# mem_stage_flat

**mem_stage_flat: met4 routing**

Scale: 2 px per um. Supply wires on this layer in gray.
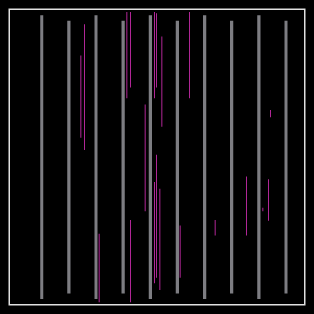

`src/rtl/mem_stage.sv`:
```
// Memory-access stage: runs loads/stores on the data-memory bus, passes other instructions to WB.
// Latency: 1 cycle for non-memory/misaligned, 2+ for stores (req..gnt), 3+ for loads (req..gnt..rvalid).
// Backpressure: in_ready is low while an access is outstanding (REQ/RSP); the dmem bus stalls via gnt.
// Ports: clk/rst (sync active-high), in_valid/in_data/in_ready from EX, dmem (master modport),
//        out_* registered bundle to WB with a one-cycle out_valid pulse per instruction.
package mem_stage_pkg;
    localparam logic [3:0] LSU_NONE = 4'd0;
    localparam logic [3:0] LSU_LB   = 4'd1;
    localparam logic [3:0] LSU_LH   = 4'd2;
    localparam logic [3:0] LSU_LW   = 4'd3;
    localparam logic [3:0] LSU_LBU  = 4'd4;
    localparam logic [3:0] LSU_LHU  = 4'd5;
    localparam logic [3:0] LSU_SB   = 4'd6;
    localparam logic [3:0] LSU_SH   = 4'd7;
    localparam logic [3:0] LSU_SW   = 4'd8;

    typedef struct packed {
        logic [4:0]  rd;
        logic [31:0] opr_b;
        logic [31:0] opr_res;
        logic [31:0] pc4;
        logic [3:0]  lsuop;
        logic        rf_en;
        logic        dm_en;
        logic [1:0]  wb_sel;
    } ex_stage_out_t;
endpackage

module mem_stage
    import mem_stage_pkg::*;
#(
    parameter int XLEN = 32
) (
    input  logic              clk,
    input  logic              rst,
    input  logic              in_valid,
    input  ex_stage_out_t     in_data,
    output logic              in_ready,
    mem_stage_if.master       dmem,
    output logic              out_valid,
    output logic [4:0]        out_rd,
    output logic              out_rf_en,
    output logic [1:0]        out_wb_sel,
    output logic [XLEN-1:0]   out_opr_res,
    output logic [XLEN-1:0]   out_pc4,
    output logic [XLEN-1:0]   out_ldata,
    output logic              out_misaligned
);

    localparam logic [1:0] S_IDLE = 2'd0;
    localparam logic [1:0] S_REQ  = 2'd1;
    localparam logic [1:0] S_RSP  = 2'd2;

    function automatic logic is_load_op(input logic [3:0] op);
        return (op == LSU_LB) || (op == LSU_LH) || (op == LSU_LW) ||
               (op == LSU_LBU) || (op == LSU_LHU);
    endfunction

    function automatic logic is_store_op(input logic [3:0] op);
        return (op == LSU_SB) || (op == LSU_SH) || (op == LSU_SW);
    endfunction

    logic [1:0]  state_q, state_d;
    // Latched request and instruction context for the outstanding access.
    logic [4:0]  rd_q, rd_d;
    logic [31:0] opr_res_q, opr_res_d;
    logic [31:0] pc4_q, pc4_d;
    logic [3:0]  lsuop_q, lsuop_d;
    logic        rf_en_q, rf_en_d;
    logic [1:0]  wb_sel_q, wb_sel_d;
    logic [3:0]  be_q, be_d;
    logic [31:0] wdata_q, wdata_d;
    // WB output register.
    logic        out_valid_q, out_valid_d;
    logic [4:0]  out_rd_q, out_rd_d;
    logic        out_rf_en_q, out_rf_en_d;
    logic [1:0]  out_wb_sel_q, out_wb_sel_d;
    logic [31:0] out_opr_res_q, out_opr_res_d;
    logic [31:0] out_pc4_q, out_pc4_d;
    logic [31:0] out_ldata_q, out_ldata_d;
    logic        out_misaligned_q, out_misaligned_d;

    // Decode of the incoming instruction.
    logic        in_mem_op;
    logic        in_byte, in_half;
    logic [1:0]  in_off;
    logic        in_misaligned;
    logic [3:0]  in_be;
    logic [31:0] in_wdata;
    // Load extraction from the response word.
    logic [31:0] rd_shifted;
    logic [31:0] ldata_ext;

    always_comb begin
        in_off    = in_data.opr_res[1:0];
        in_byte   = (in_data.lsuop == LSU_LB) || (in_data.lsuop == LSU_LBU) ||
                    (in_data.lsuop == LSU_SB);
        in_half   = (in_data.lsuop == LSU_LH) || (in_data.lsuop == LSU_LHU) ||
                    (in_data.lsuop == LSU_SH);
        // dm_en with a lsuop that is neither load nor store behaves as an ALU op.
        in_mem_op = in_data.dm_en && (is_load_op(in_data.lsuop) || is_store_op(in_data.lsuop));
        in_misaligned = (in_half && in_off[0]) || (!in_byte && !in_half && (in_off != 2'b00));
        if (in_byte) begin
            in_be    = 4'b0001 << in_off;
            in_wdata = {4{in_data.opr_b[7:0]}};
        end else if (in_half) begin
            in_be    = 4'b0011 << in_off;
            in_wdata = {2{in_data.opr_b[15:0]}};
        end else begin
            in_be    = 4'b1111;
            in_wdata = in_data.opr_b;
        end
    end

    always_comb begin
        rd_shifted = dmem.rdata >> {opr_res_q[1:0], 3'b000};
        case (lsuop_q)
            LSU_LB:  ldata_ext = {{24{rd_shifted[7]}}, rd_shifted[7:0]};
            LSU_LBU: ldata_ext = {24'h0, rd_shifted[7:0]};
            LSU_LH:  ldata_ext = {{16{rd_shifted[15]}}, rd_shifted[15:0]};
            LSU_LHU: ldata_ext = {16'h0, rd_shifted[15:0]};
            default: ldata_ext = dmem.rdata;
        endcase
    end

    always_comb begin
        state_d          = state_q;
        rd_d             = rd_q;
        opr_res_d        = opr_res_q;
        pc4_d            = pc4_q;
        lsuop_d          = lsuop_q;
        rf_en_d          = rf_en_q;
        wb_sel_d         = wb_sel_q;
        be_d             = be_q;
        wdata_d          = wdata_q;
        out_valid_d      = 1'b0;
        out_rd_d         = out_rd_q;
        out_rf_en_d      = out_rf_en_q;
        out_wb_sel_d     = out_wb_sel_q;
        out_opr_res_d    = out_opr_res_q;
        out_pc4_d        = out_pc4_q;
        out_ldata_d      = out_ldata_q;
        out_misaligned_d = out_misaligned_q;

        case (state_q)
            S_IDLE: begin
                if (in_valid) begin
                    if (!in_mem_op || in_misaligned) begin
                        // Completes immediately; a misaligned access never reaches the bus.
                        out_valid_d      = 1'b1;
                        out_rd_d         = in_data.rd;
                        out_rf_en_d      = in_data.rf_en && !in_mem_op;
                        out_wb_sel_d     = in_data.wb_sel;
                        out_opr_res_d    = in_data.opr_res;
                        out_pc4_d        = in_data.pc4;
                        out_ldata_d      = 32'h0;
                        out_misaligned_d = in_mem_op;
                    end else begin
                        rd_d      = in_data.rd;
                        opr_res_d = in_data.opr_res;
                        pc4_d     = in_data.pc4;
                        lsuop_d   = in_data.lsuop;
                        rf_en_d   = in_data.rf_en;
                        wb_sel_d  = in_data.wb_sel;
                        be_d      = in_be;
                        wdata_d   = in_wdata;
                        state_d   = S_REQ;
                    end
                end
            end
            S_REQ: begin
                if (dmem.gnt) begin
                    if (is_store_op(lsuop_q)) begin
                        out_valid_d      = 1'b1;
                        out_rd_d         = rd_q;
                        out_rf_en_d      = rf_en_q;
                        out_wb_sel_d     = wb_sel_q;
                        out_opr_res_d    = opr_res_q;
                        out_pc4_d        = pc4_q;
                        out_ldata_d      = 32'h0;
                        out_misaligned_d = 1'b0;
                        state_d          = S_IDLE;
                    end else begin
                        state_d = S_RSP;
                    end
                end
            end
            S_RSP: begin
                if (dmem.rvalid) begin
                    out_valid_d      = 1'b1;
                    out_rd_d         = rd_q;
                    out_rf_en_d      = rf_en_q;
                    out_wb_sel_d     = wb_sel_q;
                    out_opr_res_d    = opr_res_q;
                    out_pc4_d        = pc4_q;
                    out_ldata_d      = ldata_ext;
                    out_misaligned_d = 1'b0;
                    state_d          = S_IDLE;
                end
            end
            default: state_d = S_IDLE;
        endcase
    end

    always_ff @(posedge clk) begin
        if (rst) begin
            state_q          <= S_IDLE;
            rd_q             <= '0;
            opr_res_q        <= '0;
            pc4_q            <= '0;
            lsuop_q          <= '0;
            rf_en_q          <= 1'b0;
            wb_sel_q         <= '0;
            be_q             <= '0;
            wdata_q          <= '0;
            out_valid_q      <= 1'b0;
            out_rd_q         <= '0;
            out_rf_en_q      <= 1'b0;
            out_wb_sel_q     <= '0;
            out_opr_res_q    <= '0;
            out_pc4_q        <= '0;
            out_ldata_q      <= '0;
            out_misaligned_q <= 1'b0;
        end else begin
            state_q          <= state_d;
            rd_q             <= rd_d;
            opr_res_q        <= opr_res_d;
            pc4_q            <= pc4_d;
            lsuop_q          <= lsuop_d;
            rf_en_q          <= rf_en_d;
            wb_sel_q         <= wb_sel_d;
            be_q             <= be_d;
            wdata_q          <= wdata_d;
            out_valid_q      <= out_valid_d;
            out_rd_q         <= out_rd_d;
            out_rf_en_q      <= out_rf_en_d;
            out_wb_sel_q     <= out_wb_sel_d;
            out_opr_res_q    <= out_opr_res_d;
            out_pc4_q        <= out_pc4_d;
            out_ldata_q      <= out_ldata_d;
            out_misaligned_q <= out_misaligned_d;
        end
    end

    assign in_ready       = (state_q == S_IDLE);
    assign dmem.req       = (state_q == S_REQ);
    assign dmem.we        = (state_q == S_REQ) && is_store_op(lsuop_q);
    assign dmem.addr      = {opr_res_q[31:2], 2'b00};
    assign dmem.be        = be_q;
    assign dmem.wdata     = wdata_q;

    assign out_valid      = out_valid_q;
    assign out_rd         = out_rd_q;
    assign out_rf_en      = out_rf_en_q;
    assign out_wb_sel     = out_wb_sel_q;
    assign out_opr_res    = out_opr_res_q;
    assign out_pc4        = out_pc4_q;
    assign out_ldata      = out_ldata_q;
    assign out_misaligned = out_misaligned_q;

endmodule

```
`src/rtl/mem_stage_if.sv`:
```
// Data-memory request/response bus between the memory stage and the data memory.
// Latency: none (wires only); the master holds req/we/addr/be/wdata stable until gnt.
// Backpressure: gnt stalls the request phase; rvalid marks the load response (never before the cycle after gnt).
// Ports: req/we/addr/be/wdata driven by master; gnt/rvalid/rdata driven by slave.
interface mem_stage_if;
    logic        req;
    logic        we;
    logic [31:0] addr;
    logic [3:0]  be;
    logic [31:0] wdata;
    logic        gnt;
    logic        rvalid;
    logic [31:0] rdata;

    modport master (
        output req, we, addr, be, wdata,
        input  gnt, rvalid, rdata
    );

    modport slave (
        input  req, we, addr, be, wdata,
        output gnt, rvalid, rdata
    );
endinterface

```
`src/flat_wrapper.sv`:
```
// flat-port wrapper written by rule: the top's interface ports become plain ports
module mem_stage_flat import mem_stage_pkg::*;
#(
    parameter int XLEN = 32
)
  (clk, rst, in_valid, in_data, in_ready, out_valid, out_rd, out_rf_en, out_wb_sel, out_opr_res, out_pc4, out_ldata, out_misaligned, dmem_req, dmem_we, dmem_addr, dmem_be, dmem_wdata, dmem_gnt, dmem_rvalid, dmem_rdata);
  mem_stage_if dmem_i ();
  input  logic clk;
  input  logic rst;
  input  logic in_valid;
  input  ex_stage_out_t in_data;
  output logic in_ready;
  output logic out_valid;
  output logic [4:0] out_rd;
  output logic out_rf_en;
  output logic [1:0] out_wb_sel;
  output logic [XLEN-1:0] out_opr_res;
  output logic [XLEN-1:0] out_pc4;
  output logic [XLEN-1:0] out_ldata;
  output logic out_misaligned;
  output wire logic [$bits(dmem_i.req)-1:0] dmem_req;
  output wire logic [$bits(dmem_i.we)-1:0] dmem_we;
  output wire logic [$bits(dmem_i.addr)-1:0] dmem_addr;
  output wire logic [$bits(dmem_i.be)-1:0] dmem_be;
  output wire logic [$bits(dmem_i.wdata)-1:0] dmem_wdata;
  input wire logic [$bits(dmem_i.gnt)-1:0] dmem_gnt;
  input wire logic [$bits(dmem_i.rvalid)-1:0] dmem_rvalid;
  input wire logic [$bits(dmem_i.rdata)-1:0] dmem_rdata;
  assign dmem_req = dmem_i.req;
  assign dmem_we = dmem_i.we;
  assign dmem_addr = dmem_i.addr;
  assign dmem_be = dmem_i.be;
  assign dmem_wdata = dmem_i.wdata;
  assign dmem_i.gnt = dmem_gnt;
  assign dmem_i.rvalid = dmem_rvalid;
  assign dmem_i.rdata = dmem_rdata;
  mem_stage #(.XLEN(XLEN)) u_core (.clk(clk), .rst(rst), .in_valid(in_valid), .in_data(in_data), .in_ready(in_ready), .dmem(dmem_i), .out_valid(out_valid), .out_rd(out_rd), .out_rf_en(out_rf_en), .out_wb_sel(out_wb_sel), .out_opr_res(out_opr_res), .out_pc4(out_pc4), .out_ldata(out_ldata), .out_misaligned(out_misaligned));
endmodule
```
`config.mk`:
```
export PLATFORM = sky130hd
export DESIGN_NAME = mem_stage_flat
export DESIGN_NICKNAME = d
export VERILOG_FILES = /design/src/rtl/mem_stage.sv /design/src/rtl/mem_stage_if.sv /design/src/flat_wrapper.sv
export SDC_FILE = /design/constraint.sdc
export NUM_CORES = 1
export LEC_CHECK = 0
export ABC_CLOCK_PERIOD_IN_PS = 5290
export CORE_MARGIN = 2
export CORE_UTILIZATION = 51
export CTS_BUF_LIST = sky130_fd_sc_hd__clkbuf_16
export DETAILED_ROUTE_END_ITERATION = 16
export HOLD_SLACK_MARGIN = 0.12
export PLACE_DENSITY_LB_ADDON = 0.12
export SYNTH_ARGS = -nofsm -noshare
export SYNTH_HDL_FRONTEND = slang
export SYNTH_SLANG_ARGS = --single-unit
```
`constraint.sdc`:
```
create_clock -name clk -period 5.29 [get_ports clk]
set_input_delay 0.529 -clock clk [delete_from_list [all_inputs] [get_ports clk]]
set_output_delay 0.529 -clock clk [all_outputs]
set_load 0.005 [all_outputs]
```
# seven_seg_scan_decoder

**config.mk**
```make
export PLATFORM = sky130hd
export DESIGN_NAME = seven_seg_scan_decoder
export DESIGN_NICKNAME = d
export VERILOG_FILES = /design/src/rtl/seven_seg_scan_decoder.sv
export SDC_FILE = /design/constraint.sdc
export NUM_CORES = 1
export LEC_CHECK = 0
export CELL_PAD_IN_SITES_DETAIL_PLACEMENT = 1
export CELL_PAD_IN_SITES_GLOBAL_PLACEMENT = 2
export CORE_ASPECT_RATIO = 1.25
export CORE_MARGIN = 2
export CORE_UTILIZATION = 42
export CTS_CLUSTER_DIAMETER = 40
export DETAILED_ROUTE_END_ITERATION = 10
export PLACE_DENSITY = 0.95
export SYNTH_ARGS = -nofsm -noshare
export SYNTH_HDL_FRONTEND = slang
export SYNTH_SLANG_ARGS = --single-unit
export TNS_END_PERCENT = 1
```
**constraint.sdc**
```tcl
create_clock -name clk_16mhz -period 8.2 [get_ports clk_16mhz]
set_input_delay 1.23 -clock clk_16mhz [delete_from_list [all_inputs] [get_ports clk_16mhz]]
set_output_delay 1.23 -clock clk_16mhz [all_outputs]
set_load 0.02 [all_outputs]
```
**src/rtl/seven_seg_scan_decoder.sv**
```systemverilog
// rtl/seven_seg_scan_decoder.sv - decodes a scanned two-digit seven-segment bus back into a byte
module seven_seg_scan_decoder #(
   parameter int SETTLE_CYCLES  = 16,
   parameter int STABLE_FRAMES  = 3,
   parameter int TIMEOUT_CYCLES = 65536
) (
   input  logic       clk_16mhz,
   input  logic       rst,
   input  logic [6:0] seg_in,
   input  logic       ca_in,
   output logic [7:0] byte_out,
   output logic       byte_valid,
   output logic       byte_update,
   output logic       pattern_err,
   output logic       link_lost
);

   localparam int SW = $clog2(SETTLE_CYCLES + 1);
   localparam int FW = $clog2(STABLE_FRAMES + 1);
   localparam int TW = $clog2(TIMEOUT_CYCLES + 1);

   typedef enum logic [1:0] {ST_IDLE, ST_SETTLE, ST_SAMPLE, ST_HOLD} state_t;

   // {valid, nibble}; blank and every non-hex pattern decode as invalid
   function automatic logic [4:0] decode_glyph(input logic [6:0] g);
      case (g)
         7'h3F: decode_glyph = 5'h10;
         7'h06: decode_glyph = 5'h11;
         7'h5B: decode_glyph = 5'h12;
         7'h4F: decode_glyph = 5'h13;
         7'h66: decode_glyph = 5'h14;
         7'h6D: decode_glyph = 5'h15;
         7'h7D: decode_glyph = 5'h16;
         7'h07: decode_glyph = 5'h17;
         7'h7F: decode_glyph = 5'h18;
         7'h6F: decode_glyph = 5'h19;
         7'h77: decode_glyph = 5'h1A;
         7'h7C: decode_glyph = 5'h1B;
         7'h39: decode_glyph = 5'h1C;
         7'h5E: decode_glyph = 5'h1D;
         7'h79: decode_glyph = 5'h1E;
         7'h71: decode_glyph = 5'h1F;
         default: decode_glyph = 5'h00;
      endcase
   endfunction

   logic [6:0]    seg_s1_q, seg_s2_q;
   logic          ca_s1_q, ca_s2_q, ca_dly_q;
   logic          ca_edge;
   state_t        state_q, state_d;
   logic [SW-1:0] settle_cnt_q, settle_cnt_d;
   logic [TW-1:0] tcnt_q, tcnt_d;
   logic          timeout_hit;
   logic          link_lost_q, link_lost_d;
   logic          sample_en;
   logic [3:0]    cand_q [2];
   logic [3:0]    cand_d [2];
   logic [FW-1:0] cnt_q [2];
   logic [FW-1:0] cnt_d [2];
   logic [FW-1:0] cur_cnt;
   logic [1:0]    commit_q, commit_d;
   logic [7:0]    byte_q, byte_d;
   logic          upd_q, upd_d, perr_q, perr_d;
   logic [4:0]    dec;
   logic          dig;

   assign ca_edge     = ca_s2_q ^ ca_dly_q;
   assign dig         = ca_s2_q;
   assign dec         = decode_glyph(seg_s2_q);
   assign timeout_hit = !ca_edge && (tcnt_q == TW'(TIMEOUT_CYCLES - 1));

   // two-flop synchronizers for the asynchronous bus plus the ca delay used for edge detection
   always_ff @(posedge clk_16mhz or posedge rst) begin
      if (rst) begin
         seg_s1_q <= '0;
         seg_s2_q <= '0;
         ca_s1_q  <= 1'b0;
         ca_s2_q  <= 1'b0;
         ca_dly_q <= 1'b0;
      end else begin
         seg_s1_q <= seg_in;
         seg_s2_q <= seg_s1_q;
         ca_s1_q  <= ca_in;
         ca_s2_q  <= ca_s1_q;
         ca_dly_q <= ca_s2_q;
      end
   end

   // FSM state register
   always_ff @(posedge clk_16mhz or posedge rst) begin
      if (rst) state_q <= ST_IDLE;
      else     state_q <= state_d;
   end

   // FSM next state: any ca edge restarts settling, a timeout drops back to idle
   always_comb begin
      state_d = state_q;
      if (ca_edge) begin
         state_d = (SETTLE_CYCLES == 1) ? ST_SAMPLE : ST_SETTLE;
      end else if (timeout_hit) begin
         state_d = ST_IDLE;
      end else begin
         case (state_q)
            ST_SETTLE: if (settle_cnt_q >= SW'(SETTLE_CYCLES - 1)) state_d = ST_SAMPLE;
            ST_SAMPLE: state_d = ST_HOLD;
            default:   state_d = state_q;
         endcase
      end
   end

   // FSM output: sample only when the digit select has not moved again this cycle
   always_comb begin
      sample_en = 1'b0;
      if (state_q == ST_SAMPLE && !ca_edge) sample_en = 1'b1;
   end

   // settle counter counts the edge cycle as 1 so sampling lands SETTLE_CYCLES after the edge
   always_comb begin
      settle_cnt_d = settle_cnt_q;
      if (ca_edge)                   settle_cnt_d = SW'(1);
      else if (state_q == ST_SETTLE) settle_cnt_d = settle_cnt_q + SW'(1);
   end

   // link supervision: count cycles since the last ca edge, saturating at the timeout
   always_comb begin
      link_lost_d = link_lost_q;
      tcnt_d      = tcnt_q;
      if (ca_edge) begin
         tcnt_d      = TW'(1);
         link_lost_d = 1'b0;
      end else if (tcnt_q != TW'(TIMEOUT_CYCLES)) begin
         tcnt_d = tcnt_q + TW'(1);
         if (timeout_hit) link_lost_d = 1'b1;
      end
   end

   // per-digit debounce of decoded glyphs and commit into the output byte
   always_comb begin
      cand_d   = cand_q;
      cnt_d    = cnt_q;
      commit_d = commit_q;
      byte_d   = byte_q;
      upd_d    = 1'b0;
      perr_d   = 1'b0;
      cur_cnt  = '0;
      if (timeout_hit) begin
         cnt_d[0] = '0;
         cnt_d[1] = '0;
         commit_d = 2'b00;
      end else if (sample_en) begin
         if (!dec[4]) begin
            perr_d     = 1'b1;
            cnt_d[dig] = '0;
         end else begin
            if (dec[3:0] == cand_q[dig]) begin
               cur_cnt = (cnt_q[dig] == FW'(STABLE_FRAMES)) ? cnt_q[dig] : cnt_q[dig] + FW'(1);
            end else begin
               cur_cnt     = FW'(1);
               cand_d[dig] = dec[3:0];
            end
            cnt_d[dig] = cur_cnt;
            if (cur_cnt == FW'(STABLE_FRAMES)) begin
               commit_d[dig] = 1'b1;
               if (dig) byte_d[7:4] = dec[3:0];
               else     byte_d[3:0] = dec[3:0];
               upd_d = (byte_d != byte_q) && (&commit_d);
            end
         end
      end
   end

   // datapath registers
   always_ff @(posedge clk_16mhz or posedge rst) begin
      if (rst) begin
         settle_cnt_q <= '0;
         tcnt_q       <= TW'(TIMEOUT_CYCLES);
         link_lost_q  <= 1'b1;
         cand_q[0]    <= '0;
         cand_q[1]    <= '0;
         cnt_q[0]     <= '0;
         cnt_q[1]     <= '0;
         commit_q     <= 2'b00;
         byte_q       <= 8'h00;
         upd_q        <= 1'b0;
         perr_q       <= 1'b0;
      end else begin
         settle_cnt_q <= settle_cnt_d;
         tcnt_q       <= tcnt_d;
         link_lost_q  <= link_lost_d;
         cand_q       <= cand_d;
         cnt_q        <= cnt_d;
         commit_q     <= commit_d;
         byte_q       <= byte_d;
         upd_q        <= upd_d;
         perr_q       <= perr_d;
      end
   end

   assign byte_out    = byte_q;
   assign byte_valid  = (&commit_q) & ~link_lost_q;
   assign byte_update = upd_q;
   assign pattern_err = perr_q;
   assign link_lost   = link_lost_q;

endmodule
```
**mem_stage_flat: I/O nets highlighted**

Scale: 2 px per um.
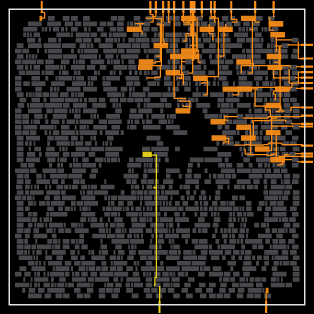
legend:
  dmem_addr:
    color: orange
    bits: 32
    direction: output
    edge: 16 top, 15 right, 1 bottom
    end_cells: 32
    buffers: 30
    wire: 1060 um
  dmem_req:
    color: yellow
    bits: 1
    direction: output
    edge: bottom
    end_cells: 1
    buffers: 1
    wire: 79.6 um
num ports: 323
Port-buffer cells: 320

About 'met4 routing' of mem_stage_flat:
longest straight run: 62.6 um
wire length on this layer: 728 um
main direction: vertical
share of all routed wire: 2.5%
nets with wire on the layer: 19

==> notes.md, mem_stage_flat <==
run results: total tool warning count=32, Worst Hold End=u_core.rd_q[1]$_SDFFE_PP0P_, reg2reg start=u_core.state_q[0]$_SDFFE_PP0P_, status=finished, final reports clean, crit path kind=in -> reg, n_diodes=0, placed insts=1623, Logic pwr share=18.8%, Worst EP required=roughly 5.7 ns, CP cell instances=clkdlybuf4s50_1 -> inv_1 -> ha_1 -> nor2_1 -> a311oi_4 -> o211ai_4 -> buf_4 -> nand2_1 -> mux2_2, pwr/cell area=288 nW/um2, Min-Delay Startpoint=u_core.rd_q[1]$_SDFFE_PP0P_, met2 WL=14200 um, Place WS=1.84 ns, sw frac=26.6%, Yosys Instances=1160, Sink Count=220, Slew @ Worst Pin=1.13 ns, met2 usage=44.8%, nets=1533, final setup vio count=0, Post-CTS Setup Inserts=0, Adders+Majority by Area=0.960%, Final Max Tran Viols=0, Seq. pwr=roughly 0.0018 W, Clock net power=~0.0015 W, Leakage=4.64 nW, CTS buffer count=24, PnR Total Power=0.00404 W, maximum number of pins on one net before global-route repair=between 90 and 100, Worst Reg-to-Reg Cells=8
## mem_stage_flat: sequential cells by signal, summed over array words and instances (netlist names), 2 cells and up
register and count:
u_core.lsuop_q 4, u_core.pc4_q 32, u_core.state_q 2, u_core.rd_q 5, u_core.dmem.wdata 32, u_core.out_rd 5
u_core.dmem.be 4, u_core.out_opr_res 32, u_core.out_ldata 32, u_core.out_pc4 32, u_core.wb_sel_q 2, u_core.out_wb_sel 2
u_core.opr_res_q 32
## mem_stage_flat: layout make-up
cell class	count	area, um2	area share [%]
clock inverter	13	73.8	0.526
inverter	27	101	0.722
multi-input combinational	775	5200	37.1
tap	270	338	2.41
clock buffer	24	601	4.28
timing repair buffer	331	3310	23.6
sequential	220	4400	31.4
## mem_stage_flat: synthesized netlist by cell type, types with 11 or more instances
cell type  number
a211oi_1       27
a211oi_2       69
a21oi_1       176
buf_2          33
buf_4          35
clkbuf_1       61
dfxtp_1       220
inv_1          26
mux2i_1        96
nand2_1       191
nand2b_1       15
nor2_1         41
nor2b_1        12
o211ai_1       17
o21ai_0        11
o32ai_1        16
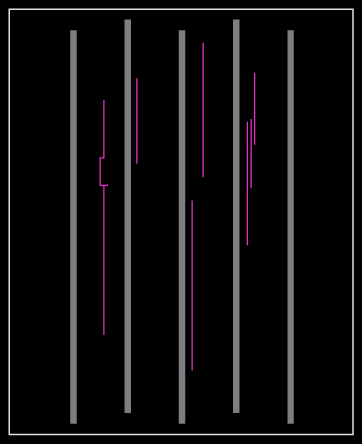
**Above:** seven_seg_scan_decoder (met4 routing).
Scale: 4 px per um. Supply wires on this layer in gray.
share of all routed wire: 2.8%
main direction: vertical
wire length on this layer: 223 um
longest straight run: 42.2 um
nets with wire on the layer: 6

==> notes.md, seven_seg_scan_decoder <==
run results: CP arrival=just under 4 ns, largest stage delay on the critical path=0.61 ns, crit path kind=reg -> reg, status=finished, final reports clean, non-clk buf share=5.66%, met2 WL=about 4200 um, placed cell area=between 3000 and 4000 um2, Worst setup EP type=register, count of multi-input gates=242, post-CTS sizing=0, logic share of the area=42.9%, Post-CTS Setup Inserts=0, CP cell instances=xnor2_1 -> nand3_1 -> o2111ai_1 -> nor4_1 -> ha_1 -> a21oi_1 -> a21bo_2 -> a31oi_2 -> mux2_2, register share after synthesis=47.4%, fraction of area in registers=41.5%, Worst R2R Setup Slack=between 4 and 5 ns, Post-DRT Antenna Nets=0, Flop pwr share=46.9%, total tool warning count=28, Rel. slew slack=43.8%, DR vias/cell=around 5.7, final wirelength=between 8000 and 9000 um, met1 GRT Util=23.8%, nonclk buf count=23, Die Wd=85.6 um, CP endpoint=cand_q[1]$_DFFE_PP0P_, Final Core Density=48.9%, Syn Nets=roughly 350, post-route setup slack=between 4 and 5 ns, registers=66, Clk network pwr share=38.1%, FP Core Util=42.9%, Adders+Majority by Area=~2.5%, n_taps=roughly 97, Core ar.=8150 um2, Top cells excl fill/tap=64 x dfrtp_1, 27 x nor2_1, 25 x nand2_1, worst vdd ir=0.0985 mV, Worst Hold Depth=0, worst-path maximum fanout=16, Synth Cell Area=3490 um2, num ports=22, clk root buf=clkbuf_8, clk tree area frac=5.72%, Netlist cell types=59, CTS clk-pin slew, worst paths=approximately 0.080 ns, reg2reg start=ca_s2_q$_DFF_PP0_, Max-area cell class=logic gates, placed insts=between 400 and 500, Finished Layout Cells=roughly 460, H-Tree Depth=3, first-pass GRT wire length=14300 um, most numerous logic cell after layout=dfrtp_1, pwr/cell area=between 200 and 250 nW/um2, antenna violations before repair=0, Worst Hold End=seg_s2_q[3]$_DFF_PP0_, Pint=0.000583 W
==> seven_seg_scan_decoder: critical path, delay by kind of cell, from the launching register on <==
family / cells / cell delay (ns)
multiplexers: 1 / 0.37
AND/OR/NAND/NOR: 2 / 0.30
XOR/XNOR: 1 / 0.56
flip-flops: 1 / 0.61
AND-OR/OR-AND: 4 / 1.46
adder cells (fa/ha/maj): 1 / 0.29
==> seven_seg_scan_decoder: sequential cells by signal, indices dropped and copies added (netlist names), 2 cells and up <==
signal / flops
cnt_q: 4
seg_s2_q: 7
cand_q: 8
tcnt_q: 17
settle_cnt_q: 5
seg_s1_q: 7
commit_q: 2
byte_out: 8
state_q: 2
==> seven_seg_scan_decoder: Yosys cell counts (all sizes together) (8+ instances only) <==
master | n | area [um2]
and3 | 8 | 50.1
dfrtp | 64 | 1600
nand2 | 25 | 93.8
nand3 | 17 | 85.1
clkbuf | 10 | 38.8
nand4 | 9 | 62.6
xor2 | 10 | 95.1
mux2 | 18 | 203
a21oi | 18 | 93.8
xnor2 | 14 | 130
nor2 | 27 | 101
inv | 12 | 45.0
o21ai | 14 | 70.1

==> layout pictures side by side <==
Local utilization.
picture 1
Scale: 4 px per um. 9 x 11 tiles, from dark blue (low) to red (high), 0 to 100% covered.
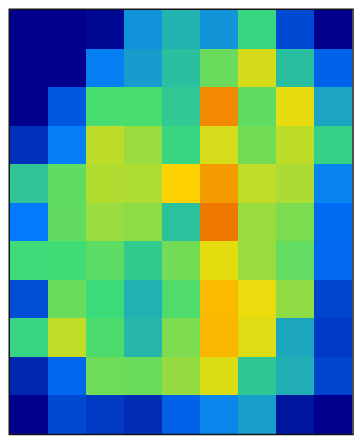
picture 2
Scale: 2 px per um. 15 x 15 tiles, from dark blue (low) to red (high), 0 to 100% covered.
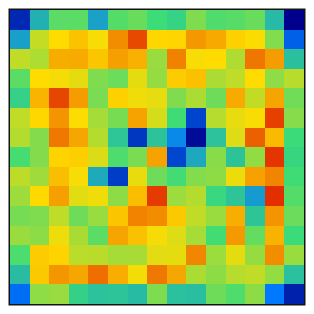
picture 1 -> seven_seg_scan_decoder
picture 2 -> mem_stage_flat

Key to picture 2:
nearly empty tiles: 0.40%
fullest tile: 95%
emptiest ninth of the die: center
tiles over 75% full: 30%
mean over tiles: 63%


# demux1_2_stream

**demux1_2_stream: track usage over the die**

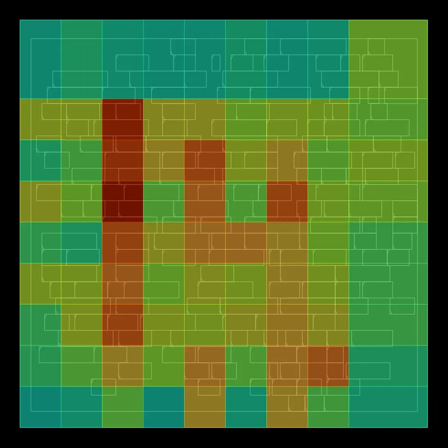

--- src/rtl/demux_pkg.sv ---
// Shared types and constants for the 1:2 stream demultiplexer.
package demux_pkg;

    // Route select encoding
    typedef enum logic {
        CH0 = 1'b0,
        CH1 = 1'b1
    } ch_e;

    // Output buffer fill level; the encoding doubles as the entry count
    typedef enum logic [1:0] {
        EMPTY = 2'd0,
        ONE   = 2'd1,
        FULL  = 2'd2
    } buf_state_e;

    localparam int unsigned CNT_W = 16;

endpackage

--- src/rtl/demux_obuf.sv ---
// Two-entry valid/ready output buffer. The head entry drives the output directly,
// so a pushed beat is visible no earlier than the cycle after acceptance.
module demux_obuf
    import demux_pkg::*;
#(
    parameter int unsigned W     = 8,
    parameter int unsigned DEPTH = 2
) (
    input  logic         clk,
    input  logic         rst,
    input  logic         push_valid,
    input  logic [W-1:0] push_data,
    output logic         full,
    output logic         out_valid,
    output logic [W-1:0] out_data,
    input  logic         out_ready
);

    localparam logic [1:0] DEPTH_L = DEPTH[1:0];

    buf_state_e   state_q, state_d;
    logic [W-1:0] head_q, head_d;
    logic [W-1:0] tail_q, tail_d;
    logic [1:0]   fill;
    logic         push;
    logic         pop;

    assign fill      = state_q;
    assign full      = (fill == DEPTH_L);
    assign out_valid = (state_q != EMPTY);
    assign out_data  = head_q;

    // A full buffer refuses pushes even while popping: no same-cycle pass-through
    assign push = push_valid && !full;
    assign pop  = out_valid && out_ready;

    // Next-state: fill level and entry movement for push/pop combinations
    always_comb begin
        state_d = state_q;
        head_d  = head_q;
        tail_d  = tail_q;
        case (state_q)
            EMPTY: begin
                if (push) begin
                    head_d  = push_data;
                    state_d = ONE;
                end
            end
            ONE: begin
                if (push && pop) begin
                    head_d = push_data;
                end else if (push) begin
                    tail_d  = push_data;
                    state_d = FULL;
                end else if (pop) begin
                    state_d = EMPTY;
                end
            end
            FULL: begin
                if (pop) begin
                    head_d  = tail_q;
                    state_d = ONE;
                end
            end
            default: state_d = EMPTY;
        endcase
    end

    // State and storage registers; reset discards all buffered beats
    always_ff @(posedge clk or posedge rst) begin
        if (rst) begin
            state_q <= EMPTY;
            head_q  <= '0;
            tail_q  <= '0;
        end else begin
            state_q <= state_d;
            head_q  <= head_d;
            tail_q  <= tail_d;
        end
    end

endmodule

--- src/rtl/demux1_2_stream.sv ---
// 1:2 valid/ready stream demultiplexer with an independent 2-entry buffer per channel.
// Optional feature: define DEMUX_CNT_EN to add per-channel delivered-beat counters
// (cnt0/cnt1, wrapping at 16 bits).
module demux1_2_stream
    import demux_pkg::*;
#(
    parameter int unsigned W     = 8,
    parameter int unsigned DEPTH = 2
) (
    input  logic             clk,
    input  logic             rst,
    input  logic             s,
    input  logic [W-1:0]     in_data,
    input  logic             in_valid,
    output logic             in_ready,
    output logic [W-1:0]     out0_data,
    output logic             out0_valid,
    input  logic             out0_ready,
    output logic [W-1:0]     out1_data,
    output logic             out1_valid,
    input  logic             out1_ready
`ifdef DEMUX_CNT_EN
    ,
    output logic [CNT_W-1:0] cnt0,
    output logic [CNT_W-1:0] cnt1
`endif
);

    ch_e  sel;
    logic full0;
    logic full1;
    logic push0;
    logic push1;

    assign sel = ch_e'(s);

    // Ready depends only on the selected buffer's fill, never on in_valid or out*_ready
    always_comb begin
        in_ready = (sel == CH1) ? !full1 : !full0;
        push0    = in_valid && in_ready && (sel == CH0);
        push1    = in_valid && in_ready && (sel == CH1);
    end

    demux_obuf #(
        .W     (W),
        .DEPTH (DEPTH)
    ) u_obuf0 (
        .clk        (clk),
        .rst        (rst),
        .push_valid (push0),
        .push_data  (in_data),
        .full       (full0),
        .out_valid  (out0_valid),
        .out_data   (out0_data),
        .out_ready  (out0_ready)
    );

    demux_obuf #(
        .W     (W),
        .DEPTH (DEPTH)
    ) u_obuf1 (
        .clk        (clk),
        .rst        (rst),
        .push_valid (push1),
        .push_data  (in_data),
        .full       (full1),
        .out_valid  (out1_valid),
        .out_data   (out1_data),
        .out_ready  (out1_ready)
    );

`ifdef DEMUX_CNT_EN
    // Count output transfers per channel, wrapping naturally at 2^CNT_W
    always_ff @(posedge clk or posedge rst) begin
        if (rst) begin
            cnt0 <= '0;
            cnt1 <= '0;
        end else begin
            if (out0_valid && out0_ready) cnt0 <= cnt0 + CNT_W'(1);
            if (out1_valid && out1_ready) cnt1 <= cnt1 + CNT_W'(1);
        end
    end
`endif

endmodule

--- config.mk ---
export PLATFORM = sky130hd
export DESIGN_NAME = demux1_2_stream
export DESIGN_NICKNAME = d
export VERILOG_FILES = /design/src/rtl/demux_pkg.sv /design/src/rtl/demux_obuf.sv /design/src/rtl/demux1_2_stream.sv
export SDC_FILE = /design/constraint.sdc
export NUM_CORES = 1
export LEC_CHECK = 0
export CAP_MARGIN = 40
export CORE_MARGIN = 1.5
export CORE_UTILIZATION = 40
export CTS_BUF_LIST = sky130_fd_sc_hd__clkbuf_4 sky130_fd_sc_hd__clkbuf_8
export CTS_CLUSTER_SIZE = 25
export DETAILED_ROUTE_END_ITERATION = 6
export GPL_TIMING_DRIVEN = 0
export PLACE_DENSITY = 0.67
export SYNTH_ARGS = -nofsm -noshare
export SYNTH_HDL_FRONTEND = slang
export SYNTH_SLANG_ARGS = --single-unit
--- constraint.sdc ---
create_clock -name clk -period 1.4 [get_ports clk]
set_clock_uncertainty 0.05 [all_clocks]
set_input_delay 0.28 -clock clk [delete_from_list [all_inputs] [get_ports clk]]
set_output_delay 0.28 -clock clk [all_outputs]
set_load 0.05 [all_outputs]
# logic_accumulator

===== src/rtl/logic_accumulator.sv =====
// logic_accumulator: bitwise logic unit with an accumulator operand and a small output FIFO.
// Revision 1.0
`default_nettype none

module logic_accumulator #(
  parameter int WIDTH = 8,
  parameter int DEPTH = 2,
  parameter int CNT_W = 16
) (
  input  logic             clk,
  input  logic             rst,
  input  logic             in_valid,
  output logic             in_ready,
  input  logic [2:0]       in_op,
  input  logic             in_acc,
  input  logic [WIDTH-1:0] in_a,
  input  logic [WIDTH-1:0] in_b,
  input  logic             acc_clr,
  output logic             out_valid,
  input  logic             out_ready,
  output logic [WIDTH-1:0] out_data,
  output logic             out_zero,
  output logic             out_parity,
  output logic [WIDTH-1:0] acc_value,
  output logic [CNT_W-1:0] op_count
);

  localparam int AW = (DEPTH > 1) ? $clog2(DEPTH) : 1;
  localparam logic [AW:0]       DEPTH_C = (AW+1)'(DEPTH);
  localparam logic [AW-1:0]     PTR_ONE = AW'(1);
  localparam logic [AW:0]       CNT_ONE = (AW+1)'(1);
  localparam logic [CNT_W-1:0]  OPS_ONE = CNT_W'(1);

  localparam logic [2:0] OP_NAND = 3'd0;
  localparam logic [2:0] OP_AND  = 3'd1;
  localparam logic [2:0] OP_OR   = 3'd2;
  localparam logic [2:0] OP_NOR  = 3'd3;
  localparam logic [2:0] OP_XOR  = 3'd4;
  localparam logic [2:0] OP_XNOR = 3'd5;
  localparam logic [2:0] OP_NOTA = 3'd6;

  logic [WIDTH-1:0] mem [DEPTH];
  logic [AW-1:0]    wr_ptr;
  logic [AW-1:0]    rd_ptr;
  logic [AW:0]      count;
  logic [WIDTH-1:0] acc;
  logic [CNT_W-1:0] ops;

  logic             accept;
  logic             pop;
  logic [WIDTH-1:0] op_a;
  logic [WIDTH-1:0] result;
  logic [WIDTH-1:0] head;

  assign in_ready   = !rst && (count < DEPTH_C);
  assign accept     = in_valid && in_ready;
  assign out_valid  = (count != '0);
  assign pop        = out_valid && out_ready;
  assign head       = mem[rd_ptr];
  assign out_data   = out_valid ? head : '0;
  assign out_zero   = out_valid && (head == '0);
  assign out_parity = out_valid && (^head);
  assign acc_value  = acc;
  assign op_count   = ops;

  // A clear arriving with an accumulator-sourced op clears first, so A reads as zero.
  always_comb begin
    op_a = in_a;
    if (in_acc) begin
      op_a = acc_clr ? '0 : acc;
    end
  end

  always_comb begin
    result = op_a;
    case (in_op)
      OP_NAND: result = ~(op_a & in_b);
      OP_AND:  result = op_a & in_b;
      OP_OR:   result = op_a | in_b;
      OP_NOR:  result = ~(op_a | in_b);
      OP_XOR:  result = op_a ^ in_b;
      OP_XNOR: result = ~(op_a ^ in_b);
      OP_NOTA: result = ~op_a;
      default: result = op_a;
    endcase
  end

  // Storage needs no reset: entries are only visible while count is non-zero.
  always_ff @(posedge clk) begin
    if (accept) begin
      mem[wr_ptr] <= result;
    end
  end

  always_ff @(posedge clk) begin
    if (rst) begin
      wr_ptr <= '0;
      rd_ptr <= '0;
      count  <= '0;
      acc    <= '0;
      ops    <= '0;
    end else begin
      if (accept) begin
        wr_ptr <= wr_ptr + PTR_ONE;
      end
      if (pop) begin
        rd_ptr <= rd_ptr + PTR_ONE;
      end
      case ({accept, pop})
        2'b10:   count <= count + CNT_ONE;
        2'b01:   count <= count - CNT_ONE;
        default: count <= count;
      endcase
      if (accept) begin
        acc <= result;
      end else if (acc_clr) begin
        acc <= '0;
      end
      if (accept && (ops != '1)) begin
        ops <= ops + OPS_ONE;
      end
    end
  end

endmodule

`default_nettype wire


===== config.mk =====
export PLATFORM = sky130hd
export DESIGN_NAME = logic_accumulator
export DESIGN_NICKNAME = d
export VERILOG_FILES = /design/src/rtl/logic_accumulator.sv
export SDC_FILE = /design/constraint.sdc
export NUM_CORES = 1
export LEC_CHECK = 0
export CORE_MARGIN = 5
export CORE_UTILIZATION = 47
export CTS_CLUSTER_DIAMETER = 40
export CTS_CLUSTER_SIZE = 16
export DETAILED_ROUTE_END_ITERATION = 10
export PLACE_DENSITY = 0.77
export REMOVE_ABC_BUFFERS = 1
export SYNTH_ARGS = -nofsm -noshare
export SYNTH_HDL_FRONTEND = slang
export SYNTH_SLANG_ARGS = --single-unit
export TNS_END_PERCENT = 5

===== constraint.sdc =====
create_clock -name clk -period 2.1 [get_ports clk]
set_clock_uncertainty 0.15 [all_clocks]
set_input_delay 0.21 -clock clk [delete_from_list [all_inputs] [get_ports clk]]
set_output_delay 0.21 -clock clk [all_outputs]
set_load 0.005 [all_outputs]

# qcl_ddr_rx_align_flat

$ cat config.mk
export PLATFORM = sky130hd
export DESIGN_NAME = qcl_ddr_rx_align_flat
export DESIGN_NICKNAME = d
export VERILOG_FILES = /design/src/rtl/qcl_ddr_rx_align_if.sv /design/src/rtl/qcl_ddr_rx_align.sv /design/src/flat_wrapper.sv
export SDC_FILE = /design/constraint.sdc
export NUM_CORES = 1
export LEC_CHECK = 0
export ABC_AREA = 1
export CAP_MARGIN = 10
export CORE_ASPECT_RATIO = 1.2
export CORE_MARGIN = 2
export CORE_UTILIZATION = 35
export DETAILED_ROUTE_END_ITERATION = 10
export MAX_ROUTING_LAYER = met4
export PLACE_DENSITY = 0.63
export SYNTH_ARGS = -nofsm -noshare
export SYNTH_HDL_FRONTEND = slang
export SYNTH_SLANG_ARGS = --single-unit
$ cat constraint.sdc
create_clock -name clk_i -period 1.8 [get_ports clk_i]
set_clock_uncertainty 0.1 [all_clocks]
set_input_delay 0.36 -clock clk_i [delete_from_list [all_inputs] [get_ports clk_i]]
set_output_delay 0.36 -clock clk_i [all_outputs]
set_load 0.05 [all_outputs]
$ cat src/rtl/qcl_ddr_rx_align_if.sv
// Bundle between the IDDR capture stage and the aligning receive back-end.
// The master drives lane pairs and retrain; the slave returns aligned words and status.
interface qcl_ddr_rx_align_if #(
  parameter int channels_p = 16,
  parameter int deser_p    = 8
);
  localparam int off_w_lp = $clog2(deser_p);

  logic [2*channels_p-1:0]        data_i;
  logic                           retrain_i;
  logic [channels_p*deser_p-1:0]  data_par_o;
  logic                           valid_o;
  logic [channels_p-1:0]          aligned_o;
  logic [channels_p-1:0]          fail_o;
  logic [channels_p*off_w_lp-1:0] offset_o;

  modport master (
    output data_i, retrain_i,
    input  data_par_o, valid_o, aligned_o, fail_o, offset_o
  );

  modport slave (
    input  data_i, retrain_i,
    output data_par_o, valid_o, aligned_o, fail_o, offset_o
  );
endinterface

$ cat src/rtl/qcl_ddr_rx_align.sv
// Multi-lane DDR deserialiser with a shared word gearbox and per-lane bit-slip training.
// Each lane slides its word window over a 2*deser_p bit history until the training word repeats.
module qcl_ddr_rx_align #(
  parameter int                 channels_p      = 16,
  parameter int                 deser_p         = 8,
  parameter logic [deser_p-1:0] train_pattern_p = 8'hF0,
  parameter int                 lock_count_p    = 4
) (
  input logic               clk_i,
  input logic               reset_i,
  qcl_ddr_rx_align_if.slave rx
);
  localparam int off_w_lp   = $clog2(deser_p);
  localparam int hist_w_lp  = 2 * deser_p;
  localparam int phase_w_lp = (deser_p / 2 > 1) ? $clog2(deser_p / 2) : 1;
  localparam int match_w_lp = $clog2(lock_count_p + 1);

  localparam logic [phase_w_lp-1:0] phase_last_lp = phase_w_lp'(deser_p / 2 - 1);
  localparam logic [off_w_lp-1:0]   off_last_lp   = off_w_lp'(deser_p - 1);
  localparam logic [match_w_lp-1:0] match_last_lp = match_w_lp'(lock_count_p - 1);

  // state     | meaning
  // st_search | compare each word with the training pattern at the current offset
  // st_settle | drop one word after a slip, the window straddles old and new offset
  // st_locked | offset frozen until retrain or reset
  localparam logic [1:0] st_search = 2'd0;
  localparam logic [1:0] st_settle = 2'd1;
  localparam logic [1:0] st_locked = 2'd2;

  logic [phase_w_lp-1:0]         phase_q;
  logic                          word_stb_q;
  logic                          primed_q;
  logic                          valid_q;
  logic [channels_p*deser_p-1:0] data_par_q;
  logic [hist_w_lp-1:0]          hist_q  [channels_p];
  logic [deser_p-1:0]            word    [channels_p];
  logic [1:0]                    state_q [channels_p];
  logic [1:0]                    state_d [channels_p];
  logic [off_w_lp-1:0]           off_q   [channels_p];
  logic [off_w_lp-1:0]           off_d   [channels_p];
  logic [off_w_lp-1:0]           slip_q  [channels_p];
  logic [off_w_lp-1:0]           slip_d  [channels_p];
  logic [match_w_lp-1:0]         match_q [channels_p];
  logic [match_w_lp-1:0]         match_d [channels_p];
  logic [channels_p-1:0]         fail_q;
  logic [channels_p-1:0]         fail_d;
  logic                          eval;

  // The first word after reset is half reset-cleared history, so it is not trained on.
  assign eval = word_stb_q & primed_q;

  always_comb begin
    fail_d = fail_q;
    for (int c = 0; c < channels_p; c++) begin
      word[c]    = hist_q[c][off_q[c] +: deser_p];
      state_d[c] = state_q[c];
      off_d[c]   = off_q[c];
      slip_d[c]  = slip_q[c];
      match_d[c] = match_q[c];
      if (rx.retrain_i) begin
        state_d[c] = st_search;
        slip_d[c]  = '0;
        match_d[c] = '0;
        fail_d[c]  = 1'b0;
      end else if (eval) begin
        case (state_q[c])
          st_search: begin
            if (word[c] == train_pattern_p) begin
              if (match_q[c] == match_last_lp) begin
                state_d[c] = st_locked;
                match_d[c] = '0;
              end else begin
                match_d[c] = match_q[c] + match_w_lp'(1);
              end
            end else begin
              match_d[c] = '0;
              off_d[c]   = (off_q[c] == off_last_lp) ? '0 : off_q[c] + off_w_lp'(1);
              state_d[c] = st_settle;
              if (slip_q[c] == off_last_lp) begin
                slip_d[c] = '0;
                fail_d[c] = 1'b1;
              end else begin
                slip_d[c] = slip_q[c] + off_w_lp'(1);
              end
            end
          end
          st_settle: state_d[c] = st_search;
          st_locked: state_d[c] = st_locked;
          default:   state_d[c] = st_search;
        endcase
      end
    end
  end

  always_ff @(posedge clk_i) begin
    if (reset_i) begin
      phase_q    <= '0;
      word_stb_q <= 1'b0;
      primed_q   <= 1'b0;
      valid_q    <= 1'b0;
      data_par_q <= '0;
      fail_q     <= '0;
      for (int c = 0; c < channels_p; c++) begin
        hist_q[c]  <= '0;
        state_q[c] <= st_search;
        off_q[c]   <= '0;
        slip_q[c]  <= '0;
        match_q[c] <= '0;
      end
    end else begin
      phase_q    <= (phase_q == phase_last_lp) ? '0 : phase_q + phase_w_lp'(1);
      word_stb_q <= (phase_q == phase_last_lp);
      primed_q   <= primed_q | word_stb_q;
      valid_q    <= word_stb_q;
      fail_q     <= fail_d;
      for (int c = 0; c < channels_p; c++) begin
        hist_q[c]  <= {rx.data_i[2*c+1], rx.data_i[2*c], hist_q[c][hist_w_lp-1:2]};
        state_q[c] <= state_d[c];
        off_q[c]   <= off_d[c];
        slip_q[c]  <= slip_d[c];
        match_q[c] <= match_d[c];
        if (word_stb_q) begin
          data_par_q[c*deser_p +: deser_p] <= word[c];
        end
      end
    end
  end

  assign rx.data_par_o = data_par_q;
  assign rx.valid_o    = valid_q;
  assign rx.fail_o     = fail_q;

  for (genvar c = 0; c < channels_p; c++) begin : g_lane_out
    assign rx.aligned_o[c]                         = (state_q[c] == st_locked);
    assign rx.offset_o[c*off_w_lp +: off_w_lp]     = off_q[c];
  end
endmodule
$ cat src/flat_wrapper.sv
// flat-port wrapper written by rule: the top's interface ports become plain ports
module qcl_ddr_rx_align_flat 
#(
  parameter int                 channels_p      = 16,
  parameter int                 deser_p         = 8,
  parameter logic [deser_p-1:0] train_pattern_p = 8'hF0,
  parameter int                 lock_count_p    = 4
)
  (clk_i, reset_i, rx_data_i, rx_retrain_i, rx_data_par_o, rx_valid_o, rx_aligned_o, rx_fail_o, rx_offset_o);
  qcl_ddr_rx_align_if #(.channels_p(channels_p), .deser_p(deser_p)) rx_i ();
  input logic clk_i;
  input logic reset_i;
  input wire logic [$bits(rx_i.data_i)-1:0] rx_data_i;
  input wire logic [$bits(rx_i.retrain_i)-1:0] rx_retrain_i;
  output wire logic [$bits(rx_i.data_par_o)-1:0] rx_data_par_o;
  output wire logic [$bits(rx_i.valid_o)-1:0] rx_valid_o;
  output wire logic [$bits(rx_i.aligned_o)-1:0] rx_aligned_o;
  output wire logic [$bits(rx_i.fail_o)-1:0] rx_fail_o;
  output wire logic [$bits(rx_i.offset_o)-1:0] rx_offset_o;
  assign rx_i.data_i = rx_data_i;
  assign rx_i.retrain_i = rx_retrain_i;
  assign rx_data_par_o = rx_i.data_par_o;
  assign rx_valid_o = rx_i.valid_o;
  assign rx_aligned_o = rx_i.aligned_o;
  assign rx_fail_o = rx_i.fail_o;
  assign rx_offset_o = rx_i.offset_o;
  qcl_ddr_rx_align #(.channels_p(channels_p), .deser_p(deser_p), .train_pattern_p(train_pattern_p), .lock_count_p(lock_count_p)) u_core (.clk_i(clk_i), .reset_i(reset_i), .rx(rx_i));
endmodule
# uart_tx_serializer_flat

--- src/rtl/uart_tx_serializer_if.sv ---
// rtl/uart_tx_serializer_if.sv - parallel word handshake into the UART transmitter
interface uart_tx_serializer_if #(
  parameter int DATA_W = 8
);
  logic [DATA_W-1:0] tx_data;
  logic              tx_valid;
  logic              tx_ready;

  modport master (output tx_data, output tx_valid, input tx_ready);
  modport slave  (input tx_data, input tx_valid, output tx_ready);
endinterface

--- src/rtl/uart_tx_serializer.sv ---
// rtl/uart_tx_serializer.sv - start/data(LSB first)/stop frame serializer with Q/Qbar line pair
module uart_tx_serializer #(
  parameter int DATA_W       = 8,
  parameter int CLKS_PER_BIT = 4
) (
  input  logic                 clk,
  input  logic                 rst_n,
  uart_tx_serializer_if.slave  tx_if,
  output logic                 tx_out,
  output logic                 tx_out_n,
  output logic                 tx_busy,
  output logic                 tx_done
);

  if (CLKS_PER_BIT < 2 || DATA_W < 1 || DATA_W > 16) begin : g_bad_param
    $error("uart_tx_serializer: parameter out of range");
  end

  localparam int CNT_W = $clog2(CLKS_PER_BIT);
  localparam int BIT_W = (DATA_W > 1) ? $clog2(DATA_W) : 1;

  typedef enum logic [1:0] {
    S_IDLE  = 2'd0,
    S_START = 2'd1,
    S_DATA  = 2'd2,
    S_STOP  = 2'd3
  } state_t;

  state_t            state_q;
  logic [CNT_W-1:0]  cnt_q;
  logic [BIT_W-1:0]  bit_q;
  logic [DATA_W-1:0] shift_q;
  logic              out_q;
  logic              out_n_q;
  logic              ready_q;
  logic              busy_q;
  logic              done_q;

  logic              handshake;
  logic              cnt_end;
  logic              bit_last;
  logic [DATA_W-1:0] shift_nxt;
  logic              line_d;

  assign handshake = tx_if.tx_valid && ready_q;
  assign cnt_end   = (cnt_q == CNT_W'(CLKS_PER_BIT - 1));
  assign bit_last  = (bit_q == BIT_W'(DATA_W - 1));
  assign shift_nxt = shift_q >> 1;

  // Next line level is computed once so the Q and Qbar flops always load complements.
  always_comb begin
    line_d = out_q;
    case (state_q)
      S_IDLE:  if (handshake) line_d = 1'b0;
      S_START: if (cnt_end) line_d = shift_q[0];
      S_DATA:  if (cnt_end) line_d = bit_last ? 1'b1 : shift_nxt[0];
      S_STOP:  if (cnt_end) line_d = 1'b1;
      default: line_d = 1'b1;
    endcase
  end

  always_ff @(posedge clk or negedge rst_n) begin
    if (!rst_n) begin
      state_q <= S_IDLE;
      cnt_q   <= '0;
      bit_q   <= '0;
      shift_q <= '0;
      out_q   <= 1'b1;
      out_n_q <= 1'b0;
      ready_q <= 1'b1;
      busy_q  <= 1'b0;
      done_q  <= 1'b0;
    end else begin
      out_q   <= line_d;
      out_n_q <= ~line_d;
      done_q  <= 1'b0;
      case (state_q)
        S_IDLE: begin
          if (handshake) begin
            shift_q <= tx_if.tx_data;
            cnt_q   <= '0;
            bit_q   <= '0;
            ready_q <= 1'b0;
            busy_q  <= 1'b1;
            state_q <= S_START;
          end
        end
        S_START: begin
          if (cnt_end) begin
            cnt_q   <= '0;
            state_q <= S_DATA;
          end else begin
            cnt_q <= cnt_q + 1'b1;
          end
        end
        S_DATA: begin
          if (cnt_end) begin
            cnt_q <= '0;
            if (bit_last) begin
              state_q <= S_STOP;
            end else begin
              bit_q   <= bit_q + 1'b1;
              shift_q <= shift_nxt;
            end
          end else begin
            cnt_q <= cnt_q + 1'b1;
          end
        end
        S_STOP: begin
          if (cnt_end) begin
            cnt_q   <= '0;
            ready_q <= 1'b1;
            busy_q  <= 1'b0;
            done_q  <= 1'b1;
            state_q <= S_IDLE;
          end else begin
            cnt_q <= cnt_q + 1'b1;
          end
        end
        default: begin
          state_q <= S_IDLE;
          ready_q <= 1'b1;
          busy_q  <= 1'b0;
        end
      endcase
    end
  end

  assign tx_if.tx_ready = ready_q;
  assign tx_out         = out_q;
  assign tx_out_n       = out_n_q;
  assign tx_busy        = busy_q;
  assign tx_done        = done_q;

endmodule

--- src/flat_wrapper.sv ---
// flat-port wrapper written by rule: the top's interface ports become plain ports
module uart_tx_serializer_flat 
#(
  parameter int DATA_W       = 8,
  parameter int CLKS_PER_BIT = 4
)
  (clk, rst_n, tx_out, tx_out_n, tx_busy, tx_done, tx_if_tx_data, tx_if_tx_valid, tx_if_tx_ready);
  uart_tx_serializer_if #(.DATA_W(DATA_W)) tx_if_i ();
  input  logic clk;
  input  logic rst_n;
  output logic tx_out;
  output logic tx_out_n;
  output logic tx_busy;
  output logic tx_done;
  input wire logic [$bits(tx_if_i.tx_data)-1:0] tx_if_tx_data;
  input wire logic [$bits(tx_if_i.tx_valid)-1:0] tx_if_tx_valid;
  output wire logic [$bits(tx_if_i.tx_ready)-1:0] tx_if_tx_ready;
  assign tx_if_i.tx_data = tx_if_tx_data;
  assign tx_if_i.tx_valid = tx_if_tx_valid;
  assign tx_if_tx_ready = tx_if_i.tx_ready;
  uart_tx_serializer #(.DATA_W(DATA_W), .CLKS_PER_BIT(CLKS_PER_BIT)) u_core (.clk(clk), .rst_n(rst_n), .tx_if(tx_if_i), .tx_out(tx_out), .tx_out_n(tx_out_n), .tx_busy(tx_busy), .tx_done(tx_done));
endmodule
--- config.mk ---
export PLATFORM = sky130hd
export DESIGN_NAME = uart_tx_serializer_flat
export DESIGN_NICKNAME = d
export VERILOG_FILES = /design/src/rtl/uart_tx_serializer_if.sv /design/src/rtl/uart_tx_serializer.sv /design/src/flat_wrapper.sv
export SDC_FILE = /design/constraint.sdc
export NUM_CORES = 1
export LEC_CHECK = 0
export CORE_MARGIN = 2
export CORE_UTILIZATION = 48
export CTS_CLUSTER_DIAMETER = 50
export CTS_CLUSTER_SIZE = 30
export DETAILED_ROUTE_END_ITERATION = 6
export PLACE_DENSITY_LB_ADDON = 0.12
export RECOVER_POWER = 100
export REMOVE_ABC_BUFFERS = 1
export SLEW_MARGIN = 10
export SYNTH_ARGS = -nofsm -noshare
export SYNTH_HDL_FRONTEND = slang
export SYNTH_SLANG_ARGS = --single-unit
--- constraint.sdc ---
create_clock -name clk -period 2.15 [get_ports clk]
set_clock_uncertainty 0.2 [all_clocks]
set_input_delay 0.43 -clock clk [delete_from_list [all_inputs] [get_ports clk]]
set_output_delay 0.43 -clock clk [all_outputs]
set_load 0.05 [all_outputs]
# regfile_write_arbiter

--- src/rtl/regfile_write_arbiter.sv ---
// Register-file write-port arbiter.
// Two writeback requesters (req0 = ALU, req1 = load) share one write port
// through a round-robin valid/ready handshake. The winning request is
// registered into a single output stage that drives the write index, data,
// aggregate enable and one-hot per-register enable. Writes aimed at the
// hardwired zero register are accepted but never enable a cell. A saturating
// counter tracks cycles in which both requesters competed for the port.
module regfile_write_arbiter #(
    parameter int DATA_WIDTH = 64,
    parameter int ADDR_WIDTH = 5,
    parameter int ZERO_REG   = 31,
    parameter int CNT_WIDTH  = 8
) (
    input  logic                      clk,
    input  logic                      reset,
    input  logic                      stall,
    input  logic                      req0_valid,
    input  logic [ADDR_WIDTH-1:0]     req0_addr,
    input  logic [DATA_WIDTH-1:0]     req0_data,
    output logic                      req0_ready,
    input  logic                      req1_valid,
    input  logic [ADDR_WIDTH-1:0]     req1_addr,
    input  logic [DATA_WIDTH-1:0]     req1_data,
    output logic                      req1_ready,
    output logic                      wr_en,
    output logic [ADDR_WIDTH-1:0]     wr_addr,
    output logic [DATA_WIDTH-1:0]     wr_data,
    output logic [2**ADDR_WIDTH-1:0]  wr_dec,
    output logic [CNT_WIDTH-1:0]      contention_cnt
);

    localparam int                    NUM_REGS = 2**ADDR_WIDTH;
    localparam logic [ADDR_WIDTH-1:0] ZERO_IDX = ADDR_WIDTH'(ZERO_REG);
    localparam logic [CNT_WIDTH-1:0]  CNT_MAX  = '1;

    // Round-robin pointer: 0 favours req0, 1 favours req1 on a tie.
    logic                   ptr;

    logic                   grant;
    logic                   grant_we;
    logic                   contend;
    logic [ADDR_WIDTH-1:0]  sel_addr;
    logic [DATA_WIDTH-1:0]  sel_data;
    logic [NUM_REGS-1:0]    dec_next;

    // Handshake: a lone requester always wins; on a tie the pointer decides.
    // Readies are also held low while reset is asserted so nothing is
    // accepted into a stage that is being cleared.
    always_comb begin
        req0_ready = reset && !stall && req0_valid && (!req1_valid || !ptr);
        req1_ready = reset && !stall && req1_valid && (!req0_valid ||  ptr);
    end

    // Select the winner's payload and decode its one-hot cell enable.
    always_comb begin
        // NOTE: every signal gets a default before any conditional update so
        // no path leaves it unassigned, which would otherwise infer a latch.
        sel_addr = req0_addr;
        sel_data = req0_data;
        dec_next = '0;
        if (req1_ready) begin
            sel_addr = req1_addr;
            sel_data = req1_data;
        end
        grant    = req0_ready || req1_ready;
        // The zero register completes its handshake but never writes a cell.
        grant_we = grant && (sel_addr != ZERO_IDX);
        if (grant_we) begin
            dec_next[sel_addr] = 1'b1;
        end
        contend  = req0_valid && req1_valid && !stall;
    end

    // Pointer flips away from whichever requester just transferred.
    always_ff @(posedge clk or negedge reset) begin
        if (!reset) begin
            // NOTE: sequential state uses non-blocking assignments so every
            // register samples pre-edge values regardless of block order.
            ptr <= 1'b0;
        end else if (req0_ready) begin
            ptr <= 1'b1;
        end else if (req1_ready) begin
            ptr <= 1'b0;
        end
    end

    // Output stage: enables pulse for one cycle per accepted write; index and
    // data hold their last value when nothing was accepted.
    always_ff @(posedge clk or negedge reset) begin
        if (!reset) begin
            wr_en   <= 1'b0;
            wr_addr <= '0;
            wr_data <= '0;
            wr_dec  <= '0;
        end else begin
            wr_en  <= grant_we;
            wr_dec <= dec_next;
            if (grant) begin
                wr_addr <= sel_addr;
                wr_data <= sel_data;
            end
        end
    end

    // Contention counter saturates at all-ones instead of wrapping.
    always_ff @(posedge clk or negedge reset) begin
        if (!reset) begin
            contention_cnt <= '0;
        end else if (contend && (contention_cnt != CNT_MAX)) begin
            contention_cnt <= contention_cnt + 1'b1;
        end
    end

endmodule
--- config.mk ---
export PLATFORM = sky130hd
export DESIGN_NAME = regfile_write_arbiter
export DESIGN_NICKNAME = d
export VERILOG_FILES = /design/src/rtl/regfile_write_arbiter.sv
export SDC_FILE = /design/constraint.sdc
export NUM_CORES = 1
export LEC_CHECK = 0
export ABC_AREA = 1
export CORE_MARGIN = 4
export CORE_UTILIZATION = 57
export DETAILED_ROUTE_END_ITERATION = 12
export DONT_BUFFER_PORTS = 1
export GPL_TIMING_DRIVEN = 0
export MAX_ROUTING_LAYER = met4
export PLACE_DENSITY = 0.83
export SKIP_CTS_REPAIR_TIMING = 1
export SYNTH_ARGS = -nofsm -noshare
export SYNTH_HDL_FRONTEND = slang
export SYNTH_SLANG_ARGS = --single-unit
--- constraint.sdc ---
create_clock -name clk -period 1.53 [get_ports clk]
set_input_delay 0.153 -clock clk [delete_from_list [all_inputs] [get_ports clk]]
set_output_delay 0.153 -clock clk [all_outputs]
set_load 0.05 [all_outputs]
**qcl_ddr_rx_align_flat: clock distribution**

Scale: 1 px per um.
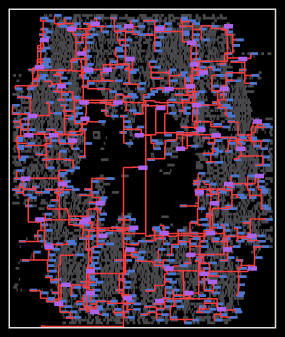
legend:
  clock wires:
    color: red
    length: 8400 um
  clock-net drivers:
    color: purple
    count: 67
  flip-flops:
    color: blue
    count: 581
routed clock nets: 68

==> notes.md, qcl_ddr_rx_align_flat <==
run results: Slew @ Worst Pin=0.585 ns, most used routing layer=met2, Worst EP required=2.20 ns, final setup vio count=around 90, area share, top type=around two fifths, failing checks=setup timing, largest stage delay on the critical path=between 0.3 and 0.4 ns, Post-CTS Setup Inserts=between 100 and 150, status=finished with violations, Post-Synth Simple-Gate Area=38.7%, maximum number of pins on one net before global-route repair=118, post-layout min period=~1.9 ns, Post-DRT Antenna Nets=0, Avg WL per Cell=13.6 um, sw frac=24.0%, CP cell instances=clkinvlp_4 -> buf_6 -> nand2_1 -> nand2_1 -> nand2_1 -> nand2_2 -> buf_4 -> buf_4 -> buf_4 -> buf_4 -> o21ai_2 -> inv_1, CP Depth=12, first-pass GRT wire length=130000 um, Vias=a little under 30000, Flop pwr share=between 40% and 50%, nets=5155, DRT met1 WL=34600 um, GR Overflow Total=0, max layer used=met4, FP Core Util=35.4%, post-route setup slack=-0.0813 ns, Largest Register=u_core.hist_q, Worst setup SP type=register, total tool warning count=31, top cells, area=dfxtp_1 41%, nand2_1 18%, nor2_1 9.4%, Final Max Tran Viols=0, Final Core Density=52.0%, CTS Buffer Depth=3
-- qcl_ddr_rx_align_flat: path summary, 6_finish.rpt --
check / startpoint / to / slack, ns
setup reg to reg: u_core.off_q[11][1]$_SDFFE_PP0P_ / u_core.rx.data_par_o[94]$_SDFFE_PP0P_ / -0.08
hold / removal: rx_data_i[29] / u_core.hist_q[14][15]$_SDFF_PP0_ / 0.16
hold reg to reg: u_core.hist_q[8][15]$_SDFF_PP0_ / u_core.hist_q[8][13]$_SDFF_PP0_ / 0.30
setup / recovery: u_core.off_q[11][1]$_SDFFE_PP0P_ / u_core.rx.data_par_o[94]$_SDFFE_PP0P_ / -0.08
-- qcl_ddr_rx_align_flat: final cells by class --
cell class | instances | area (um2) | area share [%]
sequential | 581 | 11800 | 28.1
multi-input combinational | 3047 | 16500 | 39.2
clock buffer | 105 | 2090 | 4.98
antenna | 2 | 5.00 | 0.0119
timing repair inverter | 7 | 52.6 | 0.125
tap | 1044 | 1310 | 3.11
timing repair buffer | 735 | 7530 | 18.0
clock inverter | 19 | 216 | 0.516
inverter | 600 | 2480 | 5.91
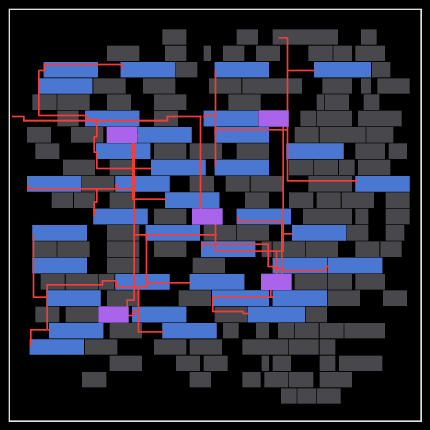
**Above:** demux1_2_stream (clock distribution).
Scale: 6 px per um.
legend:
  clock-net drivers:
    color: purple
    count: 5
  clock wires:
    color: red
    length: 465 um
  flip-flops:
    color: blue
    count: 36
routed clock nets: 6
Clk network pwr share: 21.8%
Clock net power: 0.000915 W
clk latency late pin: 0.29 ns

Notes on 'track usage over the die' of demux1_2_stream above:
Total GRT Usage: 17.7%
Avg WL per Cell: 16.7 um
most used routing layer: met2
met1 GRT Util: 23.7%
grt met3 use: 4.61%

==> notes.md, demux1_2_stream <==
run results: failing checks=setup timing, CP arrival=1.69 ns, Slowest-stage cell, CP=dfrtp_2, nets=181, CP Depth=4, Rel. slew slack=about 51%, crit path kind=reg -> reg, final setup vio count=35, hpwl dp=2220 um, registers=36, inverters=3, first-pass GRT wire length=5890 um, final wirelength=3650 um, fin crit share=112%, n_taps=50, RR Endpoint=u_obuf0.out_data[4]$_DFFE_PP0P_, count leader, synth=mux2_2, post-route setup slack=-0.167 ns, Synth Cell Area=1710 um2, status=finished with violations, Syn Nets=127, Post-DRT Antenna Nets=0, total tool warning count=29, Final Max Tran Viols=0, vias in the first global route=1223
==> demux1_2_stream: per-layer routing <==
layer	global-route usage (%)	share of wire [%]
met1	23.7	46
met4	9.00	2.0
met2	26.4	48
met5	0	0
met3	4.61	4.2
==> demux1_2_stream: registers in the layout, indices dropped and copies added (netlist names) <==
name and cells:
u_obuf1.fill 2, u_obuf1.out_data 8, u_obuf0.tail_q 8, u_obuf0.fill 2, u_obuf0.out_data 8, u_obuf1.tail_q 8
==> demux1_2_stream: power breakdown <==
| group | switching [W] | leakage (nW) | total [W] | internal (W) |
|---|---|---|---|---|
| combinational | 0.000868 | 0.714 | 0.00170 | 0.000829 |
| clock | 0.000367 | 0.0586 | 0.000915 | 0.000548 |
| sequential | 0.000201 | 0.429 | 0.00158 | 0.00138 |
==> demux1_2_stream: timing repair <==
item / in CTS / in global routing
gates cloned: 0 / 0
pin swaps: 3 / 1
resized: 109 / 20
hold endpoints to repair: 0 / 0
endpoints found under the setup margin: 53 / 36
hold buffers: 0 / 0
buffers inserted: 16 / 1
==> demux1_2_stream: worst reg2reg max path, stage by stage (launching register included) <==
cell and delay (ns):
dfrtp_2 0.45, and2b_2 0.24, o31ai_4 0.23, buf_6 0.18, mux2_4 0.30
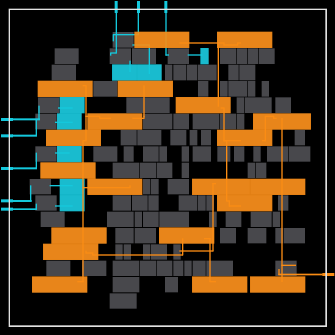
**Above:** uart_tx_serializer_flat (I/O nets highlighted).
Scale: 6 px per um.
legend:
  tx_if_tx_data:
    color: cyan
    bits: 8
    direction: input
    edge: 5 left, 3 top
    end_cells: 8
    buffers: 8
    wire: 80.1 um
  rst_n:
    color: orange
    bits: 1
    direction: input
    edge: right
    end_cells: 20
    buffers: 2
    wire: 188 um

==> notes.md, uart_tx_serializer_flat <==
run results: post-synth top area cell=dfrtp_1, Final Max Tran Viols=0, Flop pwr share=30.7%, Psw=0.000847 W, GR Overflow Total=0, Post-Synth Simple-Gate Area=10.8%, area share, top type=39.8%, Rel. slew slack=between 60% and 70%, crit path kind=reg -> out, WHS=0.300 ns, Largest Register=u_core.shift_q, most numerous logic cell after layout=dfrtp_1, Final Core Density=63.3%, final setup vio count=0, max cap viols=0, PnR Total Power=0.00211 W, DRT iter0 DRCs=18, Rows=17, Post-CTS Setup Inserts=0, sw frac=about two fifths, Port-buffer cells=15, drc violations=0, Clock net power=0.000221 W, hpwl dp=1770 um, Worst EP required=1.52 ns, cell area after layout=1400 um2, vias in the first global route=910, worst vdd ir=0.893 mV, Worst setup SP type=register, Post-synth ARST share=100%, clk root buf=clkbuf_4, met2 WL=~1200 um, total tool warning count=29, Yosys Instances=102, first-pass GRT wire length=around 4000 um, CTS clk-pin slew, worst paths=0.12 ns, Pint=0.00126 W, Setup TNS=0 ns, max layer used=met4, Clk network pwr share=10.5%, nets=about 150, Seq. cell area=503 um2, status=finished, final reports clean, placed insts=154, Top power group=combinational cells, Slowest-stage cell, CP=clkdlybuf4s50_1, antenna violations before repair=0, fin crit share=96.3%, Netlist cell types=35, Top cells excl fill/tap=18 x dfrtp_1, 15 x mux2_2, 11 x clkdlybuf4s50_1, Die ar.=2760 um2, YS chip area=1130 um2, dominant kind of combinational cell=multiplexers, clk latency late pin=0.30 ns, Worst setup EP type=output port, area grow syn2layout=23.6%, largest stage delay on the critical path=0.79 ns, Sink Count=20, Slew @ Worst Pin=between 0.5 and 0.6 ns, count leader, synth=dfrtp_1, most used routing layer=met2, max reg flops=8, iteration count of the initial detailed-routing pass=5, number of enable flip-flop cells=0
uart_tx_serializer_flat: final timing paths:
| kind | endpoint | from | slack, ns |
|---|---|---|---|
| worst max-delay path | tx_out_n | u_core.tx_out_n$_DFF_PN0_ | 0.08 |
| worst min-delay path | u_core.tx_busy$_DFFE_PN0P_ | rst_n | 0.30 |
| worst max register to register | u_core.shift_q[3]$_DFFE_PN0P_ | u_core.bit_q[0]$_DFFE_PN0P_ | 0.12 |
| worst min register to register | u_core.cnt_q[1]$_DFFE_PN0P_ | u_core.cnt_q[1]$_DFFE_PN0P_ | 0.31 |
| max in group asynchronous | u_core.shift_q[6]$_DFFE_PN0P_ | rst_n | 0.58 |
| min in group clk | u_core.cnt_q[1]$_DFFE_PN0P_ | u_core.cnt_q[1]$_DFFE_PN0P_ | 0.31 |
uart_tx_serializer_flat: layout make-up:
cell class,instances,area share [%]
repair buffers,28,15.5
well taps,28,2.50
clock buffers,4,2.59
flip-flops and latches,20,35.9
multi-input cells,71,41.6
inverters,7,1.88
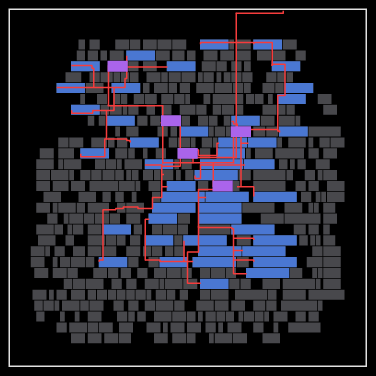
**Above:** logic_accumulator (clock distribution).
Scale: 4 px per um.
legend:
  flip-flops:
    color: blue
    count: 45
  clock wires:
    color: red
    length: 508 um
  clock-net drivers:
    color: purple
    count: 5
routed clock nets: 6
clk latency late pin: 0.29 ns
Clk network pwr share: 18.1%

==> notes.md, logic_accumulator <==
run results: Crit path buffers/inverters=2, iteration count of the initial detailed-routing pass=4, post-route setup slack=-0.124 ns, Worst Reg-to-Reg Cells=6, layout cells sized above 1=24.8%, Pint=roughly 0.0020 W, total tool warning count=35, Total GRT Usage=21.0%, CTS buffer count=5, nets=around 480, final setup vio count=1, endpoints failing hold=0, crit path kind=reg -> out, CP cell instances=buf_12 -> mux2i_4 -> ha_4 -> xnor2_2 -> xnor2_1 -> nor2_1 -> buf_2, Port-buffer cells=60, Avg WL per Cell=16.1 um, RR Endpoint=count[1]$_SDFFE_PP0P_, vias in the first global route=2883, CTS Buffer Depth=2, RSZ-0062 raised after global routing=true, Min-Delay Startpoint=acc_value[7]$_SDFF_PP0_, post-synth top area cell=dfxtp_1, Finished Layout Cells=between 500 and 600, Seq. pwr=0.00107 W, register share after synthesis=a little over a third, syn_area_per_cell=9.34 um2, Synth Cell Area=2920 um2, Yosys Instances=313, Logic pwr share=around 46%, status=finished with violations, Rows=28, AO/OA Area Share=16.0%, Die Y=88.9 um, Commonest cells post-synth=29 x dfxtp_1, 23 x inv_1, 22 x ha_1, 22 x mux2i_1, 20 x nor2_1, FP Core Util=48.8%, clk root buf=clkbuf_8, Top power group=combinational cells, Worst setup EP type=output port, Adders+Majority by Area=9.41%, CP Depth=7, largest stage delay on the critical path=between 0.3 and 0.4 ns, instance count of the mapped netlist=313, CP arrival=1.86 ns, Core ar.=5990 um2, number of enable flip-flop cells=16, CP endpoint=out_parity, YS chip area=2920 um2, failing checks=setup timing, Worst Hold End=acc_value[7]$_SDFF_PP0_, Post-Synth Simple-Gate Area=21.7%, Max Fclk=~450 MHz, Top cells excl fill/tap=63 x buf_4, 49 x clkdlybuf4s50_1, 28 x dfxtp_1, Flop pwr share=35.6%, area grow syn2layout=50.6%
-- logic_accumulator: per-stage QoR --
| step | setup slack [ns] | power (W) | setup TNS (ns) | hold slack [ns] | instance area [um2] |
|---|---|---|---|---|---|
| finish | -0.124 | 0.00299 | -0.124 | 0.382 | 4400 |
| global route | -0.197 | 0.00317 | -0.320 | 0.416 | 4400 |
| CTS | -0.137 | 0.00297 | -0.202 | 0.382 | 4340 |
| detailed placement | -0.608 | 0.00225 | -11.78 | 0.367 | 4050 |
| global placement | -0.536 | 0.00220 | -9.92 | 0.346 | 4050 |
| floorplan | -0.314 | 0.00161 | -0.636 | 0.129 | 2860 |
-- logic_accumulator: metal layers --
metal	up-vias	wire length, um	GRT usage, %
li1	1398	-	-
met1	1383	3520	27.1
met4	0	90	5.63
met5	-	0	0
met3	9	384	4.00
met2	77	4180	36.0
-- logic_accumulator: layout make-up --
cell class / count / area, um2
Multi-Input combinational cell: 228 / 1940
Fill cell: 446 / 1590
Timing Repair Buffer: 127 / 1130
Sequential cell: 45 / 1060
Tap cell: 75 / 93.8
Inverter: 24 / 90.1
Clock buffer: 5 / 68.8
Clock inverter: 3 / 22.5
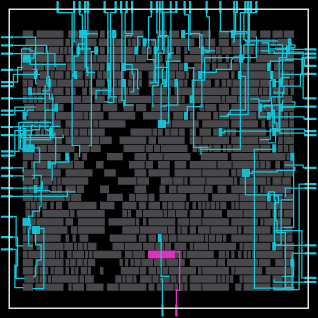
**Above:** regfile_write_arbiter (I/O nets highlighted).
Scale: 3 px per um.
legend:
  req1_data:
    color: cyan
    bits: 64
    direction: input
    edge: 26 top, 20 left, 17 right, 1 bottom
    end_cells: 64
    buffers: 64
    wire: 2320 um
  wr_en:
    color: magenta
    bits: 1
    direction: output
    edge: bottom
    end_cells: 1
    buffers: 0
    wire: 21.3 um

==> notes.md, regfile_write_arbiter <==
run results: Psw=0.00467 W, TritonCTS clock tree=done, WHS=-0.546 ns, Max-area cell class=sequential cells, status=finished with violations, area grow syn2layout=48.3%, clk root buf=clkbuf_8, crit path kind=reg -> reg, post-route setup slack=-0.122 ns, vias in the first global route=3948, sw frac=48.8%, Synth Cell Area=4740 um2, failing checks=hold timing, setup timing, final setup vio count=92, Total GRT Usage=28.1%, FP Core Util=approximately three fifths, DR vias/cell=6.30, antenna violations before repair=3, Sink Count=111, endpoints failing hold=115, Yosys Instances=542, Post-DRT Antenna Nets=0, iteration count of the initial detailed-routing pass=5, nonclk buf count=169, Core ar.=7890 um2, H-Tree Depth=3, Seq. cell area=2780 um2, Final Skew=roughly 0.012 ns
[regfile_write_arbiter: registers in the layout, summed over array words and instances (netlist names)]
register and cells:
wr_data 64, ptr 1, wr_dec 32, contention_cnt 8
wr_addr 5, wr_en 1
[regfile_write_arbiter: per-stage QoR]
step | power (W) | area (um2) | TNS, ns | util [%] | instances
after global placement | 0.00689 | 4890 | -14.36 | 62.0 | 644
final | 0.00958 | 7030 | -4.17 | 89.1 | 804
after global routing | 0.00988 | 7030 | -10.65 | 89.1 | 803
after CTS | 0.00868 | 5090 | -19.90 | 64.5 | 660
after detailed placement | 0.00699 | 4890 | -16.85 | 62.0 | 644
after floorplan | 0.00659 | 4760 | 0 | - | 542
[regfile_write_arbiter: power groups by stage]
stage,Clock (W),Combinational (W),Sequential [W]
floorplan,0,0.000792,0.00580
global route,0.00192,0.00190,0.00606
finish,0.00179,0.00176,0.00603
detailed placement,0,0.00100,0.00598
global placement,0,0.000921,0.00597
CTS,0.00175,0.000997,0.00593
[regfile_write_arbiter: layer usage]
metal  vias to the layer above  part of all wire (%)  GRT usage (%)
met5                         -                     0              -
met1                      2455                    32           31.9
met3                       121                    11           9.05
met2                       432                    50           46.7
met4                         0                   6.9           10.3
li1                       2058                     -              -

# joypad_port_controller_flat

`config.mk`:
```
export PLATFORM = sky130hd
export DESIGN_NAME = joypad_port_controller_flat
export DESIGN_NICKNAME = d
export VERILOG_FILES = /design/src/rtl/joypad_pkg.sv /design/src/rtl/joypad_port_controller_if.sv /design/src/rtl/joypad_shifter.sv /design/src/rtl/joypad_port_controller.sv /design/src/flat_wrapper.sv
export SDC_FILE = /design/constraint.sdc
export NUM_CORES = 1
export LEC_CHECK = 0
export CAP_MARGIN = 20
export CORE_MARGIN = 4
export CORE_UTILIZATION = 50
export DETAILED_ROUTE_END_ITERATION = 12
export HOLD_SLACK_MARGIN = 0.06
export PLACE_DENSITY = 0.78
export SLEW_MARGIN = 20
export SYNTH_ARGS = -nofsm -noshare
export SYNTH_HDL_FRONTEND = slang
export SYNTH_SLANG_ARGS = --single-unit
```
`constraint.sdc`:
```
create_clock -name clk_i -period 2.32 [get_ports clk_i]
set_clock_uncertainty 0.05 [all_clocks]
set_input_delay 0.58 -clock clk_i [delete_from_list [all_inputs] [get_ports clk_i]]
set_output_delay 0.58 -clock clk_i [all_outputs]
set_load 0.02 [all_outputs]
```
`src/rtl/joypad_pkg.sv`:
```
// Shared constants, button layout and port FSM encoding for the NES joypad port controller.
package joypad_pkg;

    localparam int BTN_A      = 0;
    localparam int BTN_B      = 1;
    localparam int BTN_SELECT = 2;
    localparam int BTN_START  = 3;
    localparam int BTN_UP     = 4;
    localparam int BTN_DOWN   = 5;
    localparam int BTN_LEFT   = 6;
    localparam int BTN_RIGHT  = 7;

    localparam logic ADDR_4016 = 1'b0;
    localparam logic ADDR_4017 = 1'b1;

    localparam int SHIFT_LEN = 8;
    localparam int COUNT_W   = 4;

    typedef enum logic [1:0] {
        LOAD      = 2'd0,
        SHIFT     = 2'd1,
        EXHAUSTED = 2'd2
    } port_state_t;

endpackage

```
`src/rtl/joypad_port_controller_if.sv`:
```
// Bundles the upstream pad handshake and the CPU register bus of the joypad port controller.
interface joypad_port_controller_if;

    logic [15:0] pad_data_i;
    logic [1:0]  pad_valid_i;
    logic [1:0]  pad_ready_o;
    logic        cpu_addr_i;
    logic        cpu_wr_i;
    logic [7:0]  cpu_wdata_i;
    logic        cpu_rd_i;
    logic [7:0]  cpu_rdata_o;
    logic        cpu_rdata_valid_o;

    modport master (
        output pad_data_i, pad_valid_i, cpu_addr_i, cpu_wr_i, cpu_wdata_i, cpu_rd_i,
        input  pad_ready_o, cpu_rdata_o, cpu_rdata_valid_o
    );

    modport slave (
        input  pad_data_i, pad_valid_i, cpu_addr_i, cpu_wr_i, cpu_wdata_i, cpu_rd_i,
        output pad_ready_o, cpu_rdata_o, cpu_rdata_valid_o
    );

endinterface

```
`src/rtl/joypad_shifter.sv`:
```
// One controller port: live button state, latched shift register, read count and LOAD/SHIFT/EXHAUSTED FSM.
module joypad_shifter
    import joypad_pkg::*;
(
    input  logic       clk_i,
    input  logic       rst_ni,
    input  logic       i_strobe_set,
    input  logic       i_strobe_clr,
    input  logic       i_capture,
    input  logic [7:0] i_capture_data,
    input  logic       i_rd,
    output logic       o_rd_bit
);

    logic [7:0]         r_pad_state;
    logic [7:0]         r_shift;
    logic [7:0]         w_next_shift;
    logic [COUNT_W-1:0] r_count;
    logic [COUNT_W-1:0] w_next_count;
    logic [COUNT_W-1:0] w_count_inc;
    port_state_t        r_state;
    port_state_t        w_next_state;

    always_ff @(posedge clk_i or negedge rst_ni) begin
        if (!rst_ni) begin
            r_pad_state <= 8'h00;
        end else if (i_capture) begin
            r_pad_state <= i_capture_data;
        end
    end

    always_ff @(posedge clk_i or negedge rst_ni) begin
        if (!rst_ni) begin
            r_state <= SHIFT;
            r_shift <= 8'h00;
            r_count <= '0;
        end else begin
            r_state <= w_next_state;
            r_shift <= w_next_shift;
            r_count <= w_next_count;
        end
    end

    assign w_count_inc = r_count + COUNT_W'(1);

    // The shift register always reloads from the pre-capture pad state, so a
    // capture in the strobe-clearing cycle cannot leak into the latched byte.
    always_comb begin
        w_next_state = r_state;
        w_next_shift = r_shift;
        w_next_count = r_count;
        o_rd_bit     = 1'b0;
        case (r_state)
            LOAD: begin
                w_next_shift = r_pad_state;
                w_next_count = '0;
                o_rd_bit     = r_pad_state[BTN_A];
                if (i_strobe_clr) begin
                    w_next_state = SHIFT;
                end
            end
            SHIFT: begin
                o_rd_bit = r_shift[0];
                if (i_rd) begin
                    w_next_shift = {1'b1, r_shift[7:1]};
                    w_next_count = w_count_inc;
                    if (w_count_inc == COUNT_W'(SHIFT_LEN)) begin
                        w_next_state = EXHAUSTED;
                    end
                end
            end
            EXHAUSTED: begin
                o_rd_bit = 1'b1;
            end
            default: begin
                w_next_state = SHIFT;
            end
        endcase
        if (i_strobe_set) begin
            w_next_state = LOAD;
            w_next_shift = r_pad_state;
            w_next_count = '0;
        end
    end

endmodule

```
`src/rtl/joypad_port_controller.sv`:
```
// NES $4016/$4017 controller ports: strobe register, address decode, read data and upstream ready.
module joypad_port_controller
    import joypad_pkg::*;
#(
    parameter logic [7:0] OPEN_BUS  = 8'h40,
    parameter bit         ENABLE_P2 = 1'b1
) (
    input logic                      clk_i,
    input logic                      rst_ni,
    joypad_port_controller_if.slave  bus
);

    localparam logic P2_EN = ENABLE_P2 ? 1'b1 : 1'b0;

    logic       r_strobe;
    logic [1:0] r_ready;
    logic [7:0] r_rdata;
    logic       r_rdata_valid;

    logic       w_rd_ok;
    logic       w_wr_4016;
    logic       w_strobe_set;
    logic       w_strobe_clr;
    logic       w_sel_bit;
    logic [1:0] w_capture;
    logic [1:0] w_rd_port;
    logic [1:0] w_port_bit;

    // A write in the same cycle as a read takes priority and the read is lost.
    assign w_rd_ok      = bus.cpu_rd_i & ~bus.cpu_wr_i;
    assign w_wr_4016    = bus.cpu_wr_i & (bus.cpu_addr_i == ADDR_4016);
    assign w_strobe_set = w_wr_4016 & bus.cpu_wdata_i[0];
    assign w_strobe_clr = w_wr_4016 & ~bus.cpu_wdata_i[0] & r_strobe;

    assign w_capture    = bus.pad_valid_i & r_ready;
    assign w_rd_port[0] = w_rd_ok & (bus.cpu_addr_i == ADDR_4016);
    assign w_rd_port[1] = w_rd_ok & (bus.cpu_addr_i == ADDR_4017);

    assign w_sel_bit = (bus.cpu_addr_i == ADDR_4017) ? (w_port_bit[1] & P2_EN) : w_port_bit[0];

    always_ff @(posedge clk_i or negedge rst_ni) begin
        if (!rst_ni) begin
            r_strobe <= 1'b0;
            r_ready  <= 2'b00;
        end else begin
            r_ready <= {P2_EN, 1'b1};
            if (w_wr_4016) begin
                r_strobe <= bus.cpu_wdata_i[0];
            end
        end
    end

    always_ff @(posedge clk_i or negedge rst_ni) begin
        if (!rst_ni) begin
            r_rdata       <= 8'h00;
            r_rdata_valid <= 1'b0;
        end else begin
            r_rdata_valid <= w_rd_ok;
            if (w_rd_ok) begin
                r_rdata <= {OPEN_BUS[7:1], w_sel_bit};
            end
        end
    end

    joypad_shifter u_port1 (
        .clk_i          (clk_i),
        .rst_ni         (rst_ni),
        .i_strobe_set   (w_strobe_set),
        .i_strobe_clr   (w_strobe_clr),
        .i_capture      (w_capture[0]),
        .i_capture_data (bus.pad_data_i[7:0]),
        .i_rd           (w_rd_port[0]),
        .o_rd_bit       (w_port_bit[0])
    );

    joypad_shifter u_port2 (
        .clk_i          (clk_i),
        .rst_ni         (rst_ni),
        .i_strobe_set   (w_strobe_set),
        .i_strobe_clr   (w_strobe_clr),
        .i_capture      (w_capture[1]),
        .i_capture_data (bus.pad_data_i[15:8]),
        .i_rd           (w_rd_port[1]),
        .o_rd_bit       (w_port_bit[1])
    );

    assign bus.pad_ready_o       = r_ready;
    assign bus.cpu_rdata_o       = r_rdata;
    assign bus.cpu_rdata_valid_o = r_rdata_valid;

endmodule

```
`src/flat_wrapper.sv`:
```
// flat-port wrapper written by rule: the top's interface ports become plain ports
module joypad_port_controller_flat import joypad_pkg::*;
#(
    parameter logic [7:0] OPEN_BUS  = 8'h40,
    parameter bit         ENABLE_P2 = 1'b1
)
  (clk_i, rst_ni, bus_pad_data_i, bus_pad_valid_i, bus_cpu_addr_i, bus_cpu_wr_i, bus_cpu_wdata_i, bus_cpu_rd_i, bus_pad_ready_o, bus_cpu_rdata_o, bus_cpu_rdata_valid_o);
  joypad_port_controller_if bus_i ();
  input logic clk_i;
  input logic rst_ni;
  input wire logic [$bits(bus_i.pad_data_i)-1:0] bus_pad_data_i;
  input wire logic [$bits(bus_i.pad_valid_i)-1:0] bus_pad_valid_i;
  input wire logic [$bits(bus_i.cpu_addr_i)-1:0] bus_cpu_addr_i;
  input wire logic [$bits(bus_i.cpu_wr_i)-1:0] bus_cpu_wr_i;
  input wire logic [$bits(bus_i.cpu_wdata_i)-1:0] bus_cpu_wdata_i;
  input wire logic [$bits(bus_i.cpu_rd_i)-1:0] bus_cpu_rd_i;
  output wire logic [$bits(bus_i.pad_ready_o)-1:0] bus_pad_ready_o;
  output wire logic [$bits(bus_i.cpu_rdata_o)-1:0] bus_cpu_rdata_o;
  output wire logic [$bits(bus_i.cpu_rdata_valid_o)-1:0] bus_cpu_rdata_valid_o;
  assign bus_i.pad_data_i = bus_pad_data_i;
  assign bus_i.pad_valid_i = bus_pad_valid_i;
  assign bus_i.cpu_addr_i = bus_cpu_addr_i;
  assign bus_i.cpu_wr_i = bus_cpu_wr_i;
  assign bus_i.cpu_wdata_i = bus_cpu_wdata_i;
  assign bus_i.cpu_rd_i = bus_cpu_rd_i;
  assign bus_pad_ready_o = bus_i.pad_ready_o;
  assign bus_cpu_rdata_o = bus_i.cpu_rdata_o;
  assign bus_cpu_rdata_valid_o = bus_i.cpu_rdata_valid_o;
  joypad_port_controller #(.OPEN_BUS(OPEN_BUS), .ENABLE_P2(ENABLE_P2)) u_core (.clk_i(clk_i), .rst_ni(rst_ni), .bus(bus_i));
endmodule
```
# axi_master_ctrl

==> config.mk <==
export PLATFORM = sky130hd
export DESIGN_NAME = axi_master_ctrl
export DESIGN_NICKNAME = d
export VERILOG_FILES = /design/src/rtl/axi_master_ctrl.sv
export SDC_FILE = /design/constraint.sdc
export NUM_CORES = 1
export LEC_CHECK = 0
export CORE_AREA = 2 2 121 123
export CTS_CLUSTER_SIZE = 8
export DETAILED_ROUTE_END_ITERATION = 12
export DIE_AREA = 0 0 123 125
export PLACE_DENSITY_LB_ADDON = 0.1
export SLEW_MARGIN = 40
export SYNTH_ARGS = -nofsm -noshare
export SYNTH_HDL_FRONTEND = slang
export SYNTH_SLANG_ARGS = --single-unit
==> constraint.sdc <==
create_clock -name clk -period 6.7 [get_ports clk]
set_clock_uncertainty 0.1 [all_clocks]
set_input_delay 1.34 -clock clk [delete_from_list [all_inputs] [get_ports clk]]
set_output_delay 1.34 -clock clk [all_outputs]
set_load 0.01 [all_outputs]
==> src/rtl/axi_master_ctrl.sv <==
// Single-outstanding AXI4 burst master: accepts one command, runs INCR address/data/response phases, reports completion.
// W path is combinational pass-through; read beats and completion flags are registered one cycle; user writes back-pressured by wready.
module axi_master_ctrl #(
    parameter int addr_width = 32,
    parameter int data_width = 32,
    parameter int id_width   = 4
) (
    input  logic                    clk,
    input  logic                    rst,
    // command
    input  logic                    cmd_valid,
    output logic                    cmd_ready,
    input  logic                    cmd_write,
    input  logic [addr_width-1:0]   cmd_addr,
    input  logic [7:0]              cmd_len,
    input  logic [id_width-1:0]     cmd_id,
    // user write data
    input  logic [data_width-1:0]   wd_data,
    input  logic                    wd_valid,
    output logic                    wd_ready,
    // user read data
    output logic [data_width-1:0]   rd_data,
    output logic                    rd_valid,
    output logic                    rd_last,
    // completion
    output logic                    done,
    output logic                    done_err,
    output logic [1:0]              done_resp,
    // AW
    output logic [id_width-1:0]     awid,
    output logic [addr_width-1:0]   awaddr,
    output logic [7:0]              awlen,
    output logic [2:0]              awsize,
    output logic [1:0]              awburst,
    output logic                    awvalid,
    input  logic                    awready,
    // W
    output logic [data_width-1:0]   wdata,
    output logic [data_width/8-1:0] wstrb,
    output logic                    wvalid,
    output logic                    wlast,
    input  logic                    wready,
    // B
    input  logic [id_width-1:0]     bid,
    input  logic [1:0]              bresp,
    input  logic                    bvalid,
    output logic                    bready,
    // AR
    output logic [id_width-1:0]     arid,
    output logic [addr_width-1:0]   araddr,
    output logic [7:0]              arlen,
    output logic [2:0]              arsize,
    output logic [1:0]              arburst,
    output logic                    arvalid,
    input  logic                    arready,
    // R
    input  logic [data_width-1:0]   rdata,
    input  logic [id_width-1:0]     rid,
    input  logic [1:0]              rresp,
    input  logic                    rvalid,
    input  logic                    rlast,
    output logic                    rready
);

    typedef enum logic [2:0] {IDLE, WR_ADDR, WR_DATA, WR_RESP, RD_ADDR, RD_DATA} state_t;

    localparam logic [2:0] size_c  = 3'($clog2(data_width / 8));
    localparam logic [1:0] burst_c = 2'b01;

    state_t                state;
    logic [addr_width-1:0] addr_q;
    logic [7:0]            len_q;
    logic [7:0]            cnt;
    logic [id_width-1:0]   id_q;
    logic                  started;
    logic                  err_acc;
    logic [1:0]            resp_acc;
    logic                  last_beat;
    logic                  rbeat_err;

    assign last_beat = (cnt == len_q);
    assign rbeat_err = (rresp != 2'b00) || (rid != id_q) || (rlast != last_beat);

    // started keeps cmd_ready low until the first edge after reset release
    assign cmd_ready = started && (state == IDLE) && !done;

    assign awid    = id_q;
    assign awaddr  = addr_q;
    assign awlen   = len_q;
    assign awsize  = size_c;
    assign awburst = burst_c;
    assign awvalid = (state == WR_ADDR);

    assign wdata    = wd_data;
    assign wstrb    = '1;
    assign wvalid   = (state == WR_DATA) && wd_valid;
    assign wd_ready = (state == WR_DATA) && wready;
    assign wlast    = (state == WR_DATA) && last_beat;

    assign bready = (state == WR_RESP);

    assign arid    = id_q;
    assign araddr  = addr_q;
    assign arlen   = len_q;
    assign arsize  = size_c;
    assign arburst = burst_c;
    assign arvalid = (state == RD_ADDR);

    assign rready = (state == RD_DATA);

    always_ff @(posedge clk or negedge rst) begin
        if (!rst) begin
            state     <= IDLE;
            addr_q    <= '0;
            len_q     <= '0;
            cnt       <= '0;
            id_q      <= '0;
            started   <= 1'b0;
            err_acc   <= 1'b0;
            resp_acc  <= 2'b00;
            rd_data   <= '0;
            rd_valid  <= 1'b0;
            rd_last   <= 1'b0;
            done      <= 1'b0;
            done_err  <= 1'b0;
            done_resp <= 2'b00;
        end else begin
            started  <= 1'b1;
            rd_valid <= 1'b0;
            rd_last  <= 1'b0;
            done     <= 1'b0;
            case (state)
                IDLE: begin
                    if (cmd_valid && cmd_ready) begin
                        addr_q   <= cmd_addr;
                        len_q    <= cmd_len;
                        id_q     <= cmd_id;
                        cnt      <= '0;
                        err_acc  <= 1'b0;
                        resp_acc <= 2'b00;
                        state    <= cmd_write ? WR_ADDR : RD_ADDR;
                    end
                end
                WR_ADDR: if (awready) state <= WR_DATA;
                WR_DATA: begin
                    if (wvalid && wready) begin
                        if (last_beat) state <= WR_RESP;
                        else           cnt   <= cnt + 8'd1;
                    end
                end
                WR_RESP: begin
                    if (bvalid) begin
                        done      <= 1'b1;
                        done_resp <= bresp;
                        done_err  <= (bresp != 2'b00) || (bid != id_q);
                        state     <= IDLE;
                    end
                end
                RD_ADDR: if (arready) state <= RD_DATA;
                RD_DATA: begin
                    if (rvalid) begin
                        rd_valid <= 1'b1;
                        rd_data  <= rdata;
                        rd_last  <= last_beat;
                        if (resp_acc == 2'b00) resp_acc <= rresp;
                        // an early rlast also terminates the burst, flagged as an error
                        if (last_beat || rlast) begin
                            done      <= 1'b1;
                            done_err  <= err_acc || rbeat_err;
                            done_resp <= (resp_acc != 2'b00) ? resp_acc : rresp;
                            state     <= IDLE;
                        end else begin
                            err_acc <= err_acc || rbeat_err;
                            cnt     <= cnt + 8'd1;
                        end
                    end
                end
                default: state <= IDLE;
            endcase
        end
    end

endmodule
# axi4_lite_lstm_loader

===== config.mk =====
export PLATFORM = sky130hd
export DESIGN_NAME = axi4_lite_lstm_loader
export DESIGN_NICKNAME = d
export VERILOG_FILES = /design/src/rtl/axi4_lite_lstm_loader.sv
export SDC_FILE = /design/constraint.sdc
export NUM_CORES = 1
export LEC_CHECK = 0
export CORE_MARGIN = 5
export CORE_UTILIZATION = 44
export DETAILED_ROUTE_END_ITERATION = 10
export PLACE_DENSITY = 0.86
export SKIP_LAST_GASP = 1
export SYNTH_ARGS = -nofsm -noshare
export SYNTH_HDL_FRONTEND = slang
export SYNTH_SLANG_ARGS = --single-unit

===== constraint.sdc =====
create_clock -name clk -period 3 [get_ports clk]
set_input_delay 0.75 -clock clk [delete_from_list [all_inputs] [get_ports clk]]
set_output_delay 0.75 -clock clk [all_outputs]
set_load 0.05 [all_outputs]

===== src/rtl/axi4_lite_lstm_loader.sv =====
// ---------------------------------------------------------------------------
// axi4_lite_lstm_loader
//
// Streams a block of 32-bit words (e.g. LSTM weights) from a valid/ready
// source into an AXI4-Lite slave. It writes one word per AXI transaction and
// keeps at most one transaction outstanding.
//
// Optional feature, selected by the macro LSTM_LOADER_READBACK_EN:
//   Defined   - each written word is read back from the same address and
//               compared with the data that was written.
//   Undefined - the read channel stays idle (arvalid=0, rready=0, araddr=0).
//
// Parameter
//   STRIDE     byte increment of the address between consecutive words
//
// Ports
//   clk, rst   clock; synchronous active-low reset (rst=0 resets)
//   start      command strobe, sampled only in IDLE
//   base_addr  first write address, latched on an accepted start
//   length     word count, latched on an accepted start (0 = empty command)
//   s_data/s_valid/s_ready   input word stream
//   busy       a command is in progress
//   done       one-cycle completion pulse
//   error      sticky for the current command: a non-OKAY response, or a
//              readback mismatch when readback is compiled in
//   aw*/w*/b*  AXI4-Lite write channels (master side)
//   ar*/r*     AXI4-Lite read channels (master side)
//
// Handshake rule on every channel: a beat transfers on a rising edge where
// valid and ready are both 1. Once raised, a valid stays high with its
// payload held stable until that edge, and it does not depend on ready.
// ---------------------------------------------------------------------------
module axi4_lite_lstm_loader #(
  parameter int unsigned STRIDE = 4
) (
  input  logic        clk,
  input  logic        rst,
  input  logic        start,
  input  logic [31:0] base_addr,
  input  logic [15:0] length,
  input  logic [31:0] s_data,
  input  logic        s_valid,
  output logic        s_ready,
  output logic        busy,
  output logic        done,
  output logic        error,
  output logic [31:0] awaddr,
  output logic [2:0]  awprot,
  output logic        awvalid,
  input  logic        awready,
  output logic [31:0] wdata,
  output logic [3:0]  wstrb,
  output logic        wvalid,
  input  logic        wready,
  input  logic [1:0]  bresp,
  input  logic        bvalid,
  output logic        bready,
  output logic [31:0] araddr,
  output logic [2:0]  arprot,
  output logic        arvalid,
  input  logic        arready,
  input  logic [31:0] rdata,
  input  logic [1:0]  rresp,
  input  logic        rvalid,
  output logic        rready
);

  localparam logic [31:0] STRIDE_W = 32'(STRIDE);
  localparam logic [1:0]  RESP_OKAY = 2'b00;

  typedef enum logic [2:0] {
    IDLE  = 3'd0,
    FETCH = 3'd1,
    WRITE = 3'd2,
    WRESP = 3'd3,
    RADDR = 3'd4,
    RDATA = 3'd5,
    DONE  = 3'd6
  } state_t;

  state_t      state_q;
  state_t      state_d;

  logic [31:0] addr_q;     // address of the word currently being transferred
  logic [15:0] count_q;    // words still owed, including the current one
  logic [31:0] wdata_q;    // word captured from the stream
  logic        aw_pend_q;  // AW beat not yet accepted
  logic        w_pend_q;   // W beat not yet accepted
  logic        error_q;

  // A channel counts as finished once its beat has been accepted earlier,
  // or is being accepted on this edge.
  logic aw_done_now;
  logic w_done_now;
  logic last_word;

  assign aw_done_now = !aw_pend_q || awready;
  assign w_done_now  = !w_pend_q  || wready;
  // count_q still includes the word whose response is being taken.
  assign last_word   = (count_q == 16'd1);

  // -------------------------------------------------------------------------
  // State register
  // -------------------------------------------------------------------------
  always_ff @(posedge clk) begin
    if (!rst) begin
      state_q <= IDLE;
    end else begin
      state_q <= state_d;
    end
  end

  // -------------------------------------------------------------------------
  // Next state and state-decoded outputs
  // -------------------------------------------------------------------------
  always_comb begin
    state_d = state_q;
    s_ready = 1'b0;
    bready  = 1'b0;
    arvalid = 1'b0;
    rready  = 1'b0;
    busy    = 1'b0;
    done    = 1'b0;

    case (state_q)
      IDLE: begin
        if (start) begin
          state_d = (length == 16'd0) ? DONE : FETCH;
        end
      end

      FETCH: begin
        busy    = 1'b1;
        s_ready = 1'b1;
        if (s_valid) begin
          state_d = WRITE;
        end
      end

      WRITE: begin
        busy = 1'b1;
        if (aw_done_now && w_done_now) begin
          state_d = WRESP;
        end
      end

      WRESP: begin
        busy   = 1'b1;
        bready = 1'b1;
        if (bvalid) begin
`ifdef LSTM_LOADER_READBACK_EN
          state_d = RADDR;
`else
          state_d = last_word ? DONE : FETCH;
`endif
        end
      end

`ifdef LSTM_LOADER_READBACK_EN
      RADDR: begin
        busy    = 1'b1;
        arvalid = 1'b1;
        if (arready) begin
          state_d = RDATA;
        end
      end

      RDATA: begin
        busy   = 1'b1;
        rready = 1'b1;
        // count_q was already decremented when the write response came back.
        if (rvalid) begin
          state_d = (count_q == 16'd0) ? DONE : FETCH;
        end
      end
`endif

      DONE: begin
        done    = 1'b1;
        state_d = IDLE;
      end

      default: begin
        state_d = IDLE;
      end
    endcase
  end

  // -------------------------------------------------------------------------
  // Datapath: address, count, captured word, write-beat tracking, error
  // -------------------------------------------------------------------------
  always_ff @(posedge clk) begin
    if (!rst) begin
      addr_q    <= 32'd0;
      count_q   <= 16'd0;
      wdata_q   <= 32'd0;
      aw_pend_q <= 1'b0;
      w_pend_q  <= 1'b0;
      error_q   <= 1'b0;
    end else begin
      case (state_q)
        IDLE: begin
          if (start) begin
            addr_q  <= base_addr;
            count_q <= length;
            error_q <= 1'b0;
          end
        end

        FETCH: begin
          // Both write beats are launched together from the captured word.
          if (s_valid) begin
            wdata_q   <= s_data;
            aw_pend_q <= 1'b1;
            w_pend_q  <= 1'b1;
          end
        end

        WRITE: begin
          // Each valid drops on its own, the cycle after its own handshake.
          if (aw_pend_q && awready) begin
            aw_pend_q <= 1'b0;
          end
          if (w_pend_q && wready) begin
            w_pend_q <= 1'b0;
          end
        end

        WRESP: begin
          if (bvalid) begin
            // A bad response is recorded but the transfer keeps going.
            if (bresp != RESP_OKAY) begin
              error_q <= 1'b1;
            end
            count_q <= count_q - 16'd1;
`ifndef LSTM_LOADER_READBACK_EN
            addr_q  <= addr_q + STRIDE_W;
`endif
          end
        end

`ifdef LSTM_LOADER_READBACK_EN
        RDATA: begin
          // The address moves on only after readback so that araddr still
          // points at the word that was just written.
          if (rvalid) begin
            if ((rresp != RESP_OKAY) || (rdata != wdata_q)) begin
              error_q <= 1'b1;
            end
            addr_q <= addr_q + STRIDE_W;
          end
        end
`endif

        default: begin
        end
      endcase
    end
  end

  // -------------------------------------------------------------------------
  // Channel outputs
  // -------------------------------------------------------------------------
  assign awaddr  = addr_q;
  assign awprot  = 3'b000;
  assign awvalid = aw_pend_q;
  assign wdata   = wdata_q;
  assign wstrb   = 4'b1111;
  assign wvalid  = w_pend_q;
  assign arprot  = 3'b000;
  assign error   = error_q;

`ifdef LSTM_LOADER_READBACK_EN
  assign araddr = addr_q;
`else
  assign araddr = 32'd0;

  // The read channel inputs are not used when readback is compiled out.
  logic unused_read_inputs;
  assign unused_read_inputs = ^{arready, rvalid, rresp, rdata};
`endif

endmodule


# ppu_mmio_regs

File: src/rtl/ppu_mmio_regs.sv
// ppu_mmio_regs: PPU register file for 0xFF40-0xFF4B, STAT/VBlank interrupt pulses and OAM DMA engine
`timescale 1ns/1ps
module ppu_mmio_regs #(
  parameter int          DMA_LEN  = 160,
  parameter logic [7:0]  LCDC_RST = 8'h91,
  parameter logic [7:0]  BGP_RST  = 8'hFC
) (
  input  logic        clk,
  input  logic        rst,
  input  logic [15:0] mmio_a,
  input  logic [7:0]  mmio_din,
  input  logic        mmio_wr,
  output logic [7:0]  mmio_dout,
  input  logic [1:0]  ppu_mode,
  input  logic [7:0]  ppu_ly,
  output logic [7:0]  lcdc,
  output logic [7:0]  scy,
  output logic [7:0]  scx,
  output logic [7:0]  bgp,
  output logic [7:0]  obp0,
  output logic [7:0]  obp1,
  output logic [7:0]  wy,
  output logic [7:0]  wx,
  output logic        irq_vblank,
  output logic        irq_stat,
  output logic        dma_active,
  output logic [15:0] dma_src_a,
  output logic        dma_rd,
  input  logic [7:0]  dma_rdata,
  output logic [7:0]  oam_dma_a,
  output logic [7:0]  oam_dma_din,
  output logic        oam_dma_wr
);
  localparam logic [7:0] LAST = 8'(DMA_LEN - 1);
  typedef enum logic [1:0] {IDLE, RUN, DRAIN} dma_state_t;
  dma_state_t state, state_n;
  logic [7:0] idx, idx_n, base, base_n;
  logic [7:0] lyc, dma_reg, rd;
  logic [3:0] stat_en;
  logic [1:0] mode, prev_mode;
  logic       coinc, stat_line, stat_q, dma_start;
  // With the LCD off the PPU is treated as parked in mode 0 and silent
  assign mode      = lcdc[7] ? ppu_mode : 2'd0;
  assign stat_line = lcdc[7] && ((stat_en[3] && coinc) || (stat_en[2] && mode == 2'd2) ||
                                 (stat_en[1] && mode == 2'd1) || (stat_en[0] && mode == 2'd0));
  assign dma_start = mmio_wr && mmio_a == 16'hFF46;
  always_comb begin
    rd = 8'hFF;
    case (mmio_a)
      16'hFF40: rd = lcdc;
      16'hFF41: rd = {1'b1, stat_en, coinc, mode};
      16'hFF42: rd = scy;
      16'hFF43: rd = scx;
      16'hFF44: rd = ppu_ly;
      16'hFF45: rd = lyc;
      16'hFF46: rd = dma_reg;
      16'hFF47: rd = bgp;
      16'hFF48: rd = obp0;
      16'hFF49: rd = obp1;
      16'hFF4A: rd = wy;
      16'hFF4B: rd = wx;
      default:  rd = 8'hFF;
    endcase
  end
  always_ff @(posedge clk) begin
    if (rst) begin
      lcdc       <= LCDC_RST;
      stat_en    <= '0;
      scy        <= '0;
      scx        <= '0;
      lyc        <= '0;
      dma_reg    <= '0;
      bgp        <= BGP_RST;
      obp0       <= 8'hFF;
      obp1       <= 8'hFF;
      wy         <= '0;
      wx         <= '0;
      mmio_dout  <= 8'hFF;
      coinc      <= 1'b0;
      prev_mode  <= '0;
      stat_q     <= 1'b0;
      irq_stat   <= 1'b0;
      irq_vblank <= 1'b0;
    end else begin
      mmio_dout  <= rd;
      coinc      <= lcdc[7] && ppu_ly == lyc;
      prev_mode  <= ppu_mode;
      stat_q     <= stat_line;
      irq_stat   <= stat_line && !stat_q;
      irq_vblank <= lcdc[7] && ppu_mode == 2'd1 && prev_mode != 2'd1;
      if (mmio_wr) begin
        case (mmio_a)
          16'hFF40: lcdc    <= mmio_din;
          16'hFF41: stat_en <= mmio_din[6:3];
          16'hFF42: scy     <= mmio_din;
          16'hFF43: scx     <= mmio_din;
          16'hFF45: lyc     <= mmio_din;
          16'hFF46: dma_reg <= mmio_din;
          16'hFF47: bgp     <= mmio_din;
          16'hFF48: obp0    <= mmio_din;
          16'hFF49: obp1    <= mmio_din;
          16'hFF4A: wy      <= mmio_din;
          16'hFF4B: wx      <= mmio_din;
          default: ;
        endcase
      end
    end
  end
  always_ff @(posedge clk) begin
    if (rst) begin
      state <= IDLE;
      idx   <= '0;
      base  <= '0;
    end else begin
      state <= state_n;
      idx   <= idx_n;
      base  <= base_n;
    end
  end
  // A new FF46 write always wins, discarding the read already in flight
  always_comb begin
    state_n = state;
    idx_n   = idx;
    base_n  = base;
    if (dma_start) begin
      state_n = RUN;
      idx_n   = '0;
      base_n  = mmio_din;
    end else if (state == RUN) begin
      idx_n   = idx + 8'd1;
      state_n = idx == LAST ? DRAIN : RUN;
    end else if (state == DRAIN) begin
      state_n = IDLE;
    end
  end
  assign dma_active  = state != IDLE;
  assign dma_rd      = state == RUN;
  assign dma_src_a   = dma_rd ? {base, idx} : 16'h0000;
  assign oam_dma_wr  = (state == RUN && idx != 8'd0) || state == DRAIN;
  assign oam_dma_a   = oam_dma_wr ? idx - 8'd1 : 8'h00;
  assign oam_dma_din = oam_dma_wr ? dma_rdata : 8'h00;
endmodule

File: config.mk
export PLATFORM = sky130hd
export DESIGN_NAME = ppu_mmio_regs
export DESIGN_NICKNAME = d
export VERILOG_FILES = /design/src/rtl/ppu_mmio_regs.sv
export SDC_FILE = /design/constraint.sdc
export NUM_CORES = 1
export LEC_CHECK = 0
export CORE_MARGIN = 2
export CORE_UTILIZATION = 30
export DETAILED_ROUTE_END_ITERATION = 12
export SLEW_MARGIN = 10
export SYNTH_ARGS = -nofsm -noshare
export SYNTH_HDL_FRONTEND = slang
export SYNTH_SLANG_ARGS = --single-unit
export TNS_END_PERCENT = 20
File: constraint.sdc
create_clock -name clk -period 3.85 [get_ports clk]
set_input_delay 0.77 -clock clk [delete_from_list [all_inputs] [get_ports clk]]
set_output_delay 0.77 -clock clk [all_outputs]
set_load 0.05 [all_outputs]

==> layout pictures side by side <==
Track usage over the die.
shot_01.png
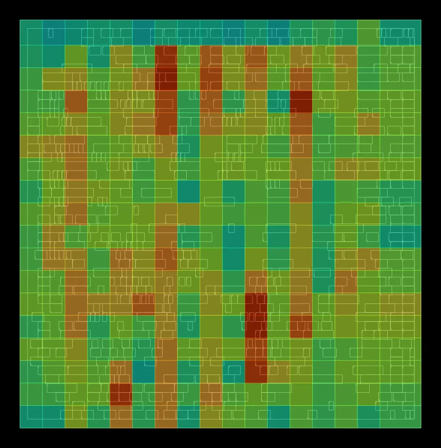
shot_02.png
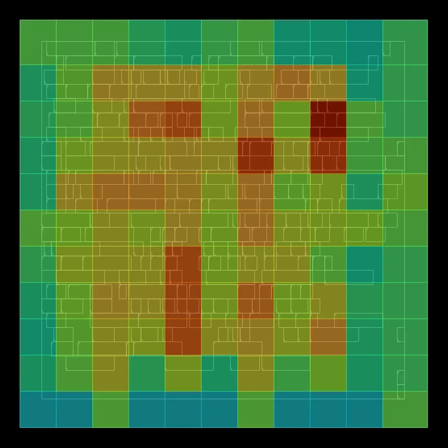
shot_03.png
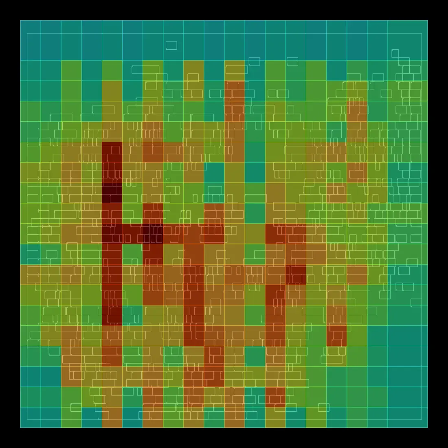
shot_04.png
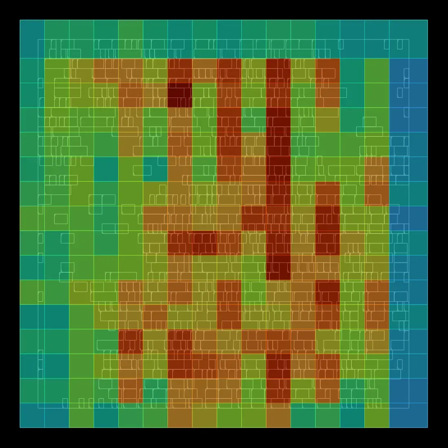
joypad_port_controller_flat: shot_02.png
axi4_lite_lstm_loader: shot_04.png
ppu_mmio_regs: shot_03.png
axi_master_ctrl: shot_01.png
The one with the most wire per cell is shot_03.png.
The one with the lowest utilization is shot_03.png.

**joypad_port_controller_flat: clock distribution**

Scale: 4 px per um.
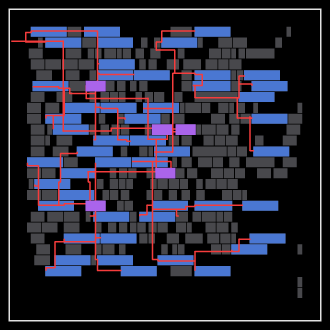
legend:
  clock wires:
    color: red
    length: 572 um
  flip-flops:
    color: blue
    count: 49
  clock-net drivers:
    color: purple
    count: 5
flops lie: all over the die
routed clock nets: 6

==> notes.md, joypad_port_controller_flat <==
run results: Vias=between 1500 and 2000, Avg WL per Cell=15.9 um, worst setup path start=bus_cpu_addr_i, Die Y=77.5 um, Clk network pwr share=25.6%, Commonest cells post-synth=47 x dfrtp_1, 17 x a31oi_1, 16 x mux2_2, GP Congestion=0.795, FP Core Util=between 50% and 60%, worst vdd ir=roughly 0.45 mV, final setup vio count=0, Layout fillers=approximately 370, post-CTS sizing=0, met3 routed wirelength=roughly 260 um, Yosys Instances=225, final wirelength=5020 um, clk root buf=clkbuf_8, max cap viols=0, layout cells sized above 1=18.7%, drc violations=0, Seq. pwr=0.00118 W, XOR/XNOR Area Share=0%, Die Wd=77.5 um, endpoints failing hold=0, most numerous logic cell after layout=dfrtp_1, Place WS=-0.0354 ns, Worst Reg-to-Reg Cells=5, CP arrival=2.20 ns, status=finished, final reports clean, Worst R2R Setup Slack=0.52 ns, register bit total from synthesis=49, Post-CTS Setup Inserts=0, max layer used=met4, fin crit share=88.7%, pwr/cell area=between 800 and 900 nW/um2, Worst EP required=2.46 ns, Comb group=0.000574 W, reg2reg start=u_core.u_port2.r_state[0]$_DFFE_PN1P_, Hold Crit Class=in -> async, area share, top type=48.7%, Netlist cell types=roughly 42, YS warnings=0, Logic pwr share=about 24%, clk latency late pin=0.30 ns, first-pass GRT wire length=8670 um, Flop pwr share=around half, GR Overflow Total=0, Top power group=registers
joypad_port_controller_flat: metrics by stage:
| stage | utilization, % | instance area, um2 | TNS, ns | cells |
|---|---|---|---|---|
| final | 62.5 | 2930 | 0 | 316 |
| after CTS | 62.5 | 2930 | 0 | 316 |
| after detailed placement | 60.2 | 2820 | -0.0989 | 308 |
| after global placement | 60.2 | 2820 | -0.0606 | 308 |
| after floorplan | - | 2430 | 0 | 230 |
| after global routing | 62.5 | 2930 | 0 | 316 |
joypad_port_controller_flat: metal layers:
| metal | GRT usage, % | up-vias |
|---|---|---|
| li1 | - | 902 |
| met5 | 0 | - |
| met1 | 25.0 | 926 |
| met3 | 4.76 | 6 |
| met4 | 5.52 | 0 |
| met2 | 27.3 | 65 |
joypad_port_controller_flat: layout make-up:
| type | instances | area [um2] | share of cell area, % |
|---|---|---|---|
| Multi-Input combinational cell | 154 | 1070 | 36.4 |
| Clock buffer | 6 | 72.6 | 2.47 |
| Timing Repair Buffer | 47 | 443 | 15.1 |
| Sequential cell | 49 | 1230 | 41.9 |
| Inverter | 4 | 15.0 | 0.512 |
| Clock inverter | 2 | 38.8 | 1.32 |
| Tap cell | 54 | 67.6 | 2.30 |
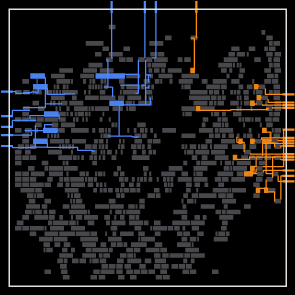
**Above:** ppu_mmio_regs (I/O nets highlighted).
Scale: 2 px per um.
legend:
  lcdc:
    color: blue
    bits: 8
    direction: output
    edge: 5 left, 3 top
    end_cells: 8
    buffers: 8
    wire: 441 um
  dma_src_a:
    color: orange
    bits: 16
    direction: output
    edge: 15 right, 1 top
    end_cells: 16
    buffers: 16
    wire: 335 um
num ports: 154
Port-buffer cells: 153

==> notes.md, ppu_mmio_regs <==
run results: drc violations=0, Worst R2R Setup Slack=2.15 ns, n_taps=225, Sink Count=around 110, total tool warning count=30, Top power group=registers, post-CTS sizing=0, registers=108, Commonest cells post-synth=108 x dfxtp_1, 62 x nor2_1, 58 x nand2_1, Seq. pwr=0.00112 W, status=finished, final reports clean, top cells, area=dfxtp_1 40%, mux2i_1 9.5%, nor2b_1 4.5%, Hold Buf Count CTS=0, clk latency late pin=0.36 ns, Core ar.=17400 um2, pwr/cell area=approximately 310 nW/um2, MI comb area=2960 um2, Final Skew=between 0.008 and 0.009 ns, post-layout min period=~3.5 ns, CP cell instances=nor3_1 -> and2_1 -> nand3b_1 -> a21oi_2 -> nor2_1 -> clkdlybuf4s50_1, first-pass GRT wire length=28300 um, crit path kind=reg -> out, GP Congestion=0.938, largest stage delay on the critical path=0.73 ns, Die Wd=138 um, Post-CTS Setup Inserts=0, worst setup path start=idx[2]$_SDFFE_PP0P_, nonclk buf count=164, YS warnings=0, Seq. cell area=2160 um2, Worst EP required=slightly above 3 ns, dominant register cell=dfxtp_1, reg2reg start=wx[3]$_SDFFE_PP0P_, Post-DRT Antenna Nets=0, Synth Cell Area=5360 um2, Clk network pwr share=40.2%, Slew @ Worst Pin=~0.94 ns, YS chip area=5360 um2, WHS=0.391 ns, number of enable flip-flop cells=0, final wirelength=18600 um, Top cells excl fill/tap=152 x clkdlybuf4s50_1, 108 x dfxtp_1, 62 x nor2_1, count leader, synth=dfxtp_1, syn_area_per_cell=just over 9 um2, area share, top type=40.3%, fraction of area in registers=29.5%, DRT iter0 DRCs=439, DR vias/cell=5.23, hpwl dp=~14000 um, worst vdd ir=0.203 mV, post-synth top area cell=dfxtp_1
[ppu_mmio_regs: worst max-delay path: cells and delay by family (launching register included)]
| family | cells | cell delay [ns] |
|---|---|---|
| AND/OR/NAND/NOR | 4 | 0.75 |
| buffers and inverters | 1 | 0.73 |
| AND-OR/OR-AND | 1 | 0.55 |
| flip-flops | 1 | 0.38 |
[ppu_mmio_regs: per-layer routing]
metal | routed length, um | GRT usage (%)
met5 | 37 | 1.67
met4 | 508 | 7.60
met3 | 1600 | 4.93
met2 | 8220 | 31.9
met1 | 8240 | 26.2
[ppu_mmio_regs: per-stage QoR]
step	area, um2	worst slack (ns)	utilization (%)	total power (W)	instances
CTS	7330	0.255	42.1	0.00231	949
finish	7330	0.309	42.1	0.00230	949
detailed placement	7050	0.640	40.5	0.00140	934
floorplan	5360	1.08	-	0.00129	589
global route	7330	0.0622	42.1	0.00237	949
global placement	7050	0.724	40.5	0.00140	934
[ppu_mmio_regs: cell families after synthesis]
kind of cell | share of synthesized area, %
flip-flops | 40.3
buffers and inverters | 4.50
multiplexers | 14.6
XOR/XNOR | 3.43
AND/OR/NAND/NOR | 24.4
adder cells (fa/ha/maj) | 1.40
AND-OR/OR-AND | 11.4
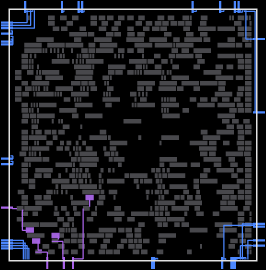
**Above:** axi_master_ctrl (I/O nets highlighted).
Scale: 2 px per um.
legend:
  wd_data:
    color: blue
    bits: 32
    direction: input
    edge: 12 left, 8 top, 6 bottom, 6 right
    end_cells: 0
    buffers: 0
    wire: 341 um
  cmd_id:
    color: purple
    bits: 4
    direction: input
    edge: 3 bottom, 1 left
    end_cells: 4
    buffers: 4
    wire: 85.6 um

==> notes.md, axi_master_ctrl <==
run results: Port-buffer cells=between 200 and 250, layout cells sized above 1=11.0%, H-Tree Depth=3, XOR/XNOR Area Share=under 10%, maximum number of pins on one net before global-route repair=79, AO/OA Area Share=6.07%, YS warnings=0, reg2reg start=cnt[5]$_DFFE_PN0P_, endpoints failing hold=0, Adders+Majority by Area=less than 1%, Netlist cell types=45, post-layout min period=4.04 ns, post-CTS sizing=0, DR vias/cell=4.63, nonclk buf count=about 230, Top power group=combinational cells, max cap viols=0, non-clk buf share=~33%, vias in the first global route=about 3800, Post-CTS Setup Inserts=0, final setup vio count=0, CLK BUF=13, instance count of the mapped netlist=474, CTS Buffer Depth=2, fin crit share=60.2%, worst vdd ir=0.165 mV, Rows=roughly 44, Min-Delay Startpoint=rd_data[1]$_DFFE_PN0P_, dominant register cell=dfrtp_1, Pint=0.00203 W, area share, top type=49.7%, CTS clk-pin slew, worst paths=roughly 0.070 ns, Synth Cell Area=4890 um2, Top cells excl fill/tap=231 x clkdlybuf4s50_1, 104 x nand2_1, 97 x dfrtp_1, FP Core Util=34.4%, met3 routed wirelength=1170 um, antenna violations before repair=0, number of enable flip-flop cells=0, Worst Hold End=rd_data[1]$_DFFE_PN0P_, hpwl dp=9500 um, TritonCTS clock tree=done, Worst EP required=5.26 ns, Worst Reg-to-Reg Cells=9, pwr/cell area=439 nW/um2, n_diodes=0, post-synth top area cell=dfrtp_1, Layout fillers=1348, status=finished, final reports clean, Die Y=125 um, logic share of the area=24.4%, first-pass GRT wire length=between 15000 and 20000 um
==> axi_master_ctrl: worst max path at each step <==
stage | startpoint | end | cells after the start
global route | state[2]$_DFFE_PN0P_ | wlast | 3
detailed placement | wd_valid | wvalid | 3
global placement | rvalid | resp_acc[0]$_DFFE_PN0P_ | 4
CTS | state[2]$_DFFE_PN0P_ | wlast | 3
finish | state[2]$_DFFE_PN0P_ | wlast | 3
floorplan | wready | wd_ready | 1
==> axi_master_ctrl: worst register-to-register path: cells and delay by family, from the launching register on <==
family                   cells  cell delay, ns
XOR/XNOR                     1            0.19
flip-flops                   1            0.45
multiplexers                 1            0.27
AND-OR/OR-AND                1            0.13
adder cells (fa/ha/maj)      1            0.32
AND/OR/NAND/NOR              5            1.45
==> axi_master_ctrl: cells in the mapped netlist, drive strengths merged, types with 3 or more instances <==
cell and count:
nand2b 4, clkbuf 7, o31ai 11, buf 100, xor2 12, and3 3, mux2 47, nor2 10
a21oi 9, nand3 7, nand2 106, dfrtp 97, inv 9, nor3b 4, nor3 3, nor4 4
a31oi 3, nor2b 3, o21ai 8
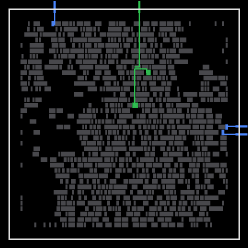
**Above:** axi4_lite_lstm_loader (I/O nets highlighted).
Scale: 2 px per um.
legend:
  s_valid:
    color: green
    bits: 1
    direction: input
    edge: top
    end_cells: 2
    buffers: 1
    wire: 57.2 um
  awprot:
    color: blue
    bits: 3
    direction: output
    edge: 2 right, 1 top
    end_cells: 3
    buffers: 0
    wire: 19.3 um

==> notes.md, axi4_lite_lstm_loader <==
run results: iteration count of the initial detailed-routing pass=5, dominant kind of combinational cell=simple AND/OR/NAND/NOR gates, layout cells sized above 1=5.79%, area share, top type=36.0%, crit path kind=reg -> out, register bit total from synthesis=86, XOR/XNOR Area Share=0%, final setup vio count=0, RR Endpoint=awaddr[30]$_SDFFE_PN0P_, Setup TNS=0 ns, Post-synth ARST share=0%, CTS buffer count=9, fin crit share=94.6%, WHS=0.456 ns, clk root buf=clkbuf_8, Leakage=2.50 nW, YS warnings=0, post-CTS sizing=0, AO/OA Area Share=21.5%, Avg WL per Cell=about 16 um, H-Tree Depth=3, Hold Buf Count CTS=0, Rows=38, number of enable flip-flop cells=0, Die ar.=13100 um2, cell area after layout=6620 um2, Seq. cell area=1720 um2, Adders+Majority by Area=less than 1%, met2 usage=between 30 and 40%, FP Core Util=between 40% and 50%, registers=86, drc violations=0, pwr/cell area=just under 700 nW/um2, Commonest cells post-synth=130 x nand2_1, 86 x dfxtp_1, 69 x a21oi_1, Post-CTS Setup Inserts=0, worst setup path start=state_q[2]$_SDFFE_PN0P_, CLK BUF=10, placed insts=roughly 920, met3 routed wirelength=1160 um, endpoints failing hold=0, Sink Count=86, status=finished, final reports clean, register share after synthesis=a little over a third, YS chip area=4780 um2, Place WS=~0.16 ns, final wirelength=14800 um, Total GRT Usage=21.9%
-- axi4_lite_lstm_loader: power by group --
part	total (W)	switching (W)	internal, W
Sequential	0.00152	0.000194	0.00133
Clock	0.000951	0.000453	0.000498
Combinational	0.00210	0.00136	0.000739
-- axi4_lite_lstm_loader: cells in the final DEF (no fill, tap or decap), drive strengths merged, types with 8 or more instances in the layout --
cell,n
clkdlybuf4s50,158
nand2,130
dfxtp,86
a21oi,69
conb,44
nor2,39
o21ai,36
nand3,32
buf,21
mux2i,15
nor3,13
inv,12
clkbuf,10
nand4,10
and2,9
a31oi,9
o22ai,8
nor4,8
-- axi4_lite_lstm_loader: kinds of logic after synthesis --
kind of cell | after synthesis
compound gates | 168
fa+ha+maj | 3
buf+inv | 96
flops | 86
mux | 15
other cells | 2
simple gates | 274
-- axi4_lite_lstm_loader: worst max-delay path, stage by stage (launching register included) --
cell             delay (ns)
dfxtp_1                0.41
and2b_1                0.34
and2_1                 0.16
clkdlybuf4s50_1        0.82
-- axi4_lite_lstm_loader: registers in the layout, indices dropped and copies added, names as in the netlist --
name,count
wdata,32
error,1
wvalid,1
count_q,16
awaddr,32
awvalid,1
state_q,3


==> gallery <==
I/O nets highlighted.
(a)
Scale: 3 px per um.
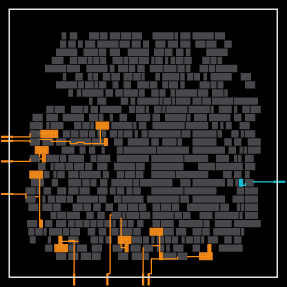
(b)
Scale: 4 px per um.
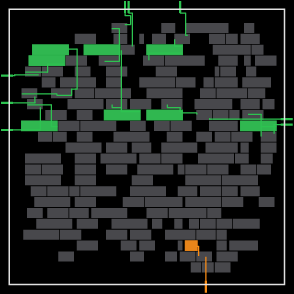
(c)
Scale: 2 px per um.
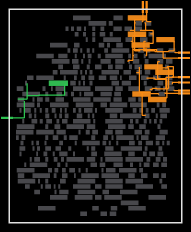
(d)
Scale: 1 px per um.
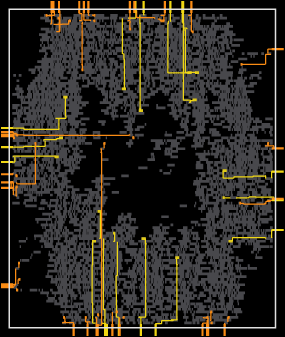
(e)
Scale: 4 px per um.
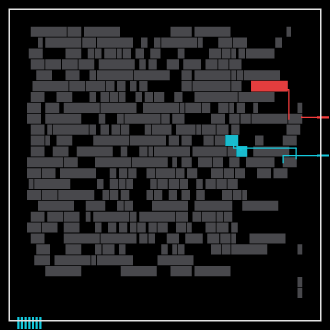
(d): qcl_ddr_rx_align_flat
(c): seven_seg_scan_decoder
(a): logic_accumulator
(b): demux1_2_stream
(e): joypad_port_controller_flat


==> screenshots <==
Clock distribution.
panel A
Scale: 3 px per um.
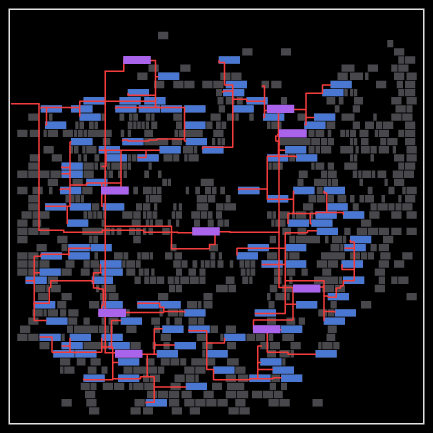
panel B
Scale: 3 px per um.
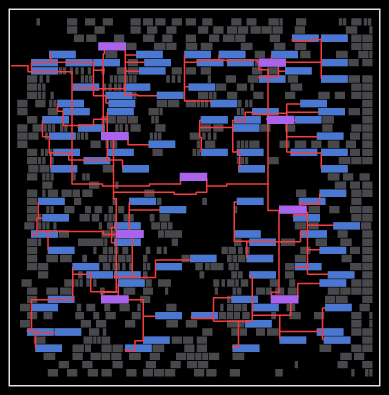
panel C
Scale: 4 px per um.
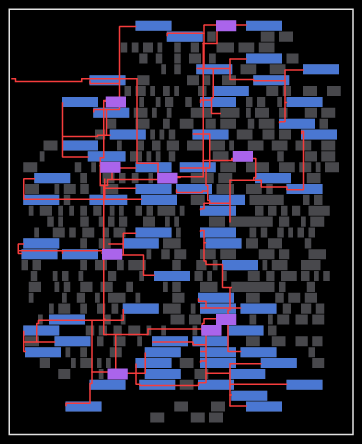
panel D
Scale: 2 px per um.
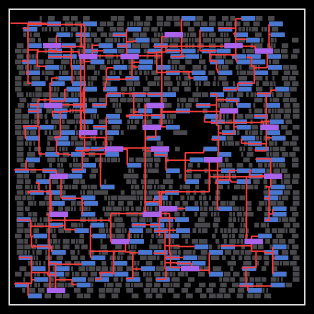
panel E
Scale: 3 px per um.
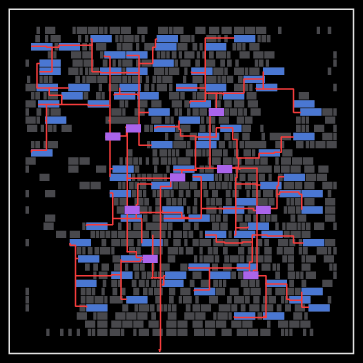
panel F
Scale: 8 px per um.
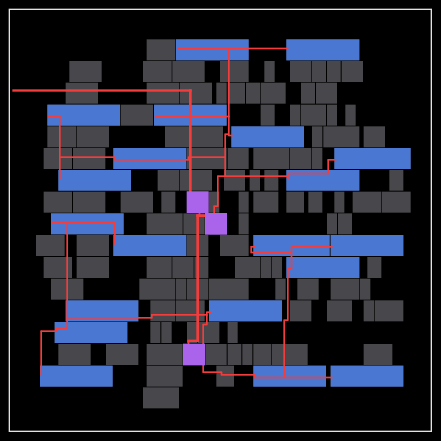
Panel D comes from mem_stage_flat.
Panel B comes from axi_master_ctrl.
Panel F comes from uart_tx_serializer_flat.
Panel C comes from seven_seg_scan_decoder.
Panel E comes from axi4_lite_lstm_loader.
Panel A comes from ppu_mmio_regs.
The one with the fewest sequential cells is panel F.
The one with the smallest die is panel F.

Power figures rest on the tool's default switching activity, not on a simulated workload.
